=== window_stats_flat ===
**window_stats_flat: M1 wires**

The bar under the picture is 200 um long.
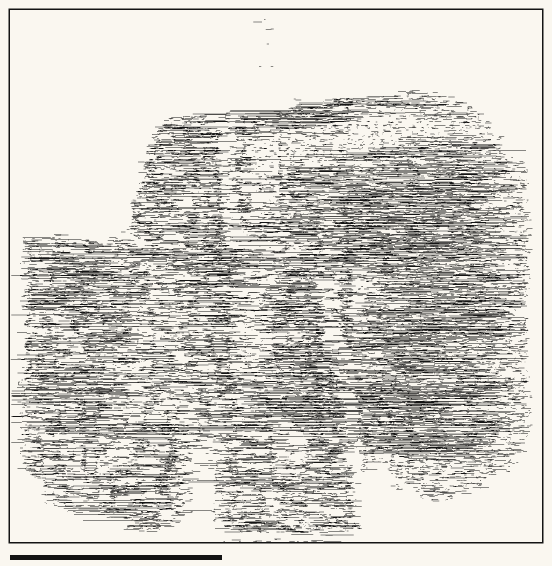

==> src/rtl/window_stats_if.sv <==
// window_stats_if: request/result and sample-memory signals of window_stats.
interface window_stats_if #(
  parameter int DW = 32,
  parameter int AW = 32
);
  logic          start;
  logic [AW-1:0] si;
  logic [AW-1:0] ei;
  logic          mode;
  logic [AW-1:0] index;
  logic [DW-1:0] value;
  logic          busy;
  logic          done;
  logic          err;
  logic          sat;
  logic [DW-1:0] mean;
  logic [DW-1:0] variance;
  logic [DW-1:0] min;
  logic [DW-1:0] max;
  modport master (
    output start, si, ei, mode, value,
    input  index, busy, done, err, sat, mean, variance, min, max
  );
  modport slave (
    input  start, si, ei, mode, value,
    output index, busy, done, err, sat, mean, variance, min, max
  );
endinterface

==> src/rtl/window_stats.sv <==
// window_stats: mean, mean-absolute/squared deviation, min and max over a sample window,
// using two accumulate passes each followed by a bit-serial restoring division by N.
module window_stats #(
  parameter int DW    = 32,
  parameter int AW    = 32,
  parameter int ACC_W = 64
) (
  input logic clk,
  input logic rst_n,
  window_stats_if.slave bus
);
  localparam int CW = $clog2(ACC_W);
  typedef enum logic [2:0] {IDLE, ACC1, DIV1, ACC2, DIV2} state_t;
  state_t state_q, state_d;
  logic [AW-1:0] idx_q, idx_d, si_q, si_d, ei_q, ei_d, n_q, n_d, rem_q, rem_d;
  logic [ACC_W-1:0] acc_q, acc_d, term, quo;
  logic [ACC_W:0] sum;
  logic [AW:0] rem_sh;
  logic [CW-1:0] cnt_q, cnt_d;
  logic [DW-1:0] mean_q, mean_d, var_q, var_d, min_q, min_d, max_q, max_d, diff;
  logic [2*DW-1:0] sq;
  logic mode_q, mode_d, busy_q, busy_d, done_q, done_d, err_q, err_d, sat_q, sat_d, ge, big;
  always_comb begin
    diff = bus.value >= mean_q ? bus.value - mean_q : mean_q - bus.value;
    sq = {{DW{1'b0}}, diff} * {{DW{1'b0}}, diff};
    term = (state_q == ACC1) ? ACC_W'(bus.value) : (mode_q ? ACC_W'(sq) : ACC_W'(diff));
    sum = {1'b0, acc_q} + {1'b0, term};
    // Dividend shifts out of the accumulator MSB while quotient bits shift into its LSB.
    rem_sh = {rem_q, acc_q[ACC_W-1]};
    ge = rem_sh >= {1'b0, n_q};
    quo = {acc_q[ACC_W-2:0], ge};
    big = |quo[ACC_W-1:DW];
  end
  always_comb begin
    state_d = state_q;
    idx_d = idx_q;
    si_d = si_q;
    ei_d = ei_q;
    n_d = n_q;
    mode_d = mode_q;
    acc_d = acc_q;
    rem_d = rem_q;
    cnt_d = cnt_q;
    mean_d = mean_q;
    var_d = var_q;
    min_d = min_q;
    max_d = max_q;
    busy_d = busy_q;
    done_d = 1'b0;
    err_d = err_q;
    sat_d = sat_q;
    case (state_q)
      IDLE: if (bus.start) begin
        if (bus.ei > bus.si) begin
          si_d = bus.si;
          ei_d = bus.ei;
          n_d = bus.ei - bus.si;
          mode_d = bus.mode;
          idx_d = bus.si;
          acc_d = '0;
          min_d = '1;
          max_d = '0;
          err_d = 1'b0;
          sat_d = 1'b0;
          busy_d = 1'b1;
          state_d = ACC1;
        end else begin
          done_d = 1'b1;
          err_d = 1'b1;
          sat_d = 1'b0;
          mean_d = '0;
          var_d = '0;
          min_d = '0;
          max_d = '0;
        end
      end
      ACC1, ACC2: begin
        acc_d = sum[ACC_W] ? '1 : sum[ACC_W-1:0];
        sat_d = sat_q | sum[ACC_W];
        idx_d = idx_q + AW'(1);
        if (state_q == ACC1) begin
          min_d = bus.value < min_q ? bus.value : min_q;
          max_d = bus.value > max_q ? bus.value : max_q;
        end
        if (idx_q == ei_q - AW'(1)) begin
          state_d = (state_q == ACC1) ? DIV1 : DIV2;
          cnt_d = '0;
          rem_d = '0;
        end
      end
      DIV1, DIV2: begin
        acc_d = quo;
        rem_d = AW'(ge ? rem_sh - {1'b0, n_q} : rem_sh);
        cnt_d = cnt_q + CW'(1);
        if (cnt_q == CW'(ACC_W - 1)) begin
          if (state_q == DIV1) begin
            mean_d = quo[DW-1:0];
            acc_d = '0;
            idx_d = si_q;
            state_d = ACC2;
          end else begin
            var_d = big ? '1 : quo[DW-1:0];
            sat_d = sat_q | big;
            done_d = 1'b1;
            busy_d = 1'b0;
            state_d = IDLE;
          end
        end
      end
      default: state_d = IDLE;
    endcase
  end
  always_ff @(posedge clk or negedge rst_n) begin
    if (!rst_n) begin
      state_q <= IDLE;
      idx_q <= '0;
      si_q <= '0;
      ei_q <= '0;
      n_q <= '0;
      mode_q <= 1'b0;
      acc_q <= '0;
      rem_q <= '0;
      cnt_q <= '0;
      mean_q <= '0;
      var_q <= '0;
      min_q <= '0;
      max_q <= '0;
      busy_q <= 1'b0;
      done_q <= 1'b0;
      err_q <= 1'b0;
      sat_q <= 1'b0;
    end else begin
      state_q <= state_d;
      idx_q <= idx_d;
      si_q <= si_d;
      ei_q <= ei_d;
      n_q <= n_d;
      mode_q <= mode_d;
      acc_q <= acc_d;
      rem_q <= rem_d;
      cnt_q <= cnt_d;
      mean_q <= mean_d;
      var_q <= var_d;
      min_q <= min_d;
      max_q <= max_d;
      busy_q <= busy_d;
      done_q <= done_d;
      err_q <= err_d;
      sat_q <= sat_d;
    end
  end
  assign bus.index = idx_q;
  assign bus.busy = busy_q;
  assign bus.done = done_q;
  assign bus.err = err_q;
  assign bus.sat = sat_q;
  assign bus.mean = mean_q;
  assign bus.variance = var_q;
  assign bus.min = min_q;
  assign bus.max = max_q;
endmodule

==> src/flat_wrapper.sv <==
// flat-port wrapper written by rule: the top's interface ports become plain ports
module window_stats_flat 
#(
  parameter int DW    = 32,
  parameter int AW    = 32,
  parameter int ACC_W = 64
)
  (clk, rst_n, bus_start, bus_si, bus_ei, bus_mode, bus_value, bus_index, bus_busy, bus_done, bus_err, bus_sat, bus_mean, bus_variance, bus_min, bus_max);
  window_stats_if #(.DW(DW), .AW(AW)) bus_i ();
  input logic clk;
  input logic rst_n;
  input wire logic [$bits(bus_i.start)-1:0] bus_start;
  input wire logic [$bits(bus_i.si)-1:0] bus_si;
  input wire logic [$bits(bus_i.ei)-1:0] bus_ei;
  input wire logic [$bits(bus_i.mode)-1:0] bus_mode;
  input wire logic [$bits(bus_i.value)-1:0] bus_value;
  output wire logic [$bits(bus_i.index)-1:0] bus_index;
  output wire logic [$bits(bus_i.busy)-1:0] bus_busy;
  output wire logic [$bits(bus_i.done)-1:0] bus_done;
  output wire logic [$bits(bus_i.err)-1:0] bus_err;
  output wire logic [$bits(bus_i.sat)-1:0] bus_sat;
  output wire logic [$bits(bus_i.mean)-1:0] bus_mean;
  output wire logic [$bits(bus_i.variance)-1:0] bus_variance;
  output wire logic [$bits(bus_i.min)-1:0] bus_min;
  output wire logic [$bits(bus_i.max)-1:0] bus_max;
  assign bus_i.start = bus_start;
  assign bus_i.si = bus_si;
  assign bus_i.ei = bus_ei;
  assign bus_i.mode = bus_mode;
  assign bus_i.value = bus_value;
  assign bus_index = bus_i.index;
  assign bus_busy = bus_i.busy;
  assign bus_done = bus_i.done;
  assign bus_err = bus_i.err;
  assign bus_sat = bus_i.sat;
  assign bus_mean = bus_i.mean;
  assign bus_variance = bus_i.variance;
  assign bus_min = bus_i.min;
  assign bus_max = bus_i.max;
  window_stats #(.DW(DW), .AW(AW), .ACC_W(ACC_W)) u_core (.clk(clk), .rst_n(rst_n), .bus(bus_i));
endmodule
==> config.mk <==
export PLATFORM = sky130hd
export DESIGN_NAME = window_stats_flat
export DESIGN_NICKNAME = d
export VERILOG_FILES = /design/src/rtl/window_stats_if.sv /design/src/rtl/window_stats.sv /design/src/flat_wrapper.sv
export SDC_FILE = /design/constraint.sdc
export NUM_CORES = 2
export LEC_CHECK = 0
export ABC_AREA = 0
export CELL_PAD_IN_SITES_DETAIL_PLACEMENT = 1
export CELL_PAD_IN_SITES_GLOBAL_PLACEMENT = 1
export CORE_MARGIN = 8
export CORE_UTILIZATION = 25
export DETAILED_ROUTE_END_ITERATION = 8
export DONT_BUFFER_PORTS = 1
export GPL_TIMING_DRIVEN = 0
export PLACE_DENSITY = 0.5
export SYNTH_ARGS = -nofsm -noshare
export SYNTH_HDL_FRONTEND = slang
export SYNTH_SLANG_ARGS = --single-unit
==> constraint.sdc <==
create_clock -name clk -period 31.9 [get_ports clk]
set_clock_uncertainty 0.1 [all_clocks]
set_input_delay 4.785 -clock clk [delete_from_list [all_inputs] [get_ports clk]]
set_output_delay 4.785 -clock clk [all_outputs]
set_load 0.05 [all_outputs]
=== fetch_queue ===
`src/rtl/fetch_queue.sv`:
```
// Instruction fetch stage: owns the PC, prefetches ROM words into a small FIFO and
// hands them to the sequencer over valid/ready. Optional FETCH_IMM_PAIR_EN pairs operand words.
module fetch_queue #(
    parameter int unsigned DEPTH    = 4,
    parameter logic [15:0] RESET_PC = 16'h0000
) (
    input  logic        sysclk,
    input  logic        sysreset_n,
    output logic [15:0] rom_addr,
    input  logic [15:0] rom_data,
    output logic [15:0] instr,
    output logic [15:0] instr_pc,
    output logic        instr_valid,
    input  logic        instr_ready,
    input  logic        redirect,
    input  logic [15:0] redirect_addr
`ifdef FETCH_IMM_PAIR_EN
    ,
    output logic [15:0] imm
`endif
);

    localparam int unsigned PTR_W = (DEPTH > 1) ? $clog2(DEPTH) : 1;
    localparam int unsigned CNT_W = $clog2(DEPTH + 1);

    if (DEPTH < 2) begin : g_depth_check
        $error("fetch_queue: DEPTH must be at least 2");
    end

    logic [15:0]      pc_q, pc_d;
    logic [PTR_W-1:0] rd_ptr_q, rd_ptr_d;
    logic [PTR_W-1:0] wr_ptr_q, wr_ptr_d;
    logic [CNT_W-1:0] count_q, count_d;
    logic [15:0]      word_q [DEPTH];
    logic [15:0]      addr_q [DEPTH];

    logic             pop_c;
    logic             push_c;
    logic             wr_en_c;
    logic [CNT_W-1:0] pop_amt_c;
    logic [PTR_W-1:0] pop_step_c;
    logic [15:0]      head_word_c;
    logic             pair_c;

    assign head_word_c = word_q[rd_ptr_q];

`ifdef FETCH_IMM_PAIR_EN
    // Immediate-source and branch/jump heads travel with the following word as their operand.
    assign pair_c = (head_word_c[9:0] == 10'h3A0) || (head_word_c[15:11] == 5'b11100);
    assign imm    = word_q[rd_ptr_q + PTR_W'(1)];
`else
    assign pair_c = 1'b0;
`endif

    assign rom_addr    = pc_q;
    assign instr       = head_word_c;
    assign instr_pc    = addr_q[rd_ptr_q];
    assign instr_valid = (count_q != '0) && (!pair_c || (count_q >= CNT_W'(2)));

    assign pop_c      = instr_valid && instr_ready;
    assign push_c     = (count_q < CNT_W'(DEPTH)) || pop_c;
    assign wr_en_c    = push_c && !redirect;
    assign pop_step_c = pair_c ? PTR_W'(2) : PTR_W'(1);
    assign pop_amt_c  = pop_c ? (pair_c ? CNT_W'(2) : CNT_W'(1)) : '0;

    // Next-state: redirect overrides any push/pop bookkeeping.
    always_comb begin
        pc_d     = pc_q;
        rd_ptr_d = rd_ptr_q;
        wr_ptr_d = wr_ptr_q;
        count_d  = count_q;
        if (redirect) begin
            pc_d     = redirect_addr;
            rd_ptr_d = '0;
            wr_ptr_d = '0;
            count_d  = '0;
        end else begin
            if (push_c) begin
                pc_d     = pc_q + 16'd1;
                wr_ptr_d = wr_ptr_q + PTR_W'(1);
            end
            if (pop_c) begin
                rd_ptr_d = rd_ptr_q + pop_step_c;
            end
            count_d = count_q + CNT_W'(push_c) - pop_amt_c;
        end
    end

    always_ff @(posedge sysclk or negedge sysreset_n) begin
        if (!sysreset_n) begin
            pc_q     <= RESET_PC;
            rd_ptr_q <= '0;
            wr_ptr_q <= '0;
            count_q  <= '0;
        end else begin
            pc_q     <= pc_d;
            rd_ptr_q <= rd_ptr_d;
            wr_ptr_q <= wr_ptr_d;
            count_q  <= count_d;
        end
    end

    // Storage is reset so the head outputs read zero out of reset.
    always_ff @(posedge sysclk or negedge sysreset_n) begin
        if (!sysreset_n) begin
            for (int i = 0; i < int'(DEPTH); i++) begin
                word_q[i] <= '0;
                addr_q[i] <= '0;
            end
        end else if (wr_en_c) begin
            word_q[wr_ptr_q] <= rom_data;
            addr_q[wr_ptr_q] <= pc_q;
        end
    end

endmodule
```
`config.mk`:
```
export PLATFORM = sky130hd
export DESIGN_NAME = fetch_queue
export DESIGN_NICKNAME = d
export VERILOG_FILES = /design/src/rtl/fetch_queue.sv
export SDC_FILE = /design/constraint.sdc
export NUM_CORES = 1
export LEC_CHECK = 0
export CELL_PAD_IN_SITES_DETAIL_PLACEMENT = 2
export CELL_PAD_IN_SITES_GLOBAL_PLACEMENT = 2
export CORE_AREA = 2 2 154 156
export CTS_CLUSTER_DIAMETER = 60
export CTS_CLUSTER_SIZE = 20
export DETAILED_ROUTE_END_ITERATION = 10
export DIE_AREA = 0 0 156 158
export PLACE_DENSITY = 0.6
export SLEW_MARGIN = 20
export SYNTH_ARGS = -nofsm -noshare
export SYNTH_HDL_FRONTEND = slang
export SYNTH_SLANG_ARGS = --single-unit
export TNS_END_PERCENT = 1
```
`constraint.sdc`:
```
create_clock -name sysclk -period 3.9 [get_ports sysclk]
set_input_delay 0.78 -clock sysclk [delete_from_list [all_inputs] [get_ports sysclk]]
set_output_delay 0.78 -clock sysclk [all_outputs]
set_load 0.01 [all_outputs]
```
=== edge_event_arbiter ===
<file path="config.mk">
export PLATFORM = sky130hd
export DESIGN_NAME = edge_event_arbiter
export DESIGN_NICKNAME = d
export VERILOG_FILES = /design/src/rtl/edge_event_arbiter.sv
export SDC_FILE = /design/constraint.sdc
export NUM_CORES = 1
export LEC_CHECK = 0
export CORE_UTILIZATION = 41
export DETAILED_ROUTE_END_ITERATION = 10
export PLACE_DENSITY = 0.75
export SLEW_MARGIN = 20
export SYNTH_ARGS = -nofsm -noshare
export SYNTH_HDL_FRONTEND = slang
export SYNTH_SLANG_ARGS = --single-unit
</file>
<file path="constraint.sdc">
create_clock -name clk -period 1.6 [get_ports clk]
set_input_delay 0.32 -clock clk [delete_from_list [all_inputs] [get_ports clk]]
set_output_delay 0.32 -clock clk [all_outputs]
set_load 0.05 [all_outputs]
</file>
<file path="src/rtl/edge_event_arbiter.sv">
// Per-channel rising-edge capture with one-deep pending slots, granted round-robin onto a
// valid/ready event port. Define EDGE_ARB_BOTH_EDGES_EN to also capture falling edges (adds evt_pol).
module edge_event_arbiter #(
    parameter int unsigned  N_CH = 4,
    localparam int unsigned ID_W = (N_CH > 1) ? $clog2(N_CH) : 1
) (
    input  logic            clk,
    input  logic            reset,
    input  logic [N_CH-1:0] in_edge,
    output logic            evt_valid,
    input  logic            evt_ready,
    output logic [ID_W-1:0] evt_id,
`ifdef EDGE_ARB_BOTH_EDGES_EN
    output logic            evt_pol,
`endif
    output logic [N_CH-1:0] pending,
    output logic [N_CH-1:0] overflow,
    input  logic [N_CH-1:0] ovf_clr
);

    typedef enum logic [0:0] {StIdle, StPresent} state_e;

    state_e            r_state, w_state_d;
    logic [N_CH-1:0]   r_prev;
    logic [N_CH-1:0]   r_pending, w_pending_d;
    logic [N_CH-1:0]   r_overflow, w_overflow_d;
    logic [ID_W-1:0]   r_evt_id, w_evt_id_d;
    logic [ID_W-1:0]   r_last_grant, w_last_grant_d;

    logic [N_CH-1:0]   w_rise;
    logic [N_CH-1:0]   w_edge;
    logic [N_CH-1:0]   w_granted;
    logic [N_CH-1:0]   w_keep;
    logic [ID_W-1:0]   w_winner;
    logic              w_found;
    logic              w_load;

`ifdef EDGE_ARB_BOTH_EDGES_EN
    logic [N_CH-1:0]   r_pol, w_pol_d;
    logic              r_evt_pol, w_evt_pol_d;

    assign w_edge  = in_edge ^ r_prev;
    assign evt_pol = r_evt_pol;
`else
    assign w_edge  = w_rise;
`endif

    assign w_rise    = in_edge & ~r_prev;
    assign evt_valid = (r_state == StPresent);
    assign evt_id    = r_evt_id;
    assign pending   = r_pending;
    assign overflow  = r_overflow;
    assign w_load    = ~evt_valid | evt_ready;

    // Search starts just after the last grant and wraps, so the last winner has lowest priority.
    always_comb begin
        int unsigned idx;
        w_found  = 1'b0;
        w_winner = '0;
        for (int unsigned k = 1; k <= N_CH; k++) begin
            idx = (32'(r_last_grant) + k) % N_CH;
            if (!w_found && r_pending[idx]) begin
                w_found  = 1'b1;
                w_winner = ID_W'(idx);
            end
        end
    end

    always_comb begin
        w_granted      = '0;
        w_state_d      = r_state;
        w_evt_id_d     = r_evt_id;
        w_last_grant_d = r_last_grant;
`ifdef EDGE_ARB_BOTH_EDGES_EN
        w_evt_pol_d    = r_evt_pol;
`endif
        if (w_load) begin
            if (w_found) begin
                w_state_d      = StPresent;
                w_evt_id_d     = w_winner;
                w_last_grant_d = w_winner;
                w_granted      = {{(N_CH-1){1'b0}}, 1'b1} << w_winner;
`ifdef EDGE_ARB_BOTH_EDGES_EN
                w_evt_pol_d    = r_pol[w_winner];
`endif
            end else begin
                w_state_d = StIdle;
            end
        end
        // A slot freed by this cycle's grant can take a new edge; otherwise the edge is lost.
        w_keep       = r_pending & ~w_granted;
        w_pending_d  = w_keep | w_edge;
        w_overflow_d = (r_overflow & ~ovf_clr) | (w_edge & w_keep);
`ifdef EDGE_ARB_BOTH_EDGES_EN
        w_pol_d      = (r_pol & w_keep) | (w_rise & ~w_keep);
`endif
    end

    always_ff @(posedge clk or negedge reset) begin
        if (!reset) begin
            r_state      <= StIdle;
            r_prev       <= '0;
            r_pending    <= '0;
            r_overflow   <= '0;
            r_evt_id     <= '0;
            r_last_grant <= ID_W'(N_CH - 1);
        end else begin
            r_state      <= w_state_d;
            r_prev       <= in_edge;
            r_pending    <= w_pending_d;
            r_overflow   <= w_overflow_d;
            r_evt_id     <= w_evt_id_d;
            r_last_grant <= w_last_grant_d;
        end
    end

`ifdef EDGE_ARB_BOTH_EDGES_EN
    always_ff @(posedge clk or negedge reset) begin
        if (!reset) begin
            r_pol     <= '0;
            r_evt_pol <= 1'b0;
        end else begin
            r_pol     <= w_pol_d;
            r_evt_pol <= w_evt_pol_d;
        end
    end
`endif

endmodule

</file>
=== quad_step_gen ===
`src/rtl/quad_step_gen.sv`:
```
// Quadrature encoder emulator: each requested detent step drives a four-phase
// Gray sequence on rot_a/rot_b, with a one-deep pending slot and a wrapping position count.
module quad_step_gen #(
    parameter int PHASE_CYCLES = 1000,
    parameter int POS_W        = 8
) (
    input  logic             clk,
    input  logic             rst,
    input  logic             step_req,
    input  logic             step_dir,
    output logic             rot_a,
    output logic             rot_b,
    output logic             busy,
    output logic             step_done,
    output logic             overflow,
    output logic [POS_W-1:0] position
);

    localparam int               CNT_W    = $clog2(PHASE_CYCLES);
    localparam logic [CNT_W-1:0] CNT_LAST = CNT_W'(PHASE_CYCLES - 1);

    typedef enum logic [2:0] {
        S_IDLE = 3'd0,
        S_PH1  = 3'd1,
        S_PH2  = 3'd2,
        S_PH3  = 3'd3,
        S_PH4  = 3'd4
    } state_t;

    state_t             r_state;
    logic [CNT_W-1:0]   r_cnt;
    logic               r_dir;
    logic               r_pend_vld;
    logic               r_pend_dir;
    logic               r_rot_a;
    logic               r_rot_b;
    logic               r_busy;
    logic               r_step_done;
    logic [POS_W-1:0]   r_position;

    state_t             w_state_nxt;
    logic [CNT_W-1:0]   w_cnt_nxt;
    logic               w_dir_nxt;
    logic               w_pend_vld_nxt;
    logic               w_pend_dir_nxt;
    logic [POS_W-1:0]   w_position_nxt;
    logic [1:0]         w_ab_nxt;
    logic               w_phase_end;
    logic               w_handoff;
    logic               w_busy_req;

    // Channel pattern per phase; clockwise leads with A, counter-clockwise with B.
    function automatic logic [1:0] phase_ab(input state_t s, input logic dir);
        logic [1:0] ab;
        case (s)
            S_PH1:   ab = dir ? 2'b10 : 2'b01;
            S_PH2:   ab = 2'b11;
            S_PH3:   ab = dir ? 2'b01 : 2'b10;
            default: ab = 2'b00;
        endcase
        return ab;
    endfunction

    assign w_phase_end = (r_state != S_IDLE) && (r_cnt == CNT_LAST);
    assign w_handoff   = (r_state == S_PH4) && w_phase_end;
    assign w_busy_req  = step_req && (r_state != S_IDLE) && !w_handoff;
    assign w_ab_nxt    = phase_ab(w_state_nxt, w_dir_nxt);

    // Next-state, phase counter, pending slot and position update
    always_comb begin
        w_state_nxt    = r_state;
        w_cnt_nxt      = r_cnt;
        w_dir_nxt      = r_dir;
        w_position_nxt = r_position;
        if (w_busy_req && !r_pend_vld) begin
            w_pend_vld_nxt = 1'b1;
            w_pend_dir_nxt = step_dir;
        end else begin
            w_pend_vld_nxt = r_pend_vld;
            w_pend_dir_nxt = r_pend_dir;
        end
        case (r_state)
            S_IDLE: begin
                w_cnt_nxt = '0;
                if (step_req) begin
                    w_state_nxt = S_PH1;
                    w_dir_nxt   = step_dir;
                end else begin
                    w_state_nxt = S_IDLE;
                end
            end
            S_PH1, S_PH2, S_PH3: begin
                if (w_phase_end) begin
                    w_state_nxt = state_t'(r_state + 3'd1);
                    w_cnt_nxt   = '0;
                end else begin
                    w_cnt_nxt = r_cnt + CNT_W'(1);
                end
            end
            S_PH4: begin
                if (w_phase_end) begin
                    w_cnt_nxt      = '0;
                    w_position_nxt = r_dir ? (r_position + POS_W'(1)) : (r_position - POS_W'(1));
                    // Pending step goes first; a request arriving now refills the slot.
                    if (r_pend_vld) begin
                        w_state_nxt    = S_PH1;
                        w_dir_nxt      = r_pend_dir;
                        w_pend_vld_nxt = step_req;
                        w_pend_dir_nxt = step_req ? step_dir : r_pend_dir;
                    end else if (step_req) begin
                        w_state_nxt = S_PH1;
                        w_dir_nxt   = step_dir;
                    end else begin
                        w_state_nxt = S_IDLE;
                    end
                end else begin
                    w_cnt_nxt = r_cnt + CNT_W'(1);
                end
            end
            default: begin
                w_state_nxt = S_IDLE;
                w_cnt_nxt   = '0;
            end
        endcase
    end

    // State and registered outputs, all derived from next-state values
    always_ff @(posedge clk) begin
        if (rst) begin
            r_state     <= S_IDLE;
            r_cnt       <= '0;
            r_dir       <= 1'b0;
            r_pend_vld  <= 1'b0;
            r_pend_dir  <= 1'b0;
            r_rot_a     <= 1'b0;
            r_rot_b     <= 1'b0;
            r_busy      <= 1'b0;
            r_step_done <= 1'b0;
            r_position  <= '0;
        end else begin
            r_state     <= w_state_nxt;
            r_cnt       <= w_cnt_nxt;
            r_dir       <= w_dir_nxt;
            r_pend_vld  <= w_pend_vld_nxt;
            r_pend_dir  <= w_pend_dir_nxt;
            r_rot_a     <= w_ab_nxt[1];
            r_rot_b     <= w_ab_nxt[0];
            r_busy      <= (w_state_nxt != S_IDLE);
            r_step_done <= (w_state_nxt == S_PH4) && (w_cnt_nxt == CNT_LAST);
            r_position  <= w_position_nxt;
        end
    end

    // Overflow must flag the very cycle the request is dropped, so it is decoded directly.
    assign overflow  = w_busy_req && r_pend_vld && !rst;
    assign rot_a     = r_rot_a;
    assign rot_b     = r_rot_b;
    assign busy      = r_busy;
    assign step_done = r_step_done;
    assign position  = r_position;

endmodule

```
`config.mk`:
```
export PLATFORM = sky130hd
export DESIGN_NAME = quad_step_gen
export DESIGN_NICKNAME = d
export VERILOG_FILES = /design/src/rtl/quad_step_gen.sv
export SDC_FILE = /design/constraint.sdc
export NUM_CORES = 1
export LEC_CHECK = 0
export CORE_MARGIN = 2
export CORE_UTILIZATION = 40
export DETAILED_ROUTE_END_ITERATION = 10
export DONT_BUFFER_PORTS = 1
export PLACE_DENSITY = 0.61
export SYNTH_ARGS = -nofsm -noshare
export SYNTH_HDL_FRONTEND = slang
export SYNTH_SLANG_ARGS = --single-unit
```
`constraint.sdc`:
```
create_clock -name clk -period 3.35 [get_ports clk]
set_input_delay 0.335 -clock clk [delete_from_list [all_inputs] [get_ports clk]]
set_output_delay 0.335 -clock clk [all_outputs]
set_load 0.02 [all_outputs]
```

## Gallery

Routing congestion map.
shot_01.png
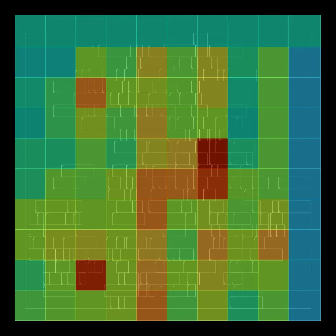
shot_02.png
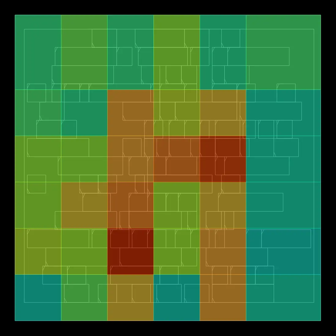
shot_03.png
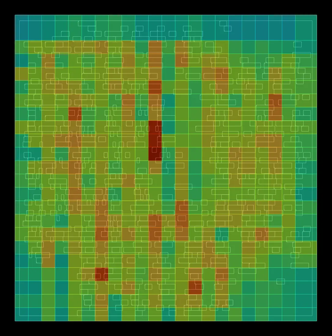
shot_04.png
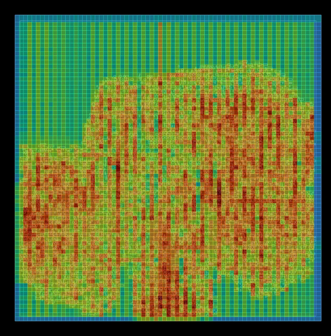
- shot_04.png = window_stats_flat
- shot_02.png = edge_event_arbiter
- shot_01.png = quad_step_gen
- shot_03.png = fetch_queue
The one with the highest track usage is shot_04.png.

**window_stats_flat: M4 wires**

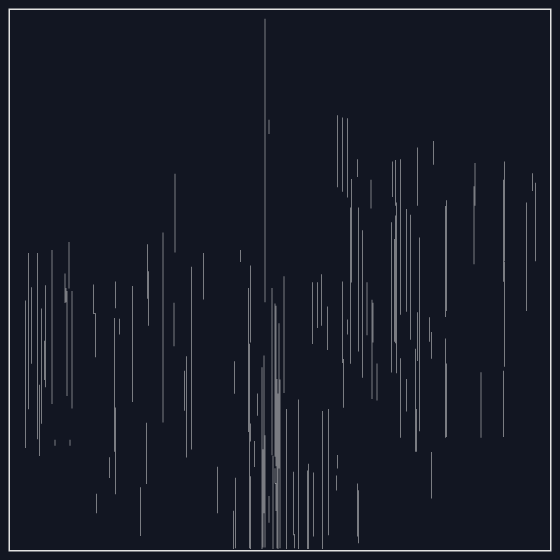
The wires run mostly vertical. The layer carries 10200 um of wire. The layer holds 3.9% of the routed length.

Notes on 'M1 wires' of window_stats_flat above:
The longest straight run is 107 um. The layer holds 42% of the routed length. The layer carries 112 mm of wire. 8163 nets have wire on it. The wires run mostly horizontal.
sum of routed wire length over all layers: 264600 um
routed vias: 50020
fraction of met1 tracks used by global routing: 0.2594

==> reports/metrics.json, window_stats_flat <==
{
  "rsz0062_at_grt": "false",
  "worstPathMaxFanout": 10,
  "cell_count_after_synthesis": 6984,
  "r2r_setup_slack_ps": 12890,
  "synth_flop_count": 366,
  "ys_cells": 6984,
  "yosys_area_um2": 58930,
  "groute.layer.met2.usage": 0.3606,
  "synth.mux.area_fraction": 0.02036,
  "final_cells": 10230,
  "io_pins": 264,
  "run_status": "finished, final reports clean",
  "yosysTopAreaCellShare": 0.2718,
  "critPathArrivalTime_ps": 22580,
  "gr-total-overflow": 0
}
[window_stats_flat: state kept, by name, indices dropped and copies added, names as in the netlist, 3 cells and up]
signal / cells
u_core.acc_q: 64
u_core.bus.index: 32
u_core.bus.max: 32
u_core.bus.mean: 32
u_core.bus.min: 32
u_core.bus.variance: 32
u_core.ei_q: 32
u_core.n_q: 32
u_core.rem_q: 32
u_core.si_q: 32
u_core.cnt_q: 6
u_core.state_q: 3
[window_stats_flat: worst reg2reg max path: cells and delay by family, from the launching register on]
kind,cells,cell delay [ps]
and+or+nand+nor,10,2240
AOI/OAI and AO/OA,15,5620
adders and majority gates,11,5210
buffers and inverters,11,4350
DFF,1,890
xor gates and xnor gates,2,530
[window_stats_flat: layout make-up]
class,count,area share
Tap cell,3150,0.06086
Sequential cell,366,0.1414
Antenna cell,3,0.0001159
Inverter,1243,0.07204
Multi-Input combinational cell,5055,0.6784
Clock inverter,25,0.005236
Buffer,320,0.01947
Clock buffer,65,0.02108
Timing Repair Buffer,6,0.001333
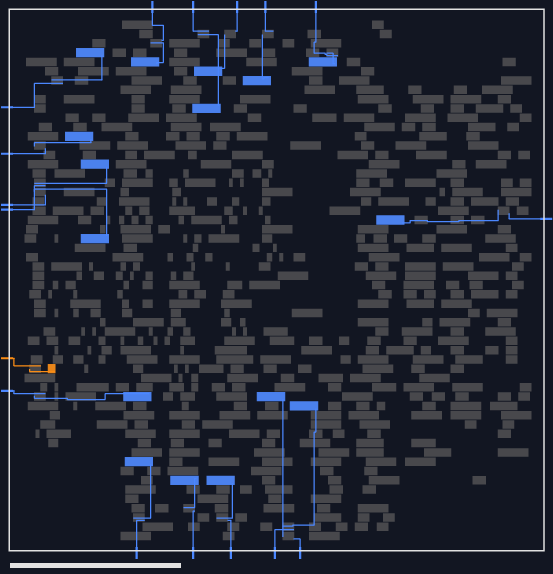
**Above:** fetch_queue (nets reached from selected ports).
The bar under the picture is 50 um long.
Orange marks instr_valid, bits 1, direction output, edge left, end cells 1, buffers 1, wire 18.8 um. Blue marks instr_pc, bits 16, direction output, edge 5 bottom, 5 top, 5 left, 1 right, end cells 16, buffers 16, wire 563 um.
number of I/O port buffers: 84
ports placed on the boundary: 85

==> reports/metrics.json, fetch_queue <==
{
  "worstPathMaxFanout": 12,
  "worstReg2RegStart": "count_q[2]",
  "yosys-top-cells-area": "sky130_fd_sc_hd__dfrtp_1 (55%), sky130_fd_sc_hd__mux2_2 (21%), sky130_fd_sc_hd__mux4_2 (11%)",
  "top_area_cell": "sky130_fd_sc_hd__dfrtp_1",
  "cts_buffers": 17,
  "cts.root.buffer_cell": "sky130_fd_sc_hd__clkbuf_16",
  "finalHoldWorstSlack_ps": 464.8,
  "grt_start_max_net_pins": 101,
  "synth.mux.area_fraction": 0.3189,
  "min_period_ps": 3117,
  "clock_insertion_delay_worst_skew_ps": 420,
  "run_status": "finished, final reports clean"
}
## fetch_queue: layout make-up
type / count / area share
Clock buffer: 18 / 0.05098
Clock inverter: 14 / 0.01612
Inverter: 4 / 0.001743
Multi-Input combinational cell: 272 / 0.3343
Sequential cell: 151 / 0.4389
Tap cell: 290 / 0.04212
Timing Repair Buffer: 93 / 0.1158
## fetch_queue: flip-flops by register name, indices dropped and copies added, names as in the netlist
signal	cells
addr_q	64
count_q	3
rd_ptr_q	2
rom_addr	16
word_q	64
wr_ptr_q	2
## fetch_queue: worst max-delay path: cells and delay by family, from the launching register on
kind,cells,cell delay [ps]
buf+inv,2,850
flops,1,510
mux,1,560
## fetch_queue: cell families after synthesis
group	count (synthesis)
AOI/OAI and AO/OA	22
xor gates and xnor gates	15
adders and majority gates	7
buffers and inverters	34
DFF	151
muxes	161
other	1
and+or+nand+nor	66
## fetch_queue: per-layer routing
layer	vias to the layer above	share of wire
met2	70	0.52
met1	2221	0.44
met3	8	0.032
met5	-	0
met4	0	0.0064
li1	1833	-
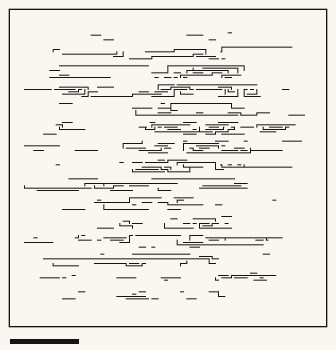
**Above:** edge_event_arbiter (M1 wires).
The bar under the picture is 10 um long.
The wires run mostly horizontal. The longest straight run is 23.9 um. The layer holds 44% of the routed length. The layer carries 732 um of wire.
fraction of met1 tracks used by global routing: 0.2360
routed vias: 667
sum of routed wire length over all layers: 1654 um

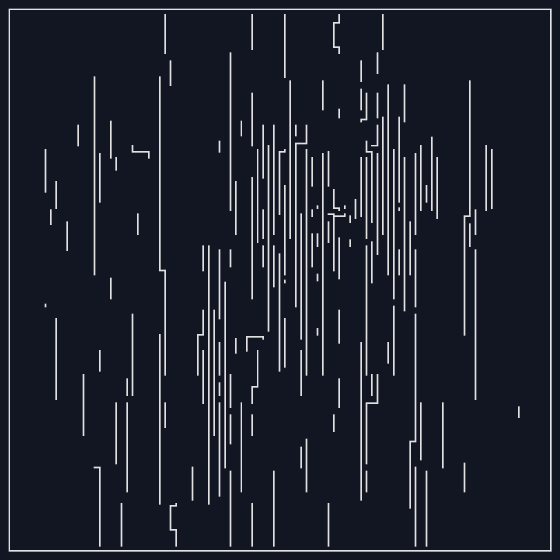
**Above:** edge_event_arbiter (M2 wires).
The wires run mostly vertical. The layer carries 786 um of wire.

==> reports/metrics.json, edge_event_arbiter <==
{
  "buffer_area_frac": 0.2434,
  "run_status": "finished, final reports clean",
  "first_pass_grt_wire_length_um": 2546,
  "final_cells": 129,
  "syn_nets": 84,
  "worstSetupEndpoint": "evt_id[0]",
  "worstReg2RegStart": "r_last_grant[1]",
  "top_usage_layer": "met2",
  "io_pins": 22,
  "drc_errors": 0,
  "crit_path_cell_trace": "mux2_4 > a22oi_2 > nand2_2 > mux2_2",
  "post-cts-setup-buffer-count": 0,
  "largest_area_class_layout": "registers",
  "ant_nets": 0,
  "dr_wl_met2_um": 785,
  "cts_buffers": 3,
  "grt_start_max_net_pins": 18,
  "critical_path.max_stage_delay_ps": 550
}
[edge_event_arbiter: cells in the mapped netlist, types with 2 or more instances]
| master | instances | area [um^2] |
|---|---|---|
| sky130_fd_sc_hd__nor2b_1 | 4 | 25.02 |
| sky130_fd_sc_hd__nand2b_1 | 5 | 31.28 |
| sky130_fd_sc_hd__inv_1 | 3 | 11.26 |
| sky130_fd_sc_hd__dfstp_2 | 2 | 52.55 |
| sky130_fd_sc_hd__a21oi_1 | 2 | 10.01 |
| sky130_fd_sc_hd__a31oi_1 | 5 | 31.28 |
| sky130_fd_sc_hd__nand3_1 | 2 | 10.01 |
| sky130_fd_sc_hd__nand2_1 | 3 | 11.26 |
| sky130_fd_sc_hd__a21o_1 | 3 | 22.52 |
| sky130_fd_sc_hd__nor2_1 | 9 | 33.78 |
| sky130_fd_sc_hd__dfrtp_1 | 15 | 375.4 |
| sky130_fd_sc_hd__a21boi_0 | 3 | 22.52 |
[edge_event_arbiter: kinds of logic after synthesis]
logic type,share of synthesized area
buffers and inverters,0.01442
DFF,0.5481
and+or+nand+nor,0.2019
muxes,0.04647
AOI/OAI and AO/OA,0.1891
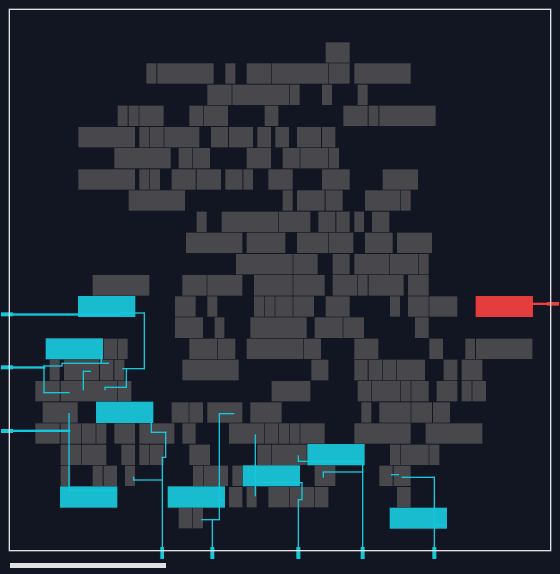
**Above:** quad_step_gen (nets reached from selected ports).
The bar under the picture is 20 um long.
Red marks busy, bits 1, direction output, edge right, end cells 1, buffers 0, wire 2.20 um. Cyan marks position, bits 8, direction output, edge 5 bottom, 3 left, end cells 8, buffers 0, wire 187 um.

==> reports/metrics.json, quad_step_gen <==
{
  "setup_tns_ps": 0,
  "placement.io_buffers": 0,
  "ys_cells": 199,
  "chip_area_um2": 4812,
  "critPathArrivalTime_ps": 2860,
  "maxUsedRoutingLayer": "met4",
  "worstPathMaxFanout": 8,
  "yosys.stat.seqShare": 0.3280,
  "run_status": "finished, final reports clean",
  "report.final.slew_viol_count": 0,
  "htree_num_levels": 1,
  "gr-total-overflow": 0,
  "mi_logic_area_um2": 1074,
  "initial_core_util": 0.4212,
  "clkSinkCount": 28
}
==> quad_step_gen: through the flow <==
stage          utilization  cell area (um^2)  std cells
2_1_floorplan            -              1709        199
3_3_place_gp        0.4265              1730        240
3_5_place_dp        0.4265              1730        240
4_1_cts             0.4366              1772        243
5_1_grt             0.4366              1772        243
6_report            0.4366              1772        243
==> quad_step_gen: final timing paths <==
check	startpoint	to	slack [ps]	cells after the start
max	r_cnt[6]	step_done	700	6
min	rst	position[7]	120	1
max reg2reg	r_cnt[6]	step_done	700	6
min reg2reg	r_cnt[0]	r_cnt[0]	500	1
==> quad_step_gen: registers in the layout, summed over array words and instances, names as in the netlist <==
register	count
r_cnt	10
position	8
r_state	3
busy	1
r_dir	1
r_pend_dir	1
r_pend_vld	1
rot_a	1
rot_b	1
step_done	1

=== wr_uart_rx_capture ===
**wr_uart_rx_capture: routing congestion map**

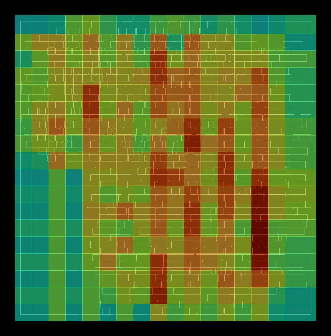

File: config.mk
export PLATFORM = sky130hd
export DESIGN_NAME = wr_uart_rx_capture
export DESIGN_NICKNAME = d
export VERILOG_FILES = /design/src/rtl/wr_uart_rx_capture.sv
export SDC_FILE = /design/constraint.sdc
export NUM_CORES = 1
export LEC_CHECK = 0
export CORE_AREA = 2 2 121 123
export CTS_CLUSTER_DIAMETER = 200
export CTS_CLUSTER_SIZE = 10
export DETAILED_ROUTE_END_ITERATION = 16
export DIE_AREA = 0 0 123 125
export GPL_ROUTABILITY_DRIVEN = 0
export GPL_TIMING_DRIVEN = 0
export HOLD_SLACK_MARGIN = 0.06
export PLACE_DENSITY = 0.71
export SYNTH_ARGS = -nofsm -noshare
export SYNTH_HDL_FRONTEND = slang
export SYNTH_SLANG_ARGS = --single-unit
export TNS_END_PERCENT = 10
File: constraint.sdc
create_clock -name clk_sys_i -period 2.6 [get_ports clk_sys_i]
set_clock_uncertainty 0.2 [all_clocks]
set_input_delay 0.39 -clock clk_sys_i [delete_from_list [all_inputs] [get_ports clk_sys_i]]
set_output_delay 0.39 -clock clk_sys_i [all_outputs]
set_load 0.01 [all_outputs]
File: src/rtl/wr_uart_rx_capture.sv
// wr_uart_rx_capture: 8N1 UART receiver feeding a show-ahead byte FIFO.
// Flags framing errors, FIFO overflow (sticky) and end-of-line (0x0A) pushes.
// Optional feature macro: UART_RX_PARITY_EN (8E1 framing with parity check).
module wr_uart_rx_capture #(
    parameter int g_clk_freq_hz = 125000000,
    parameter int g_baud        = 115200,
    parameter int g_fifo_depth  = 16
) (
    input  logic                          clk_sys_i,
    input  logic                          rst_i,
    input  logic                          rxd_i,
    input  logic                          rd_i,
    input  logic                          clr_i,
    output logic [7:0]                    data_o,
    output logic                          valid_o,
    output logic [$clog2(g_fifo_depth):0] count_o,
    output logic                          eol_o,
    output logic                          frame_err_o,
    output logic                          parity_err_o,
    output logic                          overflow_o
);

    localparam int C_CPB = g_clk_freq_hz / g_baud;
    localparam int C_TW  = $clog2(C_CPB);
    localparam int C_AW  = $clog2(g_fifo_depth);
    localparam logic [C_TW-1:0] C_T_FULL = C_TW'(C_CPB - 1);
    localparam logic [C_TW-1:0] C_T_HALF = C_TW'(C_CPB / 2 - 1);
    localparam logic [C_AW:0]   C_DEPTH  = (C_AW+1)'(g_fifo_depth);

    typedef enum logic [2:0] {S_IDLE, S_START, S_DATA, S_PAR, S_STOP, S_BRK} state_t;

    logic            r_sync1, r_sync2;
    state_t          r_state, w_state_next;
    logic [C_TW-1:0] r_timer, w_timer_next;
    logic [3:0]      r_bit_cnt, w_bit_cnt_next;
    logic [7:0]      r_shift, w_shift_next;
    logic            r_par_bad, w_par_bad_next;
    logic            w_push, w_ferr, w_rxs;
`ifdef UART_RX_PARITY_EN
    logic            w_perr, r_perr;
`endif

    logic [7:0]      r_mem [g_fifo_depth];
    logic [C_AW-1:0] r_wptr, r_rptr;
    logic [C_AW:0]   r_count;
    logic            r_eol, r_ferr, r_ovf;
    logic            w_full, w_pop, w_wr, w_drop;

    assign w_rxs = r_sync2;

    // Two-flop synchroniser for the asynchronous serial line (idles high).
    always_ff @(posedge clk_sys_i or posedge rst_i) begin
        if (rst_i) begin
            r_sync1 <= 1'b1;
            r_sync2 <= 1'b1;
        end else begin
            r_sync1 <= rxd_i;
            r_sync2 <= r_sync1;
        end
    end

    // Receiver state register together with its bit timer and shift register.
    always_ff @(posedge clk_sys_i or posedge rst_i) begin
        if (rst_i) begin
            r_state   <= S_IDLE;
            r_timer   <= '0;
            r_bit_cnt <= '0;
            r_shift   <= '0;
            r_par_bad <= 1'b0;
        end else begin
            r_state   <= w_state_next;
            r_timer   <= w_timer_next;
            r_bit_cnt <= w_bit_cnt_next;
            r_shift   <= w_shift_next;
            r_par_bad <= w_par_bad_next;
        end
    end

    // Next-state logic: mid-bit sampling, start-bit glitch rejection, break hold-off.
    always_comb begin
        w_state_next   = r_state;
        w_timer_next   = r_timer + 1'b1;
        w_bit_cnt_next = r_bit_cnt;
        w_shift_next   = r_shift;
        w_par_bad_next = r_par_bad;
        w_push         = 1'b0;
        w_ferr         = 1'b0;
`ifdef UART_RX_PARITY_EN
        w_perr         = 1'b0;
`endif
        case (r_state)
            S_IDLE: begin
                w_timer_next = '0;
                if (!w_rxs) w_state_next = S_START;
            end
            S_START: begin
                if (r_timer == C_T_HALF) begin
                    w_timer_next = '0;
                    if (w_rxs) begin
                        w_state_next = S_IDLE;
                    end else begin
                        w_state_next   = S_DATA;
                        w_bit_cnt_next = '0;
                        w_par_bad_next = 1'b0;
                    end
                end
            end
            S_DATA: begin
                if (r_timer == C_T_FULL) begin
                    w_timer_next   = '0;
                    w_shift_next   = {w_rxs, r_shift[7:1]};
                    w_bit_cnt_next = r_bit_cnt + 4'd1;
                    if (r_bit_cnt == 4'd7) begin
`ifdef UART_RX_PARITY_EN
                        w_state_next = S_PAR;
`else
                        w_state_next = S_STOP;
`endif
                    end
                end
            end
`ifdef UART_RX_PARITY_EN
            S_PAR: begin
                if (r_timer == C_T_FULL) begin
                    w_timer_next   = '0;
                    w_par_bad_next = (^r_shift) ^ w_rxs;
                    w_perr         = (^r_shift) ^ w_rxs;
                    w_state_next   = S_STOP;
                end
            end
`endif
            S_STOP: begin
                if (r_timer == C_T_FULL) begin
                    w_timer_next = '0;
                    if (w_rxs) begin
                        w_state_next = S_IDLE;
                        w_push       = !r_par_bad;
                    end else begin
                        w_ferr       = 1'b1;
                        w_state_next = S_BRK;
                    end
                end
            end
            S_BRK: begin
                w_timer_next = '0;
                if (w_rxs) w_state_next = S_IDLE;
            end
            default: begin
                w_timer_next = '0;
                w_state_next = S_IDLE;
            end
        endcase
    end

    assign w_full = (r_count == C_DEPTH);
    assign w_pop  = rd_i && valid_o;
    assign w_wr   = w_push && (!w_full || w_pop);
    assign w_drop = w_push && w_full && !w_pop;

    // FIFO storage; the head is read combinationally to give show-ahead behaviour.
    always_ff @(posedge clk_sys_i) begin
        if (w_wr) r_mem[r_wptr] <= r_shift;
    end

    // FIFO pointers (wrap naturally at the power-of-two depth) and occupancy.
    always_ff @(posedge clk_sys_i or posedge rst_i) begin
        if (rst_i) begin
            r_wptr  <= '0;
            r_rptr  <= '0;
            r_count <= '0;
        end else begin
            if (w_wr)  r_wptr <= r_wptr + 1'b1;
            if (w_pop) r_rptr <= r_rptr + 1'b1;
            case ({w_wr, w_pop})
                2'b10:   r_count <= r_count + 1'b1;
                2'b01:   r_count <= r_count - 1'b1;
                default: r_count <= r_count;
            endcase
        end
    end

    // Status pulses and sticky overflow; a new overflow beats a same-cycle clear.
    always_ff @(posedge clk_sys_i or posedge rst_i) begin
        if (rst_i) begin
            r_eol  <= 1'b0;
            r_ferr <= 1'b0;
            r_ovf  <= 1'b0;
        end else begin
            r_eol  <= w_wr && (r_shift == 8'h0A);
            r_ferr <= w_ferr;
            if (w_drop)     r_ovf <= 1'b1;
            else if (clr_i) r_ovf <= 1'b0;
        end
    end

`ifdef UART_RX_PARITY_EN
    // Parity error pulse, emitted the cycle after the parity bit sample.
    always_ff @(posedge clk_sys_i or posedge rst_i) begin
        if (rst_i) r_perr <= 1'b0;
        else       r_perr <= w_perr;
    end
    assign parity_err_o = r_perr;
`else
    assign parity_err_o = 1'b0;
`endif

    assign valid_o     = (r_count != '0);
    assign data_o      = valid_o ? r_mem[r_rptr] : 8'h00;
    assign count_o     = r_count;
    assign eol_o       = r_eol;
    assign frame_err_o = r_ferr;
    assign overflow_o  = r_ovf;

endmodule

=== rom_access_arbiter_flat ===
===== src/rtl/rom_access_arbiter_if.sv =====
// Bus bundle between the arbiter, its two requesters and the program ROM.
// slave = arbiter side, master = CPU control unit + ROM side.
interface rom_access_arbiter_if #(
    parameter int ADDR_W = 12,
    parameter int DATA_W = 8
);
    logic              if_req;
    logic [ADDR_W-1:0] if_addr;
    logic              if_flush;
    logic              if_gnt;
    logic              if_valid;
    logic [DATA_W-1:0] if_data;

    logic              dr_req;
    logic [ADDR_W-1:0] dr_addr;
    logic              dr_gnt;
    logic              dr_valid;
    logic [DATA_W-1:0] dr_data;

    logic [ADDR_W-1:0] rom_addr;
    logic              rom_rd;
    logic [DATA_W-1:0] rom_data;

    modport slave (
        input  if_req, if_addr, if_flush,
        output if_gnt, if_valid, if_data,
        input  dr_req, dr_addr,
        output dr_gnt, dr_valid, dr_data,
        output rom_addr, rom_rd,
        input  rom_data
    );

    modport master (
        output if_req, if_addr, if_flush,
        input  if_gnt, if_valid, if_data,
        output dr_req, dr_addr,
        input  dr_gnt, dr_valid, dr_data,
        input  rom_addr, rom_rd,
        output rom_data
    );
endinterface


===== src/rtl/rom_access_arbiter.sv =====
// Shares the program ROM between instruction fetch and MOVC reads,
// with an owner-tagged response pipeline and a post-reset init hold-off.
module rom_access_arbiter #(
    parameter int ADDR_W        = 12,
    parameter int DATA_W        = 8,
    parameter int RD_LATENCY    = 1,
    parameter int INIT_CYCLES   = 2,
    parameter int MAX_DR_STREAK = 4
) (
    input  logic clk,
    input  logic rst,
    rom_access_arbiter_if.slave bus
);
    typedef enum logic {S_INIT, S_RUN} state_t;

    localparam int SW = (MAX_DR_STREAK > 0) ? $clog2(MAX_DR_STREAK + 1) : 1;
    localparam int IW = (INIT_CYCLES > 1) ? $clog2(INIT_CYCLES + 1) : 1;
    localparam bit HAS_CAP = (MAX_DR_STREAK != 0);
    localparam logic [SW-1:0] STREAK_MAX = SW'(MAX_DR_STREAK);
    localparam logic [IW-1:0] INIT_LAST  = IW'(INIT_CYCLES - 1);

    state_t                r_state;
    logic [IW-1:0]         r_init_cnt;
    logic [SW-1:0]         r_streak;
    logic [RD_LATENCY-1:0] r_tag_v;
    logic [RD_LATENCY-1:0] r_tag_dr;
    logic [ADDR_W-1:0]     r_rom_addr;
    logic                  r_if_valid;
    logic                  r_dr_valid;
    logic [DATA_W-1:0]     r_if_data;
    logic [DATA_W-1:0]     r_dr_data;

    logic                  w_run;
    logic                  w_fetch_turn;
    logic                  w_if_gnt;
    logic                  w_dr_gnt;
    logic                  w_rd;
    logic [ADDR_W-1:0]     w_addr;
    logic [RD_LATENCY-1:0] w_tag_live;
    logic                  w_exit_if;
    logic                  w_exit_dr;

    assign w_run        = (r_state == S_RUN) && !rst;
    assign w_fetch_turn = HAS_CAP && (r_streak == STREAK_MAX);
    assign w_dr_gnt     = w_run && bus.dr_req
                        && !(bus.if_req && w_fetch_turn);
    assign w_if_gnt     = w_run && bus.if_req && !w_dr_gnt;
    assign w_rd         = w_if_gnt || w_dr_gnt;

    always_comb begin
        w_addr = r_rom_addr;
        case (1'b1)
            w_dr_gnt: w_addr = bus.dr_addr;
            w_if_gnt: w_addr = bus.if_addr;
            default:  w_addr = r_rom_addr;
        endcase
    end

    // A flush kills fetch tags at every stage, including the one leaving.
    assign w_tag_live = r_tag_v & ~({RD_LATENCY{bus.if_flush}} & ~r_tag_dr);
    assign w_exit_if  = w_tag_live[RD_LATENCY-1] && !r_tag_dr[RD_LATENCY-1];
    assign w_exit_dr  = w_tag_live[RD_LATENCY-1] && r_tag_dr[RD_LATENCY-1];

    always_ff @(posedge clk) begin
        if (rst) begin
            r_state    <= S_INIT;
            r_init_cnt <= '0;
            r_streak   <= '0;
            r_tag_v    <= '0;
            r_tag_dr   <= '0;
            r_rom_addr <= '0;
            r_if_valid <= 1'b0;
            r_dr_valid <= 1'b0;
            r_if_data  <= '0;
            r_dr_data  <= '0;
        end else begin
            case (r_state)
                S_INIT: begin
                    if (r_init_cnt == INIT_LAST) r_state <= S_RUN;
                    else r_init_cnt <= r_init_cnt + 1'b1;
                end
                S_RUN:   r_state <= S_RUN;
                default: r_state <= S_INIT;
            endcase

            if (w_if_gnt || !bus.if_req)
                r_streak <= '0;
            else if (w_dr_gnt && HAS_CAP && r_streak != STREAK_MAX)
                r_streak <= r_streak + 1'b1;

            for (int i = RD_LATENCY - 1; i > 0; i--) begin
                r_tag_v[i]  <= w_tag_live[i-1];
                r_tag_dr[i] <= r_tag_dr[i-1];
            end
            r_tag_v[0]  <= w_rd;
            r_tag_dr[0] <= w_dr_gnt;

            if (w_rd) r_rom_addr <= w_addr;

            r_if_valid <= w_exit_if;
            r_dr_valid <= w_exit_dr;
            if (w_exit_if) r_if_data <= bus.rom_data;
            if (w_exit_dr) r_dr_data <= bus.rom_data;
        end
    end

    assign bus.if_gnt   = w_if_gnt;
    assign bus.dr_gnt   = w_dr_gnt;
    assign bus.rom_rd   = w_rd;
    assign bus.rom_addr = w_addr;
    assign bus.if_valid = r_if_valid;
    assign bus.dr_valid = r_dr_valid;
    assign bus.if_data  = r_if_data;
    assign bus.dr_data  = r_dr_data;
endmodule


===== src/flat_wrapper.sv =====
// flat-port wrapper written by rule: the top's interface ports become plain ports
module rom_access_arbiter_flat 
#(
    parameter int ADDR_W        = 12,
    parameter int DATA_W        = 8,
    parameter int RD_LATENCY    = 1,
    parameter int INIT_CYCLES   = 2,
    parameter int MAX_DR_STREAK = 4
)
  (clk, rst, bus_if_req, bus_if_addr, bus_if_flush, bus_if_gnt, bus_if_valid, bus_if_data, bus_dr_req, bus_dr_addr, bus_dr_gnt, bus_dr_valid, bus_dr_data, bus_rom_addr, bus_rom_rd, bus_rom_data);
  rom_access_arbiter_if #(.ADDR_W(ADDR_W), .DATA_W(DATA_W)) bus_i ();
  input  logic clk;
  input  logic rst;
  input wire logic [$bits(bus_i.if_req)-1:0] bus_if_req;
  input wire logic [$bits(bus_i.if_addr)-1:0] bus_if_addr;
  input wire logic [$bits(bus_i.if_flush)-1:0] bus_if_flush;
  output wire logic [$bits(bus_i.if_gnt)-1:0] bus_if_gnt;
  output wire logic [$bits(bus_i.if_valid)-1:0] bus_if_valid;
  output wire logic [$bits(bus_i.if_data)-1:0] bus_if_data;
  input wire logic [$bits(bus_i.dr_req)-1:0] bus_dr_req;
  input wire logic [$bits(bus_i.dr_addr)-1:0] bus_dr_addr;
  output wire logic [$bits(bus_i.dr_gnt)-1:0] bus_dr_gnt;
  output wire logic [$bits(bus_i.dr_valid)-1:0] bus_dr_valid;
  output wire logic [$bits(bus_i.dr_data)-1:0] bus_dr_data;
  output wire logic [$bits(bus_i.rom_addr)-1:0] bus_rom_addr;
  output wire logic [$bits(bus_i.rom_rd)-1:0] bus_rom_rd;
  input wire logic [$bits(bus_i.rom_data)-1:0] bus_rom_data;
  assign bus_i.if_req = bus_if_req;
  assign bus_i.if_addr = bus_if_addr;
  assign bus_i.if_flush = bus_if_flush;
  assign bus_if_gnt = bus_i.if_gnt;
  assign bus_if_valid = bus_i.if_valid;
  assign bus_if_data = bus_i.if_data;
  assign bus_i.dr_req = bus_dr_req;
  assign bus_i.dr_addr = bus_dr_addr;
  assign bus_dr_gnt = bus_i.dr_gnt;
  assign bus_dr_valid = bus_i.dr_valid;
  assign bus_dr_data = bus_i.dr_data;
  assign bus_rom_addr = bus_i.rom_addr;
  assign bus_rom_rd = bus_i.rom_rd;
  assign bus_i.rom_data = bus_rom_data;
  rom_access_arbiter #(.ADDR_W(ADDR_W), .DATA_W(DATA_W), .RD_LATENCY(RD_LATENCY), .INIT_CYCLES(INIT_CYCLES), .MAX_DR_STREAK(MAX_DR_STREAK)) u_core (.clk(clk), .rst(rst), .bus(bus_i));
endmodule

===== config.mk =====
export PLATFORM = sky130hd
export DESIGN_NAME = rom_access_arbiter_flat
export DESIGN_NICKNAME = d
export VERILOG_FILES = /design/src/rtl/rom_access_arbiter_if.sv /design/src/rtl/rom_access_arbiter.sv /design/src/flat_wrapper.sv
export SDC_FILE = /design/constraint.sdc
export NUM_CORES = 1
export LEC_CHECK = 0
export ABC_CLOCK_PERIOD_IN_PS = 4800
export CORE_MARGIN = 4
export CORE_UTILIZATION = 47
export DETAILED_ROUTE_END_ITERATION = 12
export PLACE_DENSITY = 0.87
export SYNTH_ARGS = -nofsm -noshare
export SYNTH_HDL_FRONTEND = slang
export SYNTH_SLANG_ARGS = --single-unit

===== constraint.sdc =====
create_clock -name clk -period 4.8 [get_ports clk]
set_clock_uncertainty 0.05 [all_clocks]
set_input_delay 1.44 -clock clk [delete_from_list [all_inputs] [get_ports clk]]
set_output_delay 1.44 -clock clk [all_outputs]
set_load 0.05 [all_outputs]

=== tick_divider ===
**src/rtl/tick_divider.sv**
```systemverilog
// Programmable tick generator: one-cycle tick every div_cur enabled cycles, with oneshot HALT.
// Define TICK_DIVIDER_CLKOUT_EN to build the clk_out square-wave register (else clk_out is 0).
module tick_divider #(
    parameter int unsigned WIDTH       = 32,
    parameter int unsigned DIV_DEFAULT = 25000000,
    parameter int unsigned CNT_W       = 16
) (
    input  logic             clk,
    input  logic             reset,
    input  logic             enable,
    input  logic             clear,
    input  logic             oneshot,
    input  logic             div_load,
    input  logic [WIDTH-1:0] div_in,
    output logic             tick,
    output logic             clk_out,
    output logic [CNT_W-1:0] tick_count,
    output logic [WIDTH-1:0] div_cur,
    output logic             busy
);

    // A divisor of zero behaves as one: tick on every enabled cycle.
    localparam logic [WIDTH-1:0] DivReset =
        (DIV_DEFAULT == 32'd0) ? WIDTH'(1) : WIDTH'(DIV_DEFAULT);

    typedef enum logic {
        StRun,
        StHalt
    } state_e;

    state_e             state_q, state_d;
    logic [WIDTH-1:0]   cnt_q, cnt_d;
    logic [WIDTH-1:0]   div_cur_q, div_cur_d;
    logic [WIDTH-1:0]   div_pend_q, div_pend_d;
    logic               tick_q, tick_d;
    logic [CNT_W-1:0]   count_q, count_d;
    logic               at_end;

    // div_cur is never zero, so the subtraction cannot underflow.
    assign at_end = (cnt_q >= (div_cur_q - WIDTH'(1)));

    always_comb begin
        state_d    = state_q;
        cnt_d      = cnt_q;
        div_cur_d  = div_cur_q;
        div_pend_d = div_pend_q;
        tick_d     = 1'b0;
        count_d    = count_q;

        if (div_load) begin
            div_pend_d = (div_in == '0) ? WIDTH'(1) : div_in;
        end

        if (clear) begin
            state_d   = StRun;
            cnt_d     = '0;
            div_cur_d = div_pend_q;
        end else begin
            unique case (state_q)
                StHalt: begin
                    cnt_d     = '0;
                    div_cur_d = div_pend_q;
                end
                StRun: begin
                    if (enable) begin
                        if (at_end) begin
                            cnt_d     = '0;
                            tick_d    = 1'b1;
                            div_cur_d = div_pend_q;
                            count_d   = count_q + CNT_W'(1);
                            if (oneshot) begin
                                state_d = StHalt;
                            end
                        end else begin
                            cnt_d = cnt_q + WIDTH'(1);
                        end
                    end
                end
                default: state_d = StRun;
            endcase
        end
    end

    always_ff @(posedge clk) begin
        if (reset) begin
            state_q    <= StRun;
            cnt_q      <= '0;
            div_cur_q  <= DivReset;
            div_pend_q <= DivReset;
            tick_q     <= 1'b0;
            count_q    <= '0;
        end else begin
            state_q    <= state_d;
            cnt_q      <= cnt_d;
            div_cur_q  <= div_cur_d;
            div_pend_q <= div_pend_d;
            tick_q     <= tick_d;
            count_q    <= count_d;
        end
    end

`ifdef TICK_DIVIDER_CLKOUT_EN
    logic clk_out_q, clk_out_d;

    always_comb begin
        clk_out_d = clk_out_q;
        if (tick_d) begin
            clk_out_d = ~clk_out_q;
        end
    end

    always_ff @(posedge clk) begin
        if (reset) begin
            clk_out_q <= 1'b0;
        end else begin
            clk_out_q <= clk_out_d;
        end
    end

    assign clk_out = clk_out_q;
`else
    assign clk_out = 1'b0;
`endif

    assign tick       = tick_q;
    assign tick_count = count_q;
    assign div_cur    = div_cur_q;
    assign busy       = (state_q == StRun);

endmodule

```
**config.mk**
```make
export PLATFORM = sky130hd
export DESIGN_NAME = tick_divider
export DESIGN_NICKNAME = d
export VERILOG_FILES = /design/src/rtl/tick_divider.sv
export SDC_FILE = /design/constraint.sdc
export NUM_CORES = 1
export LEC_CHECK = 0
export ABC_AREA = 1
export CAP_MARGIN = 20
export CORE_MARGIN = 10
export CORE_UTILIZATION = 48
export DETAILED_ROUTE_END_ITERATION = 12
export PLACE_DENSITY = 0.75
export SLEW_MARGIN = 20
export SYNTH_ARGS = -nofsm -noshare
export SYNTH_HDL_FRONTEND = slang
export SYNTH_SLANG_ARGS = --single-unit
```
**constraint.sdc**
```tcl
create_clock -name clk -period 4.05 [get_ports clk]
set_clock_uncertainty 0.05 [all_clocks]
set_input_delay 0.81 -clock clk [delete_from_list [all_inputs] [get_ports clk]]
set_output_delay 0.81 -clock clk [all_outputs]
set_load 0.02 [all_outputs]
```
=== delay_eye_calibrator ===
==> src/rtl/delay_cal_pkg.sv <==
// Shared definitions for the delay eye calibrator.
//   TAP_WIDTH / LEN_WIDTH : tap index width and run-length width (a run of
//                           512 taps must fit, hence one extra bit).
//   cal_state_t           : calibrator FSM states.
//   eye_result_t          : {found, lo, hi, centre} of the best passing run.
//   eye_from_run()        : turns a run {start, len} into an eye_result_t.
package delay_cal_pkg;

  localparam int TAP_WIDTH = 9;
  localparam int LEN_WIDTH = 10;

  typedef enum logic [2:0] {
    ST_IDLE,
    ST_LOAD,
    ST_SETTLE,
    ST_SAMPLE,
    ST_EVAL,
    ST_CENTRE,
    ST_DONE
  } cal_state_t;

  typedef struct packed {
    logic                 found;
    logic [TAP_WIDTH-1:0] lo;
    logic [TAP_WIDTH-1:0] hi;
    logic [TAP_WIDTH-1:0] centre;
  } eye_result_t;

  // An empty run (len == 0) yields all zeros, so "no eye" loads tap 0.
  function automatic eye_result_t eye_from_run(input logic [TAP_WIDTH-1:0] start,
                                               input logic [LEN_WIDTH-1:0] len);
    eye_result_t          r;
    logic [LEN_WIDTH-1:0] last_off;
    r        = '0;
    last_off = len - LEN_WIDTH'(1);
    if (len != '0) begin
      r.found  = 1'b1;
      r.lo     = start;
      // last_off <= 511 here, so the low 9 bits hold it exactly.
      r.hi     = start + last_off[TAP_WIDTH-1:0];
      // (len-1)>>1 : centre rounded down towards the low edge.
      r.centre = start + last_off[TAP_WIDTH:1];
    end
    return r;
  endfunction

endpackage

==> src/rtl/delay_cal_run_tracker.sv <==
// Tracks the longest contiguous run of passing taps during a sweep.
//   clk, reset_n : clock, asynchronous active-low reset
//   clear        : zero the current and best runs (start of calibration)
//   evaluate     : one-cycle strobe, fold the verdict for 'tap' into the runs
//   pass         : verdict for 'tap'
//   tap          : tap being evaluated
//   result       : eye derived from the best run *including* this cycle's
//                  evaluate, so the caller can register it in the same edge
//                  that commits the final tap.
module delay_cal_run_tracker
  import delay_cal_pkg::*;
(
  input  logic                 clk,
  input  logic                 reset_n,
  input  logic                 clear,
  input  logic                 evaluate,
  input  logic                 pass,
  input  logic [TAP_WIDTH-1:0] tap,
  output eye_result_t          result
);

  logic [TAP_WIDTH-1:0] cur_start, cur_start_nxt;
  logic [TAP_WIDTH-1:0] best_start, best_start_nxt;
  logic [LEN_WIDTH-1:0] cur_len, cur_len_nxt;
  logic [LEN_WIDTH-1:0] best_len, best_len_nxt;

  always_comb begin
    cur_start_nxt  = cur_start;
    cur_len_nxt    = cur_len;
    best_start_nxt = best_start;
    best_len_nxt   = best_len;
    if (clear) begin
      cur_start_nxt  = '0;
      cur_len_nxt    = '0;
      best_start_nxt = '0;
      best_len_nxt   = '0;
    end else if (evaluate) begin
      if (pass) begin
        if (cur_len == '0) begin
          cur_start_nxt = tap;
        end
        cur_len_nxt = cur_len + LEN_WIDTH'(1);
        // Strictly greater: on a tie the earlier run is kept.
        if (cur_len_nxt > best_len) begin
          best_start_nxt = cur_start_nxt;
          best_len_nxt   = cur_len_nxt;
        end
      end else begin
        cur_len_nxt = '0;
      end
    end
  end

  always_ff @(posedge clk or negedge reset_n) begin
    if (!reset_n) begin
      cur_start  <= '0;
      cur_len    <= '0;
      best_start <= '0;
      best_len   <= '0;
    end else begin
      cur_start  <= cur_start_nxt;
      cur_len    <= cur_len_nxt;
      best_start <= best_start_nxt;
      best_len   <= best_len_nxt;
    end
  end

  assign result = eye_from_run(best_start_nxt, best_len_nxt);

endmodule

==> src/rtl/delay_eye_calibrator.sv <==
// Sweeps an IDELAY/ODELAY tap from 0 to MAX_TAP, qualifies each tap with
// SAMPLE_CYCLES cycles of sample_ok (after SETTLE_CYCLES of settling), and
// loads the centre of the longest passing run. When idle, a manual load
// request is passed through to the delay pair.
//   clk, reset_n          : clock, asynchronous active-low reset
//   start, abort          : begin calibration (IDLE only) / return to IDLE
//   sample_ok             : per-cycle pattern match, synchronous to clk
//   manual_load/_value    : one-cycle manual tap load request (IDLE only)
//   delay__load/_value    : load strobe and tap value to the delay pair
//   busy, done            : not-IDLE flag, one-cycle completion pulse
//   eye_found/lo/hi/centre: best-run result, held until the next start
//   fsm_state             : current FSM state, for observation
// Strobe semantics: delay__load is a single-cycle strobe with no back-pressure;
// delay__value is meaningful only in a cycle where delay__load is high.
// All outputs come straight from flops; next values are decoded from the
// next state, so each output lines up with the state it belongs to.
module delay_eye_calibrator
  import delay_cal_pkg::*;
#(
  parameter int MAX_TAP       = 511,
  parameter int SETTLE_CYCLES = 8,
  parameter int SAMPLE_CYCLES = 64
) (
  input  logic                 clk,
  input  logic                 reset_n,
  input  logic                 start,
  input  logic                 abort,
  input  logic                 sample_ok,
  input  logic                 manual_load,
  input  logic [TAP_WIDTH-1:0] manual_value,
  output logic                 delay__load,
  output logic [TAP_WIDTH-1:0] delay__value,
  output logic                 busy,
  output logic                 done,
  output logic                 eye_found,
  output logic [TAP_WIDTH-1:0] eye_lo,
  output logic [TAP_WIDTH-1:0] eye_hi,
  output logic [TAP_WIDTH-1:0] eye_centre,
  output cal_state_t           fsm_state
);

  localparam int CNT_MAX = (SETTLE_CYCLES > SAMPLE_CYCLES) ? SETTLE_CYCLES : SAMPLE_CYCLES;
  localparam int CNT_W   = $clog2(CNT_MAX + 1);
  localparam logic [CNT_W-1:0]     SETTLE_LAST = CNT_W'(SETTLE_CYCLES - 1);
  localparam logic [CNT_W-1:0]     SAMPLE_LAST = CNT_W'(SAMPLE_CYCLES - 1);
  localparam logic [TAP_WIDTH-1:0] TAP_LAST    = TAP_WIDTH'(MAX_TAP);

  cal_state_t           state, state_nxt;
  logic [CNT_W-1:0]     cnt, cnt_nxt;
  logic [TAP_WIDTH-1:0] tap, tap_nxt;
  logic                 pass_acc, pass_nxt;
  logic                 load_nxt;
  logic [TAP_WIDTH-1:0] value_nxt;
  logic                 done_nxt;
  eye_result_t          eye_q, eye_nxt;
  logic                 tr_clear, tr_eval;
  eye_result_t          tr_result;

  delay_cal_run_tracker u_tracker (
    .clk      (clk),
    .reset_n  (reset_n),
    .clear    (tr_clear),
    .evaluate (tr_eval),
    .pass     (pass_acc),
    .tap      (tap),
    .result   (tr_result)
  );

  always_comb begin
    state_nxt = state;
    cnt_nxt   = cnt;
    tap_nxt   = tap;
    pass_nxt  = pass_acc;
    load_nxt  = 1'b0;
    value_nxt = delay__value;
    done_nxt  = 1'b0;
    eye_nxt   = eye_q;
    tr_clear  = 1'b0;
    tr_eval   = 1'b0;

    unique case (state)
      ST_IDLE: begin
        if (start) begin
          // start wins over a simultaneous manual_load.
          state_nxt = ST_LOAD;
          tap_nxt   = '0;
          tr_clear  = 1'b1;
          eye_nxt   = '0;
          load_nxt  = 1'b1;
          value_nxt = '0;
        end else if (manual_load) begin
          load_nxt  = 1'b1;
          value_nxt = manual_value;
        end
      end
      ST_LOAD: begin
        state_nxt = ST_SETTLE;
        cnt_nxt   = '0;
      end
      ST_SETTLE: begin
        if (cnt == SETTLE_LAST) begin
          state_nxt = ST_SAMPLE;
          cnt_nxt   = '0;
          pass_nxt  = 1'b1;
        end else begin
          cnt_nxt = cnt + CNT_W'(1);
        end
      end
      ST_SAMPLE: begin
        pass_nxt = pass_acc & sample_ok;
        if (cnt == SAMPLE_LAST) begin
          state_nxt = ST_EVAL;
        end else begin
          cnt_nxt = cnt + CNT_W'(1);
        end
      end
      ST_EVAL: begin
        tr_eval = 1'b1;
        if (tap == TAP_LAST) begin
          // tr_result already reflects this final tap, so the centre load
          // appears in the CENTRE cycle itself.
          state_nxt = ST_CENTRE;
          eye_nxt   = tr_result;
          load_nxt  = 1'b1;
          value_nxt = tr_result.centre;
        end else begin
          state_nxt = ST_LOAD;
          tap_nxt   = tap + TAP_WIDTH'(1);
          load_nxt  = 1'b1;
          value_nxt = tap + TAP_WIDTH'(1);
        end
      end
      ST_CENTRE: begin
        state_nxt = ST_DONE;
        done_nxt  = 1'b1;
      end
      ST_DONE: begin
        state_nxt = ST_IDLE;
      end
      default: begin
        state_nxt = ST_IDLE;
      end
    endcase

    // abort overrides every transition outside IDLE: no final load, no done.
    if (state != ST_IDLE && abort) begin
      state_nxt     = ST_IDLE;
      load_nxt      = 1'b0;
      value_nxt     = delay__value;
      done_nxt      = 1'b0;
      tr_eval       = 1'b0;
      eye_nxt       = eye_q;
      eye_nxt.found = 1'b0;
    end
  end

  always_ff @(posedge clk or negedge reset_n) begin
    if (!reset_n) begin
      state        <= ST_IDLE;
      cnt          <= '0;
      tap          <= '0;
      pass_acc     <= 1'b0;
      delay__load  <= 1'b0;
      delay__value <= '0;
      busy         <= 1'b0;
      done         <= 1'b0;
      eye_q        <= '0;
    end else begin
      state        <= state_nxt;
      cnt          <= cnt_nxt;
      tap          <= tap_nxt;
      pass_acc     <= pass_nxt;
      delay__load  <= load_nxt;
      delay__value <= value_nxt;
      busy         <= (state_nxt != ST_IDLE);
      done         <= done_nxt;
      eye_q        <= eye_nxt;
    end
  end

  assign eye_found  = eye_q.found;
  assign eye_lo     = eye_q.lo;
  assign eye_hi     = eye_q.hi;
  assign eye_centre = eye_q.centre;
  assign fsm_state  = state;

endmodule

==> config.mk <==
export PLATFORM = sky130hd
export DESIGN_NAME = delay_eye_calibrator
export DESIGN_NICKNAME = d
export VERILOG_FILES = /design/src/rtl/delay_cal_pkg.sv /design/src/rtl/delay_cal_run_tracker.sv /design/src/rtl/delay_eye_calibrator.sv
export SDC_FILE = /design/constraint.sdc
export NUM_CORES = 1
export LEC_CHECK = 0
export CELL_PAD_IN_SITES_DETAIL_PLACEMENT = 2
export CELL_PAD_IN_SITES_GLOBAL_PLACEMENT = 2
export CORE_MARGIN = 3
export CORE_UTILIZATION = 39
export DETAILED_ROUTE_END_ITERATION = 12
export PLACE_DENSITY_LB_ADDON = 0.15
export SLEW_MARGIN = 20
export SYNTH_ARGS = -nofsm -noshare
export SYNTH_HDL_FRONTEND = slang
export SYNTH_SLANG_ARGS = --single-unit
==> constraint.sdc <==
create_clock -name clk -period 15.9 [get_ports clk]
set_input_delay 2.385 -clock clk [delete_from_list [all_inputs] [get_ports clk]]
set_output_delay 2.385 -clock clk [all_outputs]
set_load 0.02 [all_outputs]

## Gallery

M1 wires.
panel A
The bar under the picture is 20 um long.
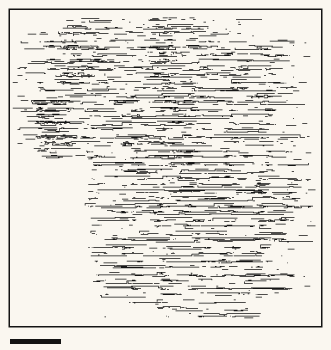
panel B
The bar under the picture is 50 um long.
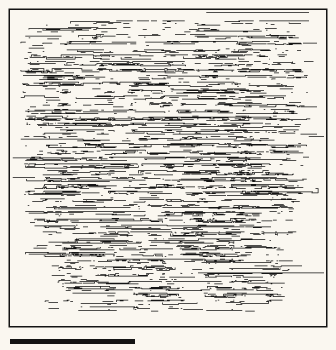
panel C
The bar under the picture is 50 um long.
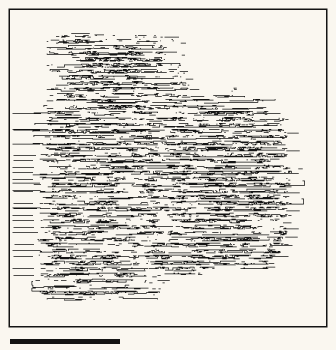
panel D
The bar under the picture is 20 um long.
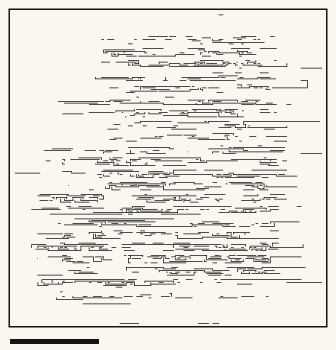
For delay_eye_calibrator, see panel B.
For rom_access_arbiter_flat, see panel D.
For wr_uart_rx_capture, see panel A.
For tick_divider, see panel C.

Key to panel C:
The layer holds 46% of the routed length. The wires run mostly horizontal. The longest straight run is 32.7 um.

**delay_eye_calibrator: routing congestion map**

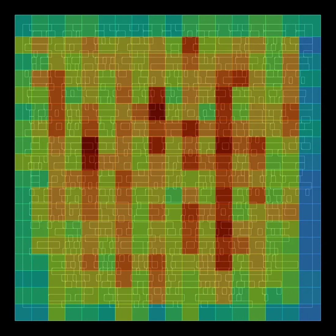
GR Layer Usage met2: 0.4125
average wire per cell in the routed design: 22.90 um

==> reports/metrics.json, delay_eye_calibrator <==
{
  "run_status": "finished, final reports clean",
  "dr_wl_met2_um": 9505,
  "postRouteWirelength_um": 19100,
  "layout_setup_ws_ps": 8905,
  "synth-warning-count": 0,
  "worstPathMaxFanout": 37,
  "finalHoldWorstSlack_ps": 492.0,
  "critical_path.max_stage_delay_ps": 530,
  "count_of_flip_flops_with_a_built_in_enable_after_synthesis": 0,
  "final_cell_area_um2": 6655,
  "yosysMostFrequentCell": "sky130_fd_sc_hd__dfrtp_1",
  "filler_cell_count_in_the_final_layout": 1545,
  "grt_pass1_vias": 5414,
  "dr_total_vias": 4836,
  "dp_hpwl_um": 13830,
  "hold_depth": 2,
  "r2r.worst_path.cells": 25,
  "log_warnings": 28,
  "cts.root.buffer_cell": "sky130_fd_sc_hd__clkbuf_16",
  "syn2layout_area_growth_pct": 18.04,
  "core_um2": 13990
}
delay_eye_calibrator: where the power goes:
group	total, mW	internal [mW]	switching (mW)
combinational	0.0794	0.0293	0.0501
sequential	0.267	0.259	0.00813
clock	0.222	0.125	0.0963
total	0.568	0.414	0.155
delay_eye_calibrator: worst paths after layout:
kind | to | from | slack [ps]
worst max register to register | delay__value[8] | u_tracker.cur_len[2] | 9620
worst min-delay path | eye_hi[5] | eye_hi[5] | 490
min in group asynchronous | cnt[0] | reset_n | 1960
worst min register to register | eye_hi[5] | eye_hi[5] | 490
worst max-delay path | delay__value[8] | abort | 8910
max in group asynchronous | eye_hi[2] | reset_n | 12640
delay_eye_calibrator: cell type report:
class,count,share of cell area
Tap cell,180,0.03384
Inverter,37,0.02087
Timing Repair Buffer,63,0.09212
Clock inverter,3,0.006016
Sequential cell,98,0.3685
Multi-Input combinational cell,441,0.4416
Clock buffer,12,0.03704
delay_eye_calibrator: kinds of logic after synthesis:
logic type      after synthesis  share of synthesized area
xor+xnor                     36                    0.06081
mux                          10                    0.01798
compound gates              176                     0.2068
flops                        98                     0.4350
buf+inv                      62                    0.04416
simple gates                184                     0.1549
fa+ha+maj                    35                    0.08034
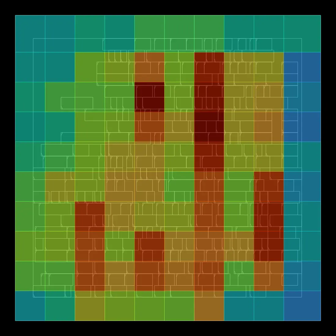
**Above:** rom_access_arbiter_flat (routing congestion map).
GR Layer Usage met2: 0.3742
final design utilization: 0.7549

==> reports/metrics.json, rom_access_arbiter_flat <==
{
  "placement.cell_area_um2": 2699,
  "ys_dominant_reg_cell": "sky130_fd_sc_hd__dfxtp_1",
  "run_status": "finished, final reports clean",
  "final_cell_area_um2": 2805,
  "power_report.internal_total_uw": 598.5,
  "cts_buffers": 5,
  "inverters": 4,
  "finalWeightedCongestion": 0.8422,
  "seq_cell_count": 38,
  "cts_resized": 0,
  "first_pass_grt_wire_length_um": 8687,
  "initial_core_util": 0.4963,
  "yosysUniqueCellTypes": 34,
  "power.net_switching_uw": 269.4,
  "num_tap_cells": 48,
  "lay_top_count": "sky130_fd_sc_hd__clkdlybuf4s50_1",
  "number_of_flip_flops_in_the_largest_register": 12,
  "register_area_um2": 760.7,
  "count_of_flip_flops_with_a_built_in_enable_after_synthesis": 0,
  "dr_total_vias": 1875,
  "critPathArrivalTime_ps": 3090,
  "setup_tns_ps": 0,
  "antennaDiodeCount": 0,
  "max-slew-margin-rel": 0.6284,
  "worstReg2RegStart": "u_core.r_streak[0]",
  "core_um2": 3716
}
## rom_access_arbiter_flat: worst min-delay path by stage
stage                     startpoint                     to  slack, ps  depth (start not counted)
6_report       u_core.bus.dr_data[0]  u_core.bus.dr_data[0]        410                          2
5_1_grt        u_core.bus.dr_data[0]  u_core.bus.dr_data[0]        430                          2
4_1_cts        u_core.bus.dr_data[7]  u_core.bus.dr_data[7]        410                          2
3_5_place_dp   u_core.bus.dr_data[7]  u_core.bus.dr_data[7]        400                          2
3_3_place_gp   u_core.bus.dr_data[1]  u_core.bus.dr_data[1]        390                          2
2_1_floorplan     u_core.r_streak[0]     u_core.r_streak[0]        420                          2
## rom_access_arbiter_flat: per-layer routing
metal	up-vias	share of wire
met1	901	0.40
met3	14	0.058
met2	72	0.51
li1	888	-
met5	-	0
met4	0	0.027
## rom_access_arbiter_flat: kinds of logic (layout without fill, tap and decap cells)
kind of cell	count (synthesis)	after routing
AND/OR/NAND/NOR	95	95
AND-OR/OR-AND	43	43
flip-flops	38	38
buffers and inverters	21	87
multiplexers	8	8
adder cells (fa/ha/maj)	3	3
XOR/XNOR	1	1
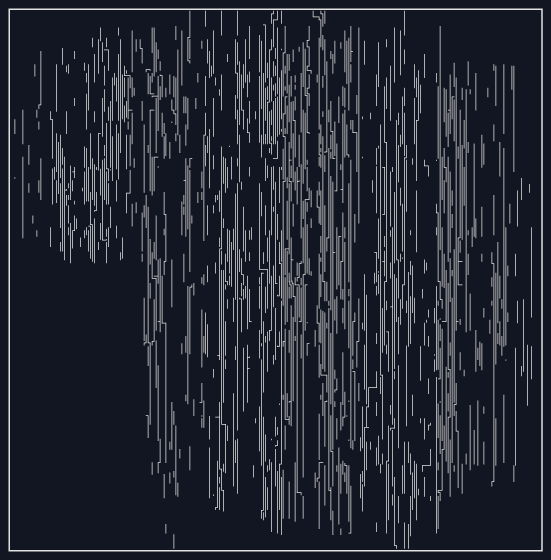
**Above:** wr_uart_rx_capture (M2 wires).
The layer carries 7410 um of wire. 447 nets have wire on it. The layer holds 52% of the routed length. The longest straight run is 66.6 um. The wires run mostly vertical.
sum of routed wire length over all layers: 14260 um
GR Layer Usage met2: 0.3273
routed vias: 3886

Notes on 'routing congestion map' of wr_uart_rx_capture above:
fraction of met1 tracks used by global routing: 0.2628
average wire per cell in the routed design: 21.12 um
M3 GR Usage: 0.05566
Global Route Usage Sum: 0.2020

==> reports/metrics.json, wr_uart_rx_capture <==
{
  "inverters": 17,
  "cp_num_buf_inv": 3,
  "layout_setup_ws_ps": -429.7,
  "switching_share": 0.1867,
  "setup.worst_path.class": "reg2out",
  "cts.root.buffer_cell": "sky130_fd_sc_hd__clkbuf_16",
  "critical_path_cell_count": 6,
  "dp_hpwl_um": 8936,
  "synth.cell_area_um2": 7183,
  "powerClk_mw": 2.35,
  "power.sequential.total_mw": 2.92,
  "log_warnings": 34,
  "p_comb_uw": 26.6,
  "power_density_nw_per_um2": 618.2,
  "dr_wl_met2_um": 7411,
  "final-setup-viol-count": 36,
  "max-cap-violations": 0,
  "violations_in_the_final_reports": "negative setup slack",
  "synth.mux.area_fraction": 0.1442,
  "setup_tns_ps": -4669,
  "run_status": "complete, but fails checks"
}
## wr_uart_rx_capture: flip-flops by register name (all words and copies together) (netlist names)
register / cells
r_sync2: 1
r_rptr: 4
count_o: 5
r_state: 3
frame_err_o: 1
r_sync1: 1
r_mem: 128
r_shift: 8
r_bit_cnt: 4
eol_o: 1
r_wptr: 4
overflow_o: 1
r_timer: 11
## wr_uart_rx_capture: synthesized netlist by cell type, drive strengths merged, types with 3 or more instances
| cell | n | area, um^2 |
|---|---|---|
| and2 | 9 | 56.30 |
| edfxtp | 128 | 3844 |
| nand3 | 9 | 45.04 |
| nor2 | 24 | 90.09 |
| o21ai | 8 | 40.03 |
| buf | 10 | 56.31 |
| dfrtp | 42 | 1051 |
| mux2 | 10 | 135.1 |
| nand2 | 14 | 52.55 |
| a21oi | 4 | 20.02 |
| xnor2 | 12 | 105.1 |
| nor2b | 11 | 68.82 |
| nand4 | 5 | 31.28 |
| inv | 17 | 63.81 |
| ha | 11 | 137.6 |
| xor2 | 10 | 87.58 |
| nor3 | 6 | 30.03 |
| clkbuf | 10 | 37.54 |
| and3 | 3 | 23.77 |
| mux4 | 40 | 900.9 |
| nor4 | 8 | 50.05 |
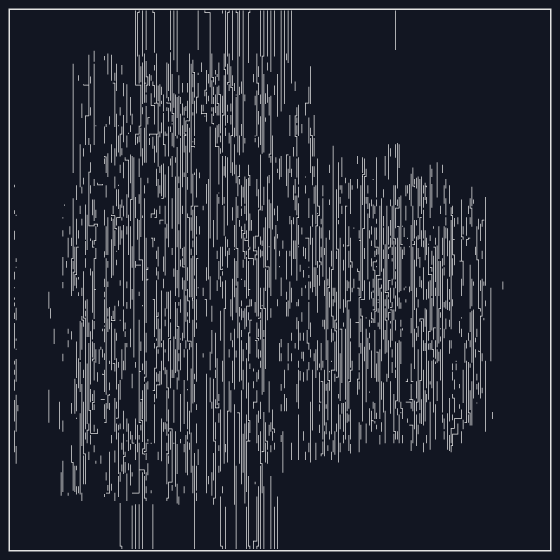
**Above:** tick_divider (M2 wires).
The longest straight run is 53.0 um. The layer holds 46% of the routed length.

==> reports/metrics.json, tick_divider <==
{
  "synth.mux.area_fraction": 0,
  "final_design_utilization": 0.5917,
  "clk_path_buf_depth": 2,
  "endpoint_kind": "flip-flop",
  "common_cells": "sky130_fd_sc_hd__nand2_1 (251), sky130_fd_sc_hd__nor2_1 (121), sky130_fd_sc_hd__dfxtp_1 (114)",
  "largest_area_class_layout": "combinational gates",
  "buffer_area_frac": 0.1072,
  "ant_nets": 0,
  "finalWeightedCongestion": 0.8969,
  "postRouteWirelength_um": 20030,
  "initial_core_util": 0.4858,
  "post_synth_xor_area_fraction": 0.07315,
  "run_status": "finished, final reports clean",
  "yosysUniqueCellTypes": 42,
  "finalHoldWorstSlack_ps": 404.9,
  "report.final.hold_viol_count": 0,
  "placement.io_buffers": 87,
  "max-slew-margin-rel": 0.3937,
  "critical_path_required_ps": 4300,
  "synth_flop_count": 114,
  "dr_total_vias": 7102
}
[tick_divider: per-layer routing]
metal  GRT usage  share of wire  vias to the layer above
li1            -              -                     3611
met4     0.07415          0.025                        0
met2      0.3138           0.46                      197
met1      0.2570           0.46                     3254
met3     0.04752          0.057                       40
met5           0              0                        -
[tick_divider: sequential cells by signal (all words and copies together), names as in the netlist]
register,flops
cnt_q,32
div_cur,32
div_pend_q,32
state_q,1
tick,1
tick_count,16
[tick_divider: worst min path at each step]
stage | endpoint | start | cells past startpoint
after floorplan | div_pend_q[11] | div_pend_q[11] | 2
after global placement | div_pend_q[16] | div_pend_q[16] | 2
after detailed placement | div_pend_q[24] | div_pend_q[24] | 2
after CTS | div_pend_q[24] | div_pend_q[24] | 2
after global routing | div_pend_q[24] | div_pend_q[24] | 2
final | div_pend_q[24] | div_pend_q[24] | 2
[tick_divider: where the power goes]
part / total [mW] / switching [mW] / leakage [nW] / internal [mW]
combinational: 0.396 / 0.231 / 2.40 / 0.165
sequential: 1.22 / 0.0554 / 0.934 / 1.17
clock: 1.60 / 0.555 / 0.293 / 1.05
[tick_divider: timing repair]
action / CTS / global route
hold buffers: 0 / 0
gates resized: 0 / 2
setup endpoints to repair: 0 / 29


==> notes/layouts.md <==
Pictures saved along the way, in no particular order.

M4 wires.
Plate I
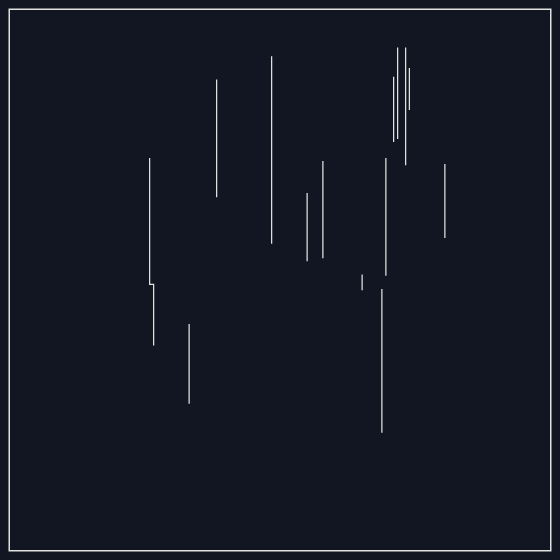
Plate II
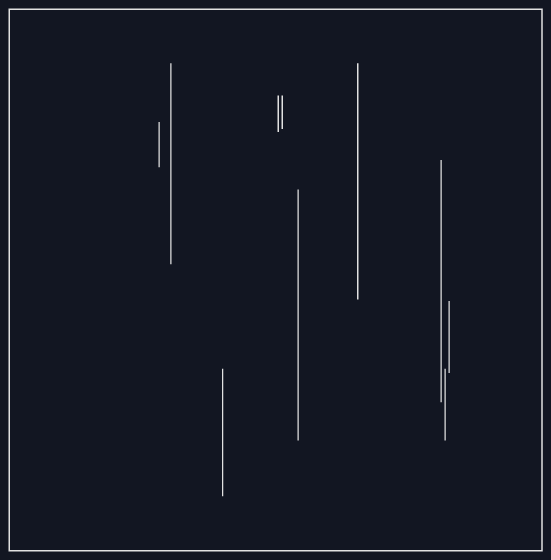
Plate III
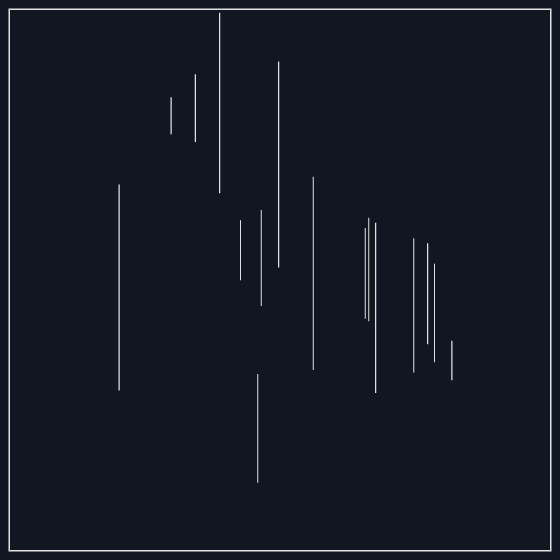
wr_uart_rx_capture -> Plate II
delay_eye_calibrator -> Plate I
tick_divider -> Plate III


==> layout pictures side by side <==
M2 wires.
(a)
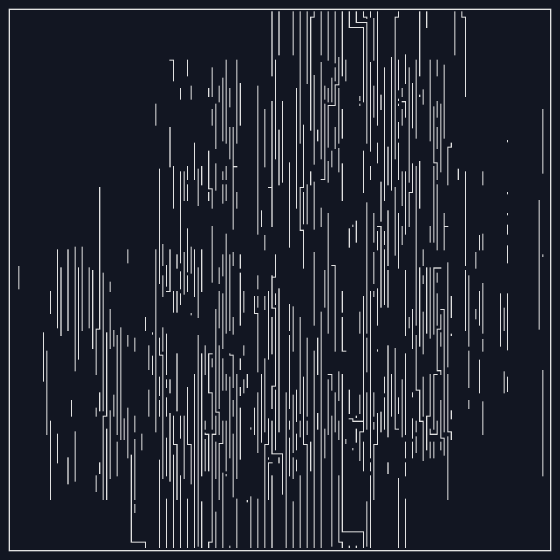
(b)
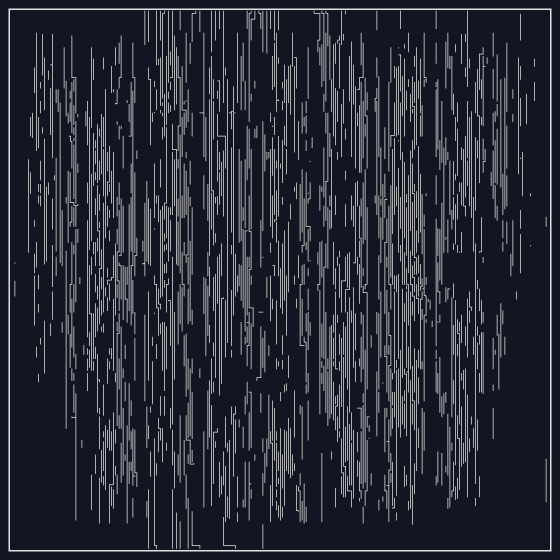
(c)
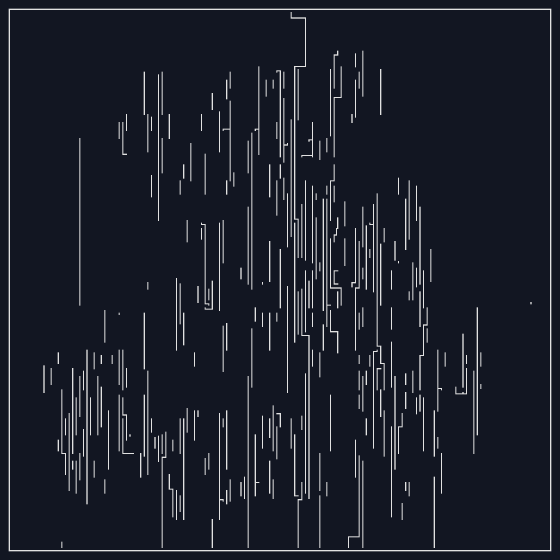
(d)
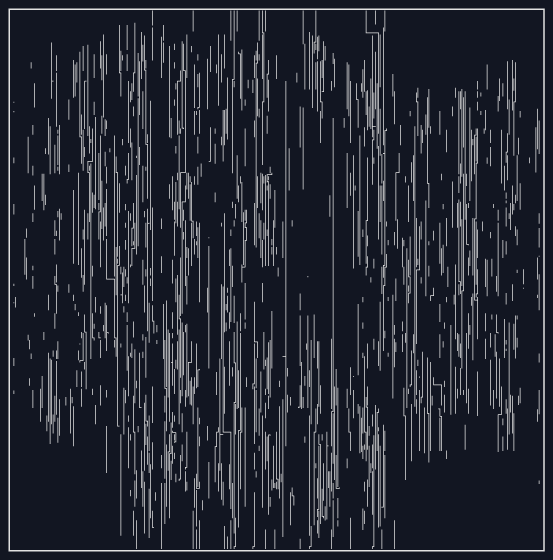
(e)
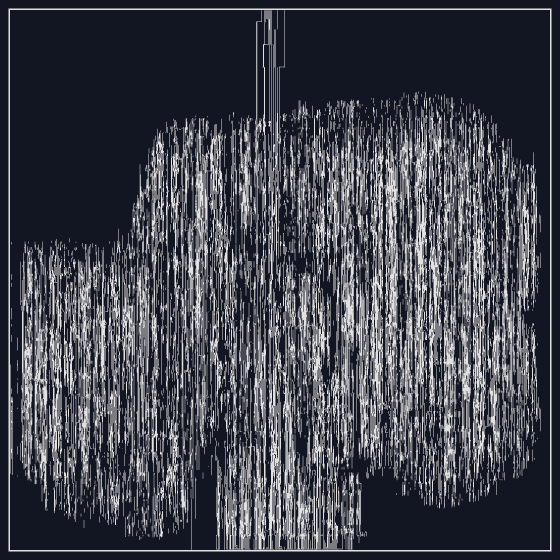
(a): rom_access_arbiter_flat
(b): delay_eye_calibrator
(c): quad_step_gen
(d): fetch_queue
(e): window_stats_flat

Key to (e):
7268 nets have wire on it. The layer holds 48% of the routed length.

Power is estimated from default activity; no workload was simulated.
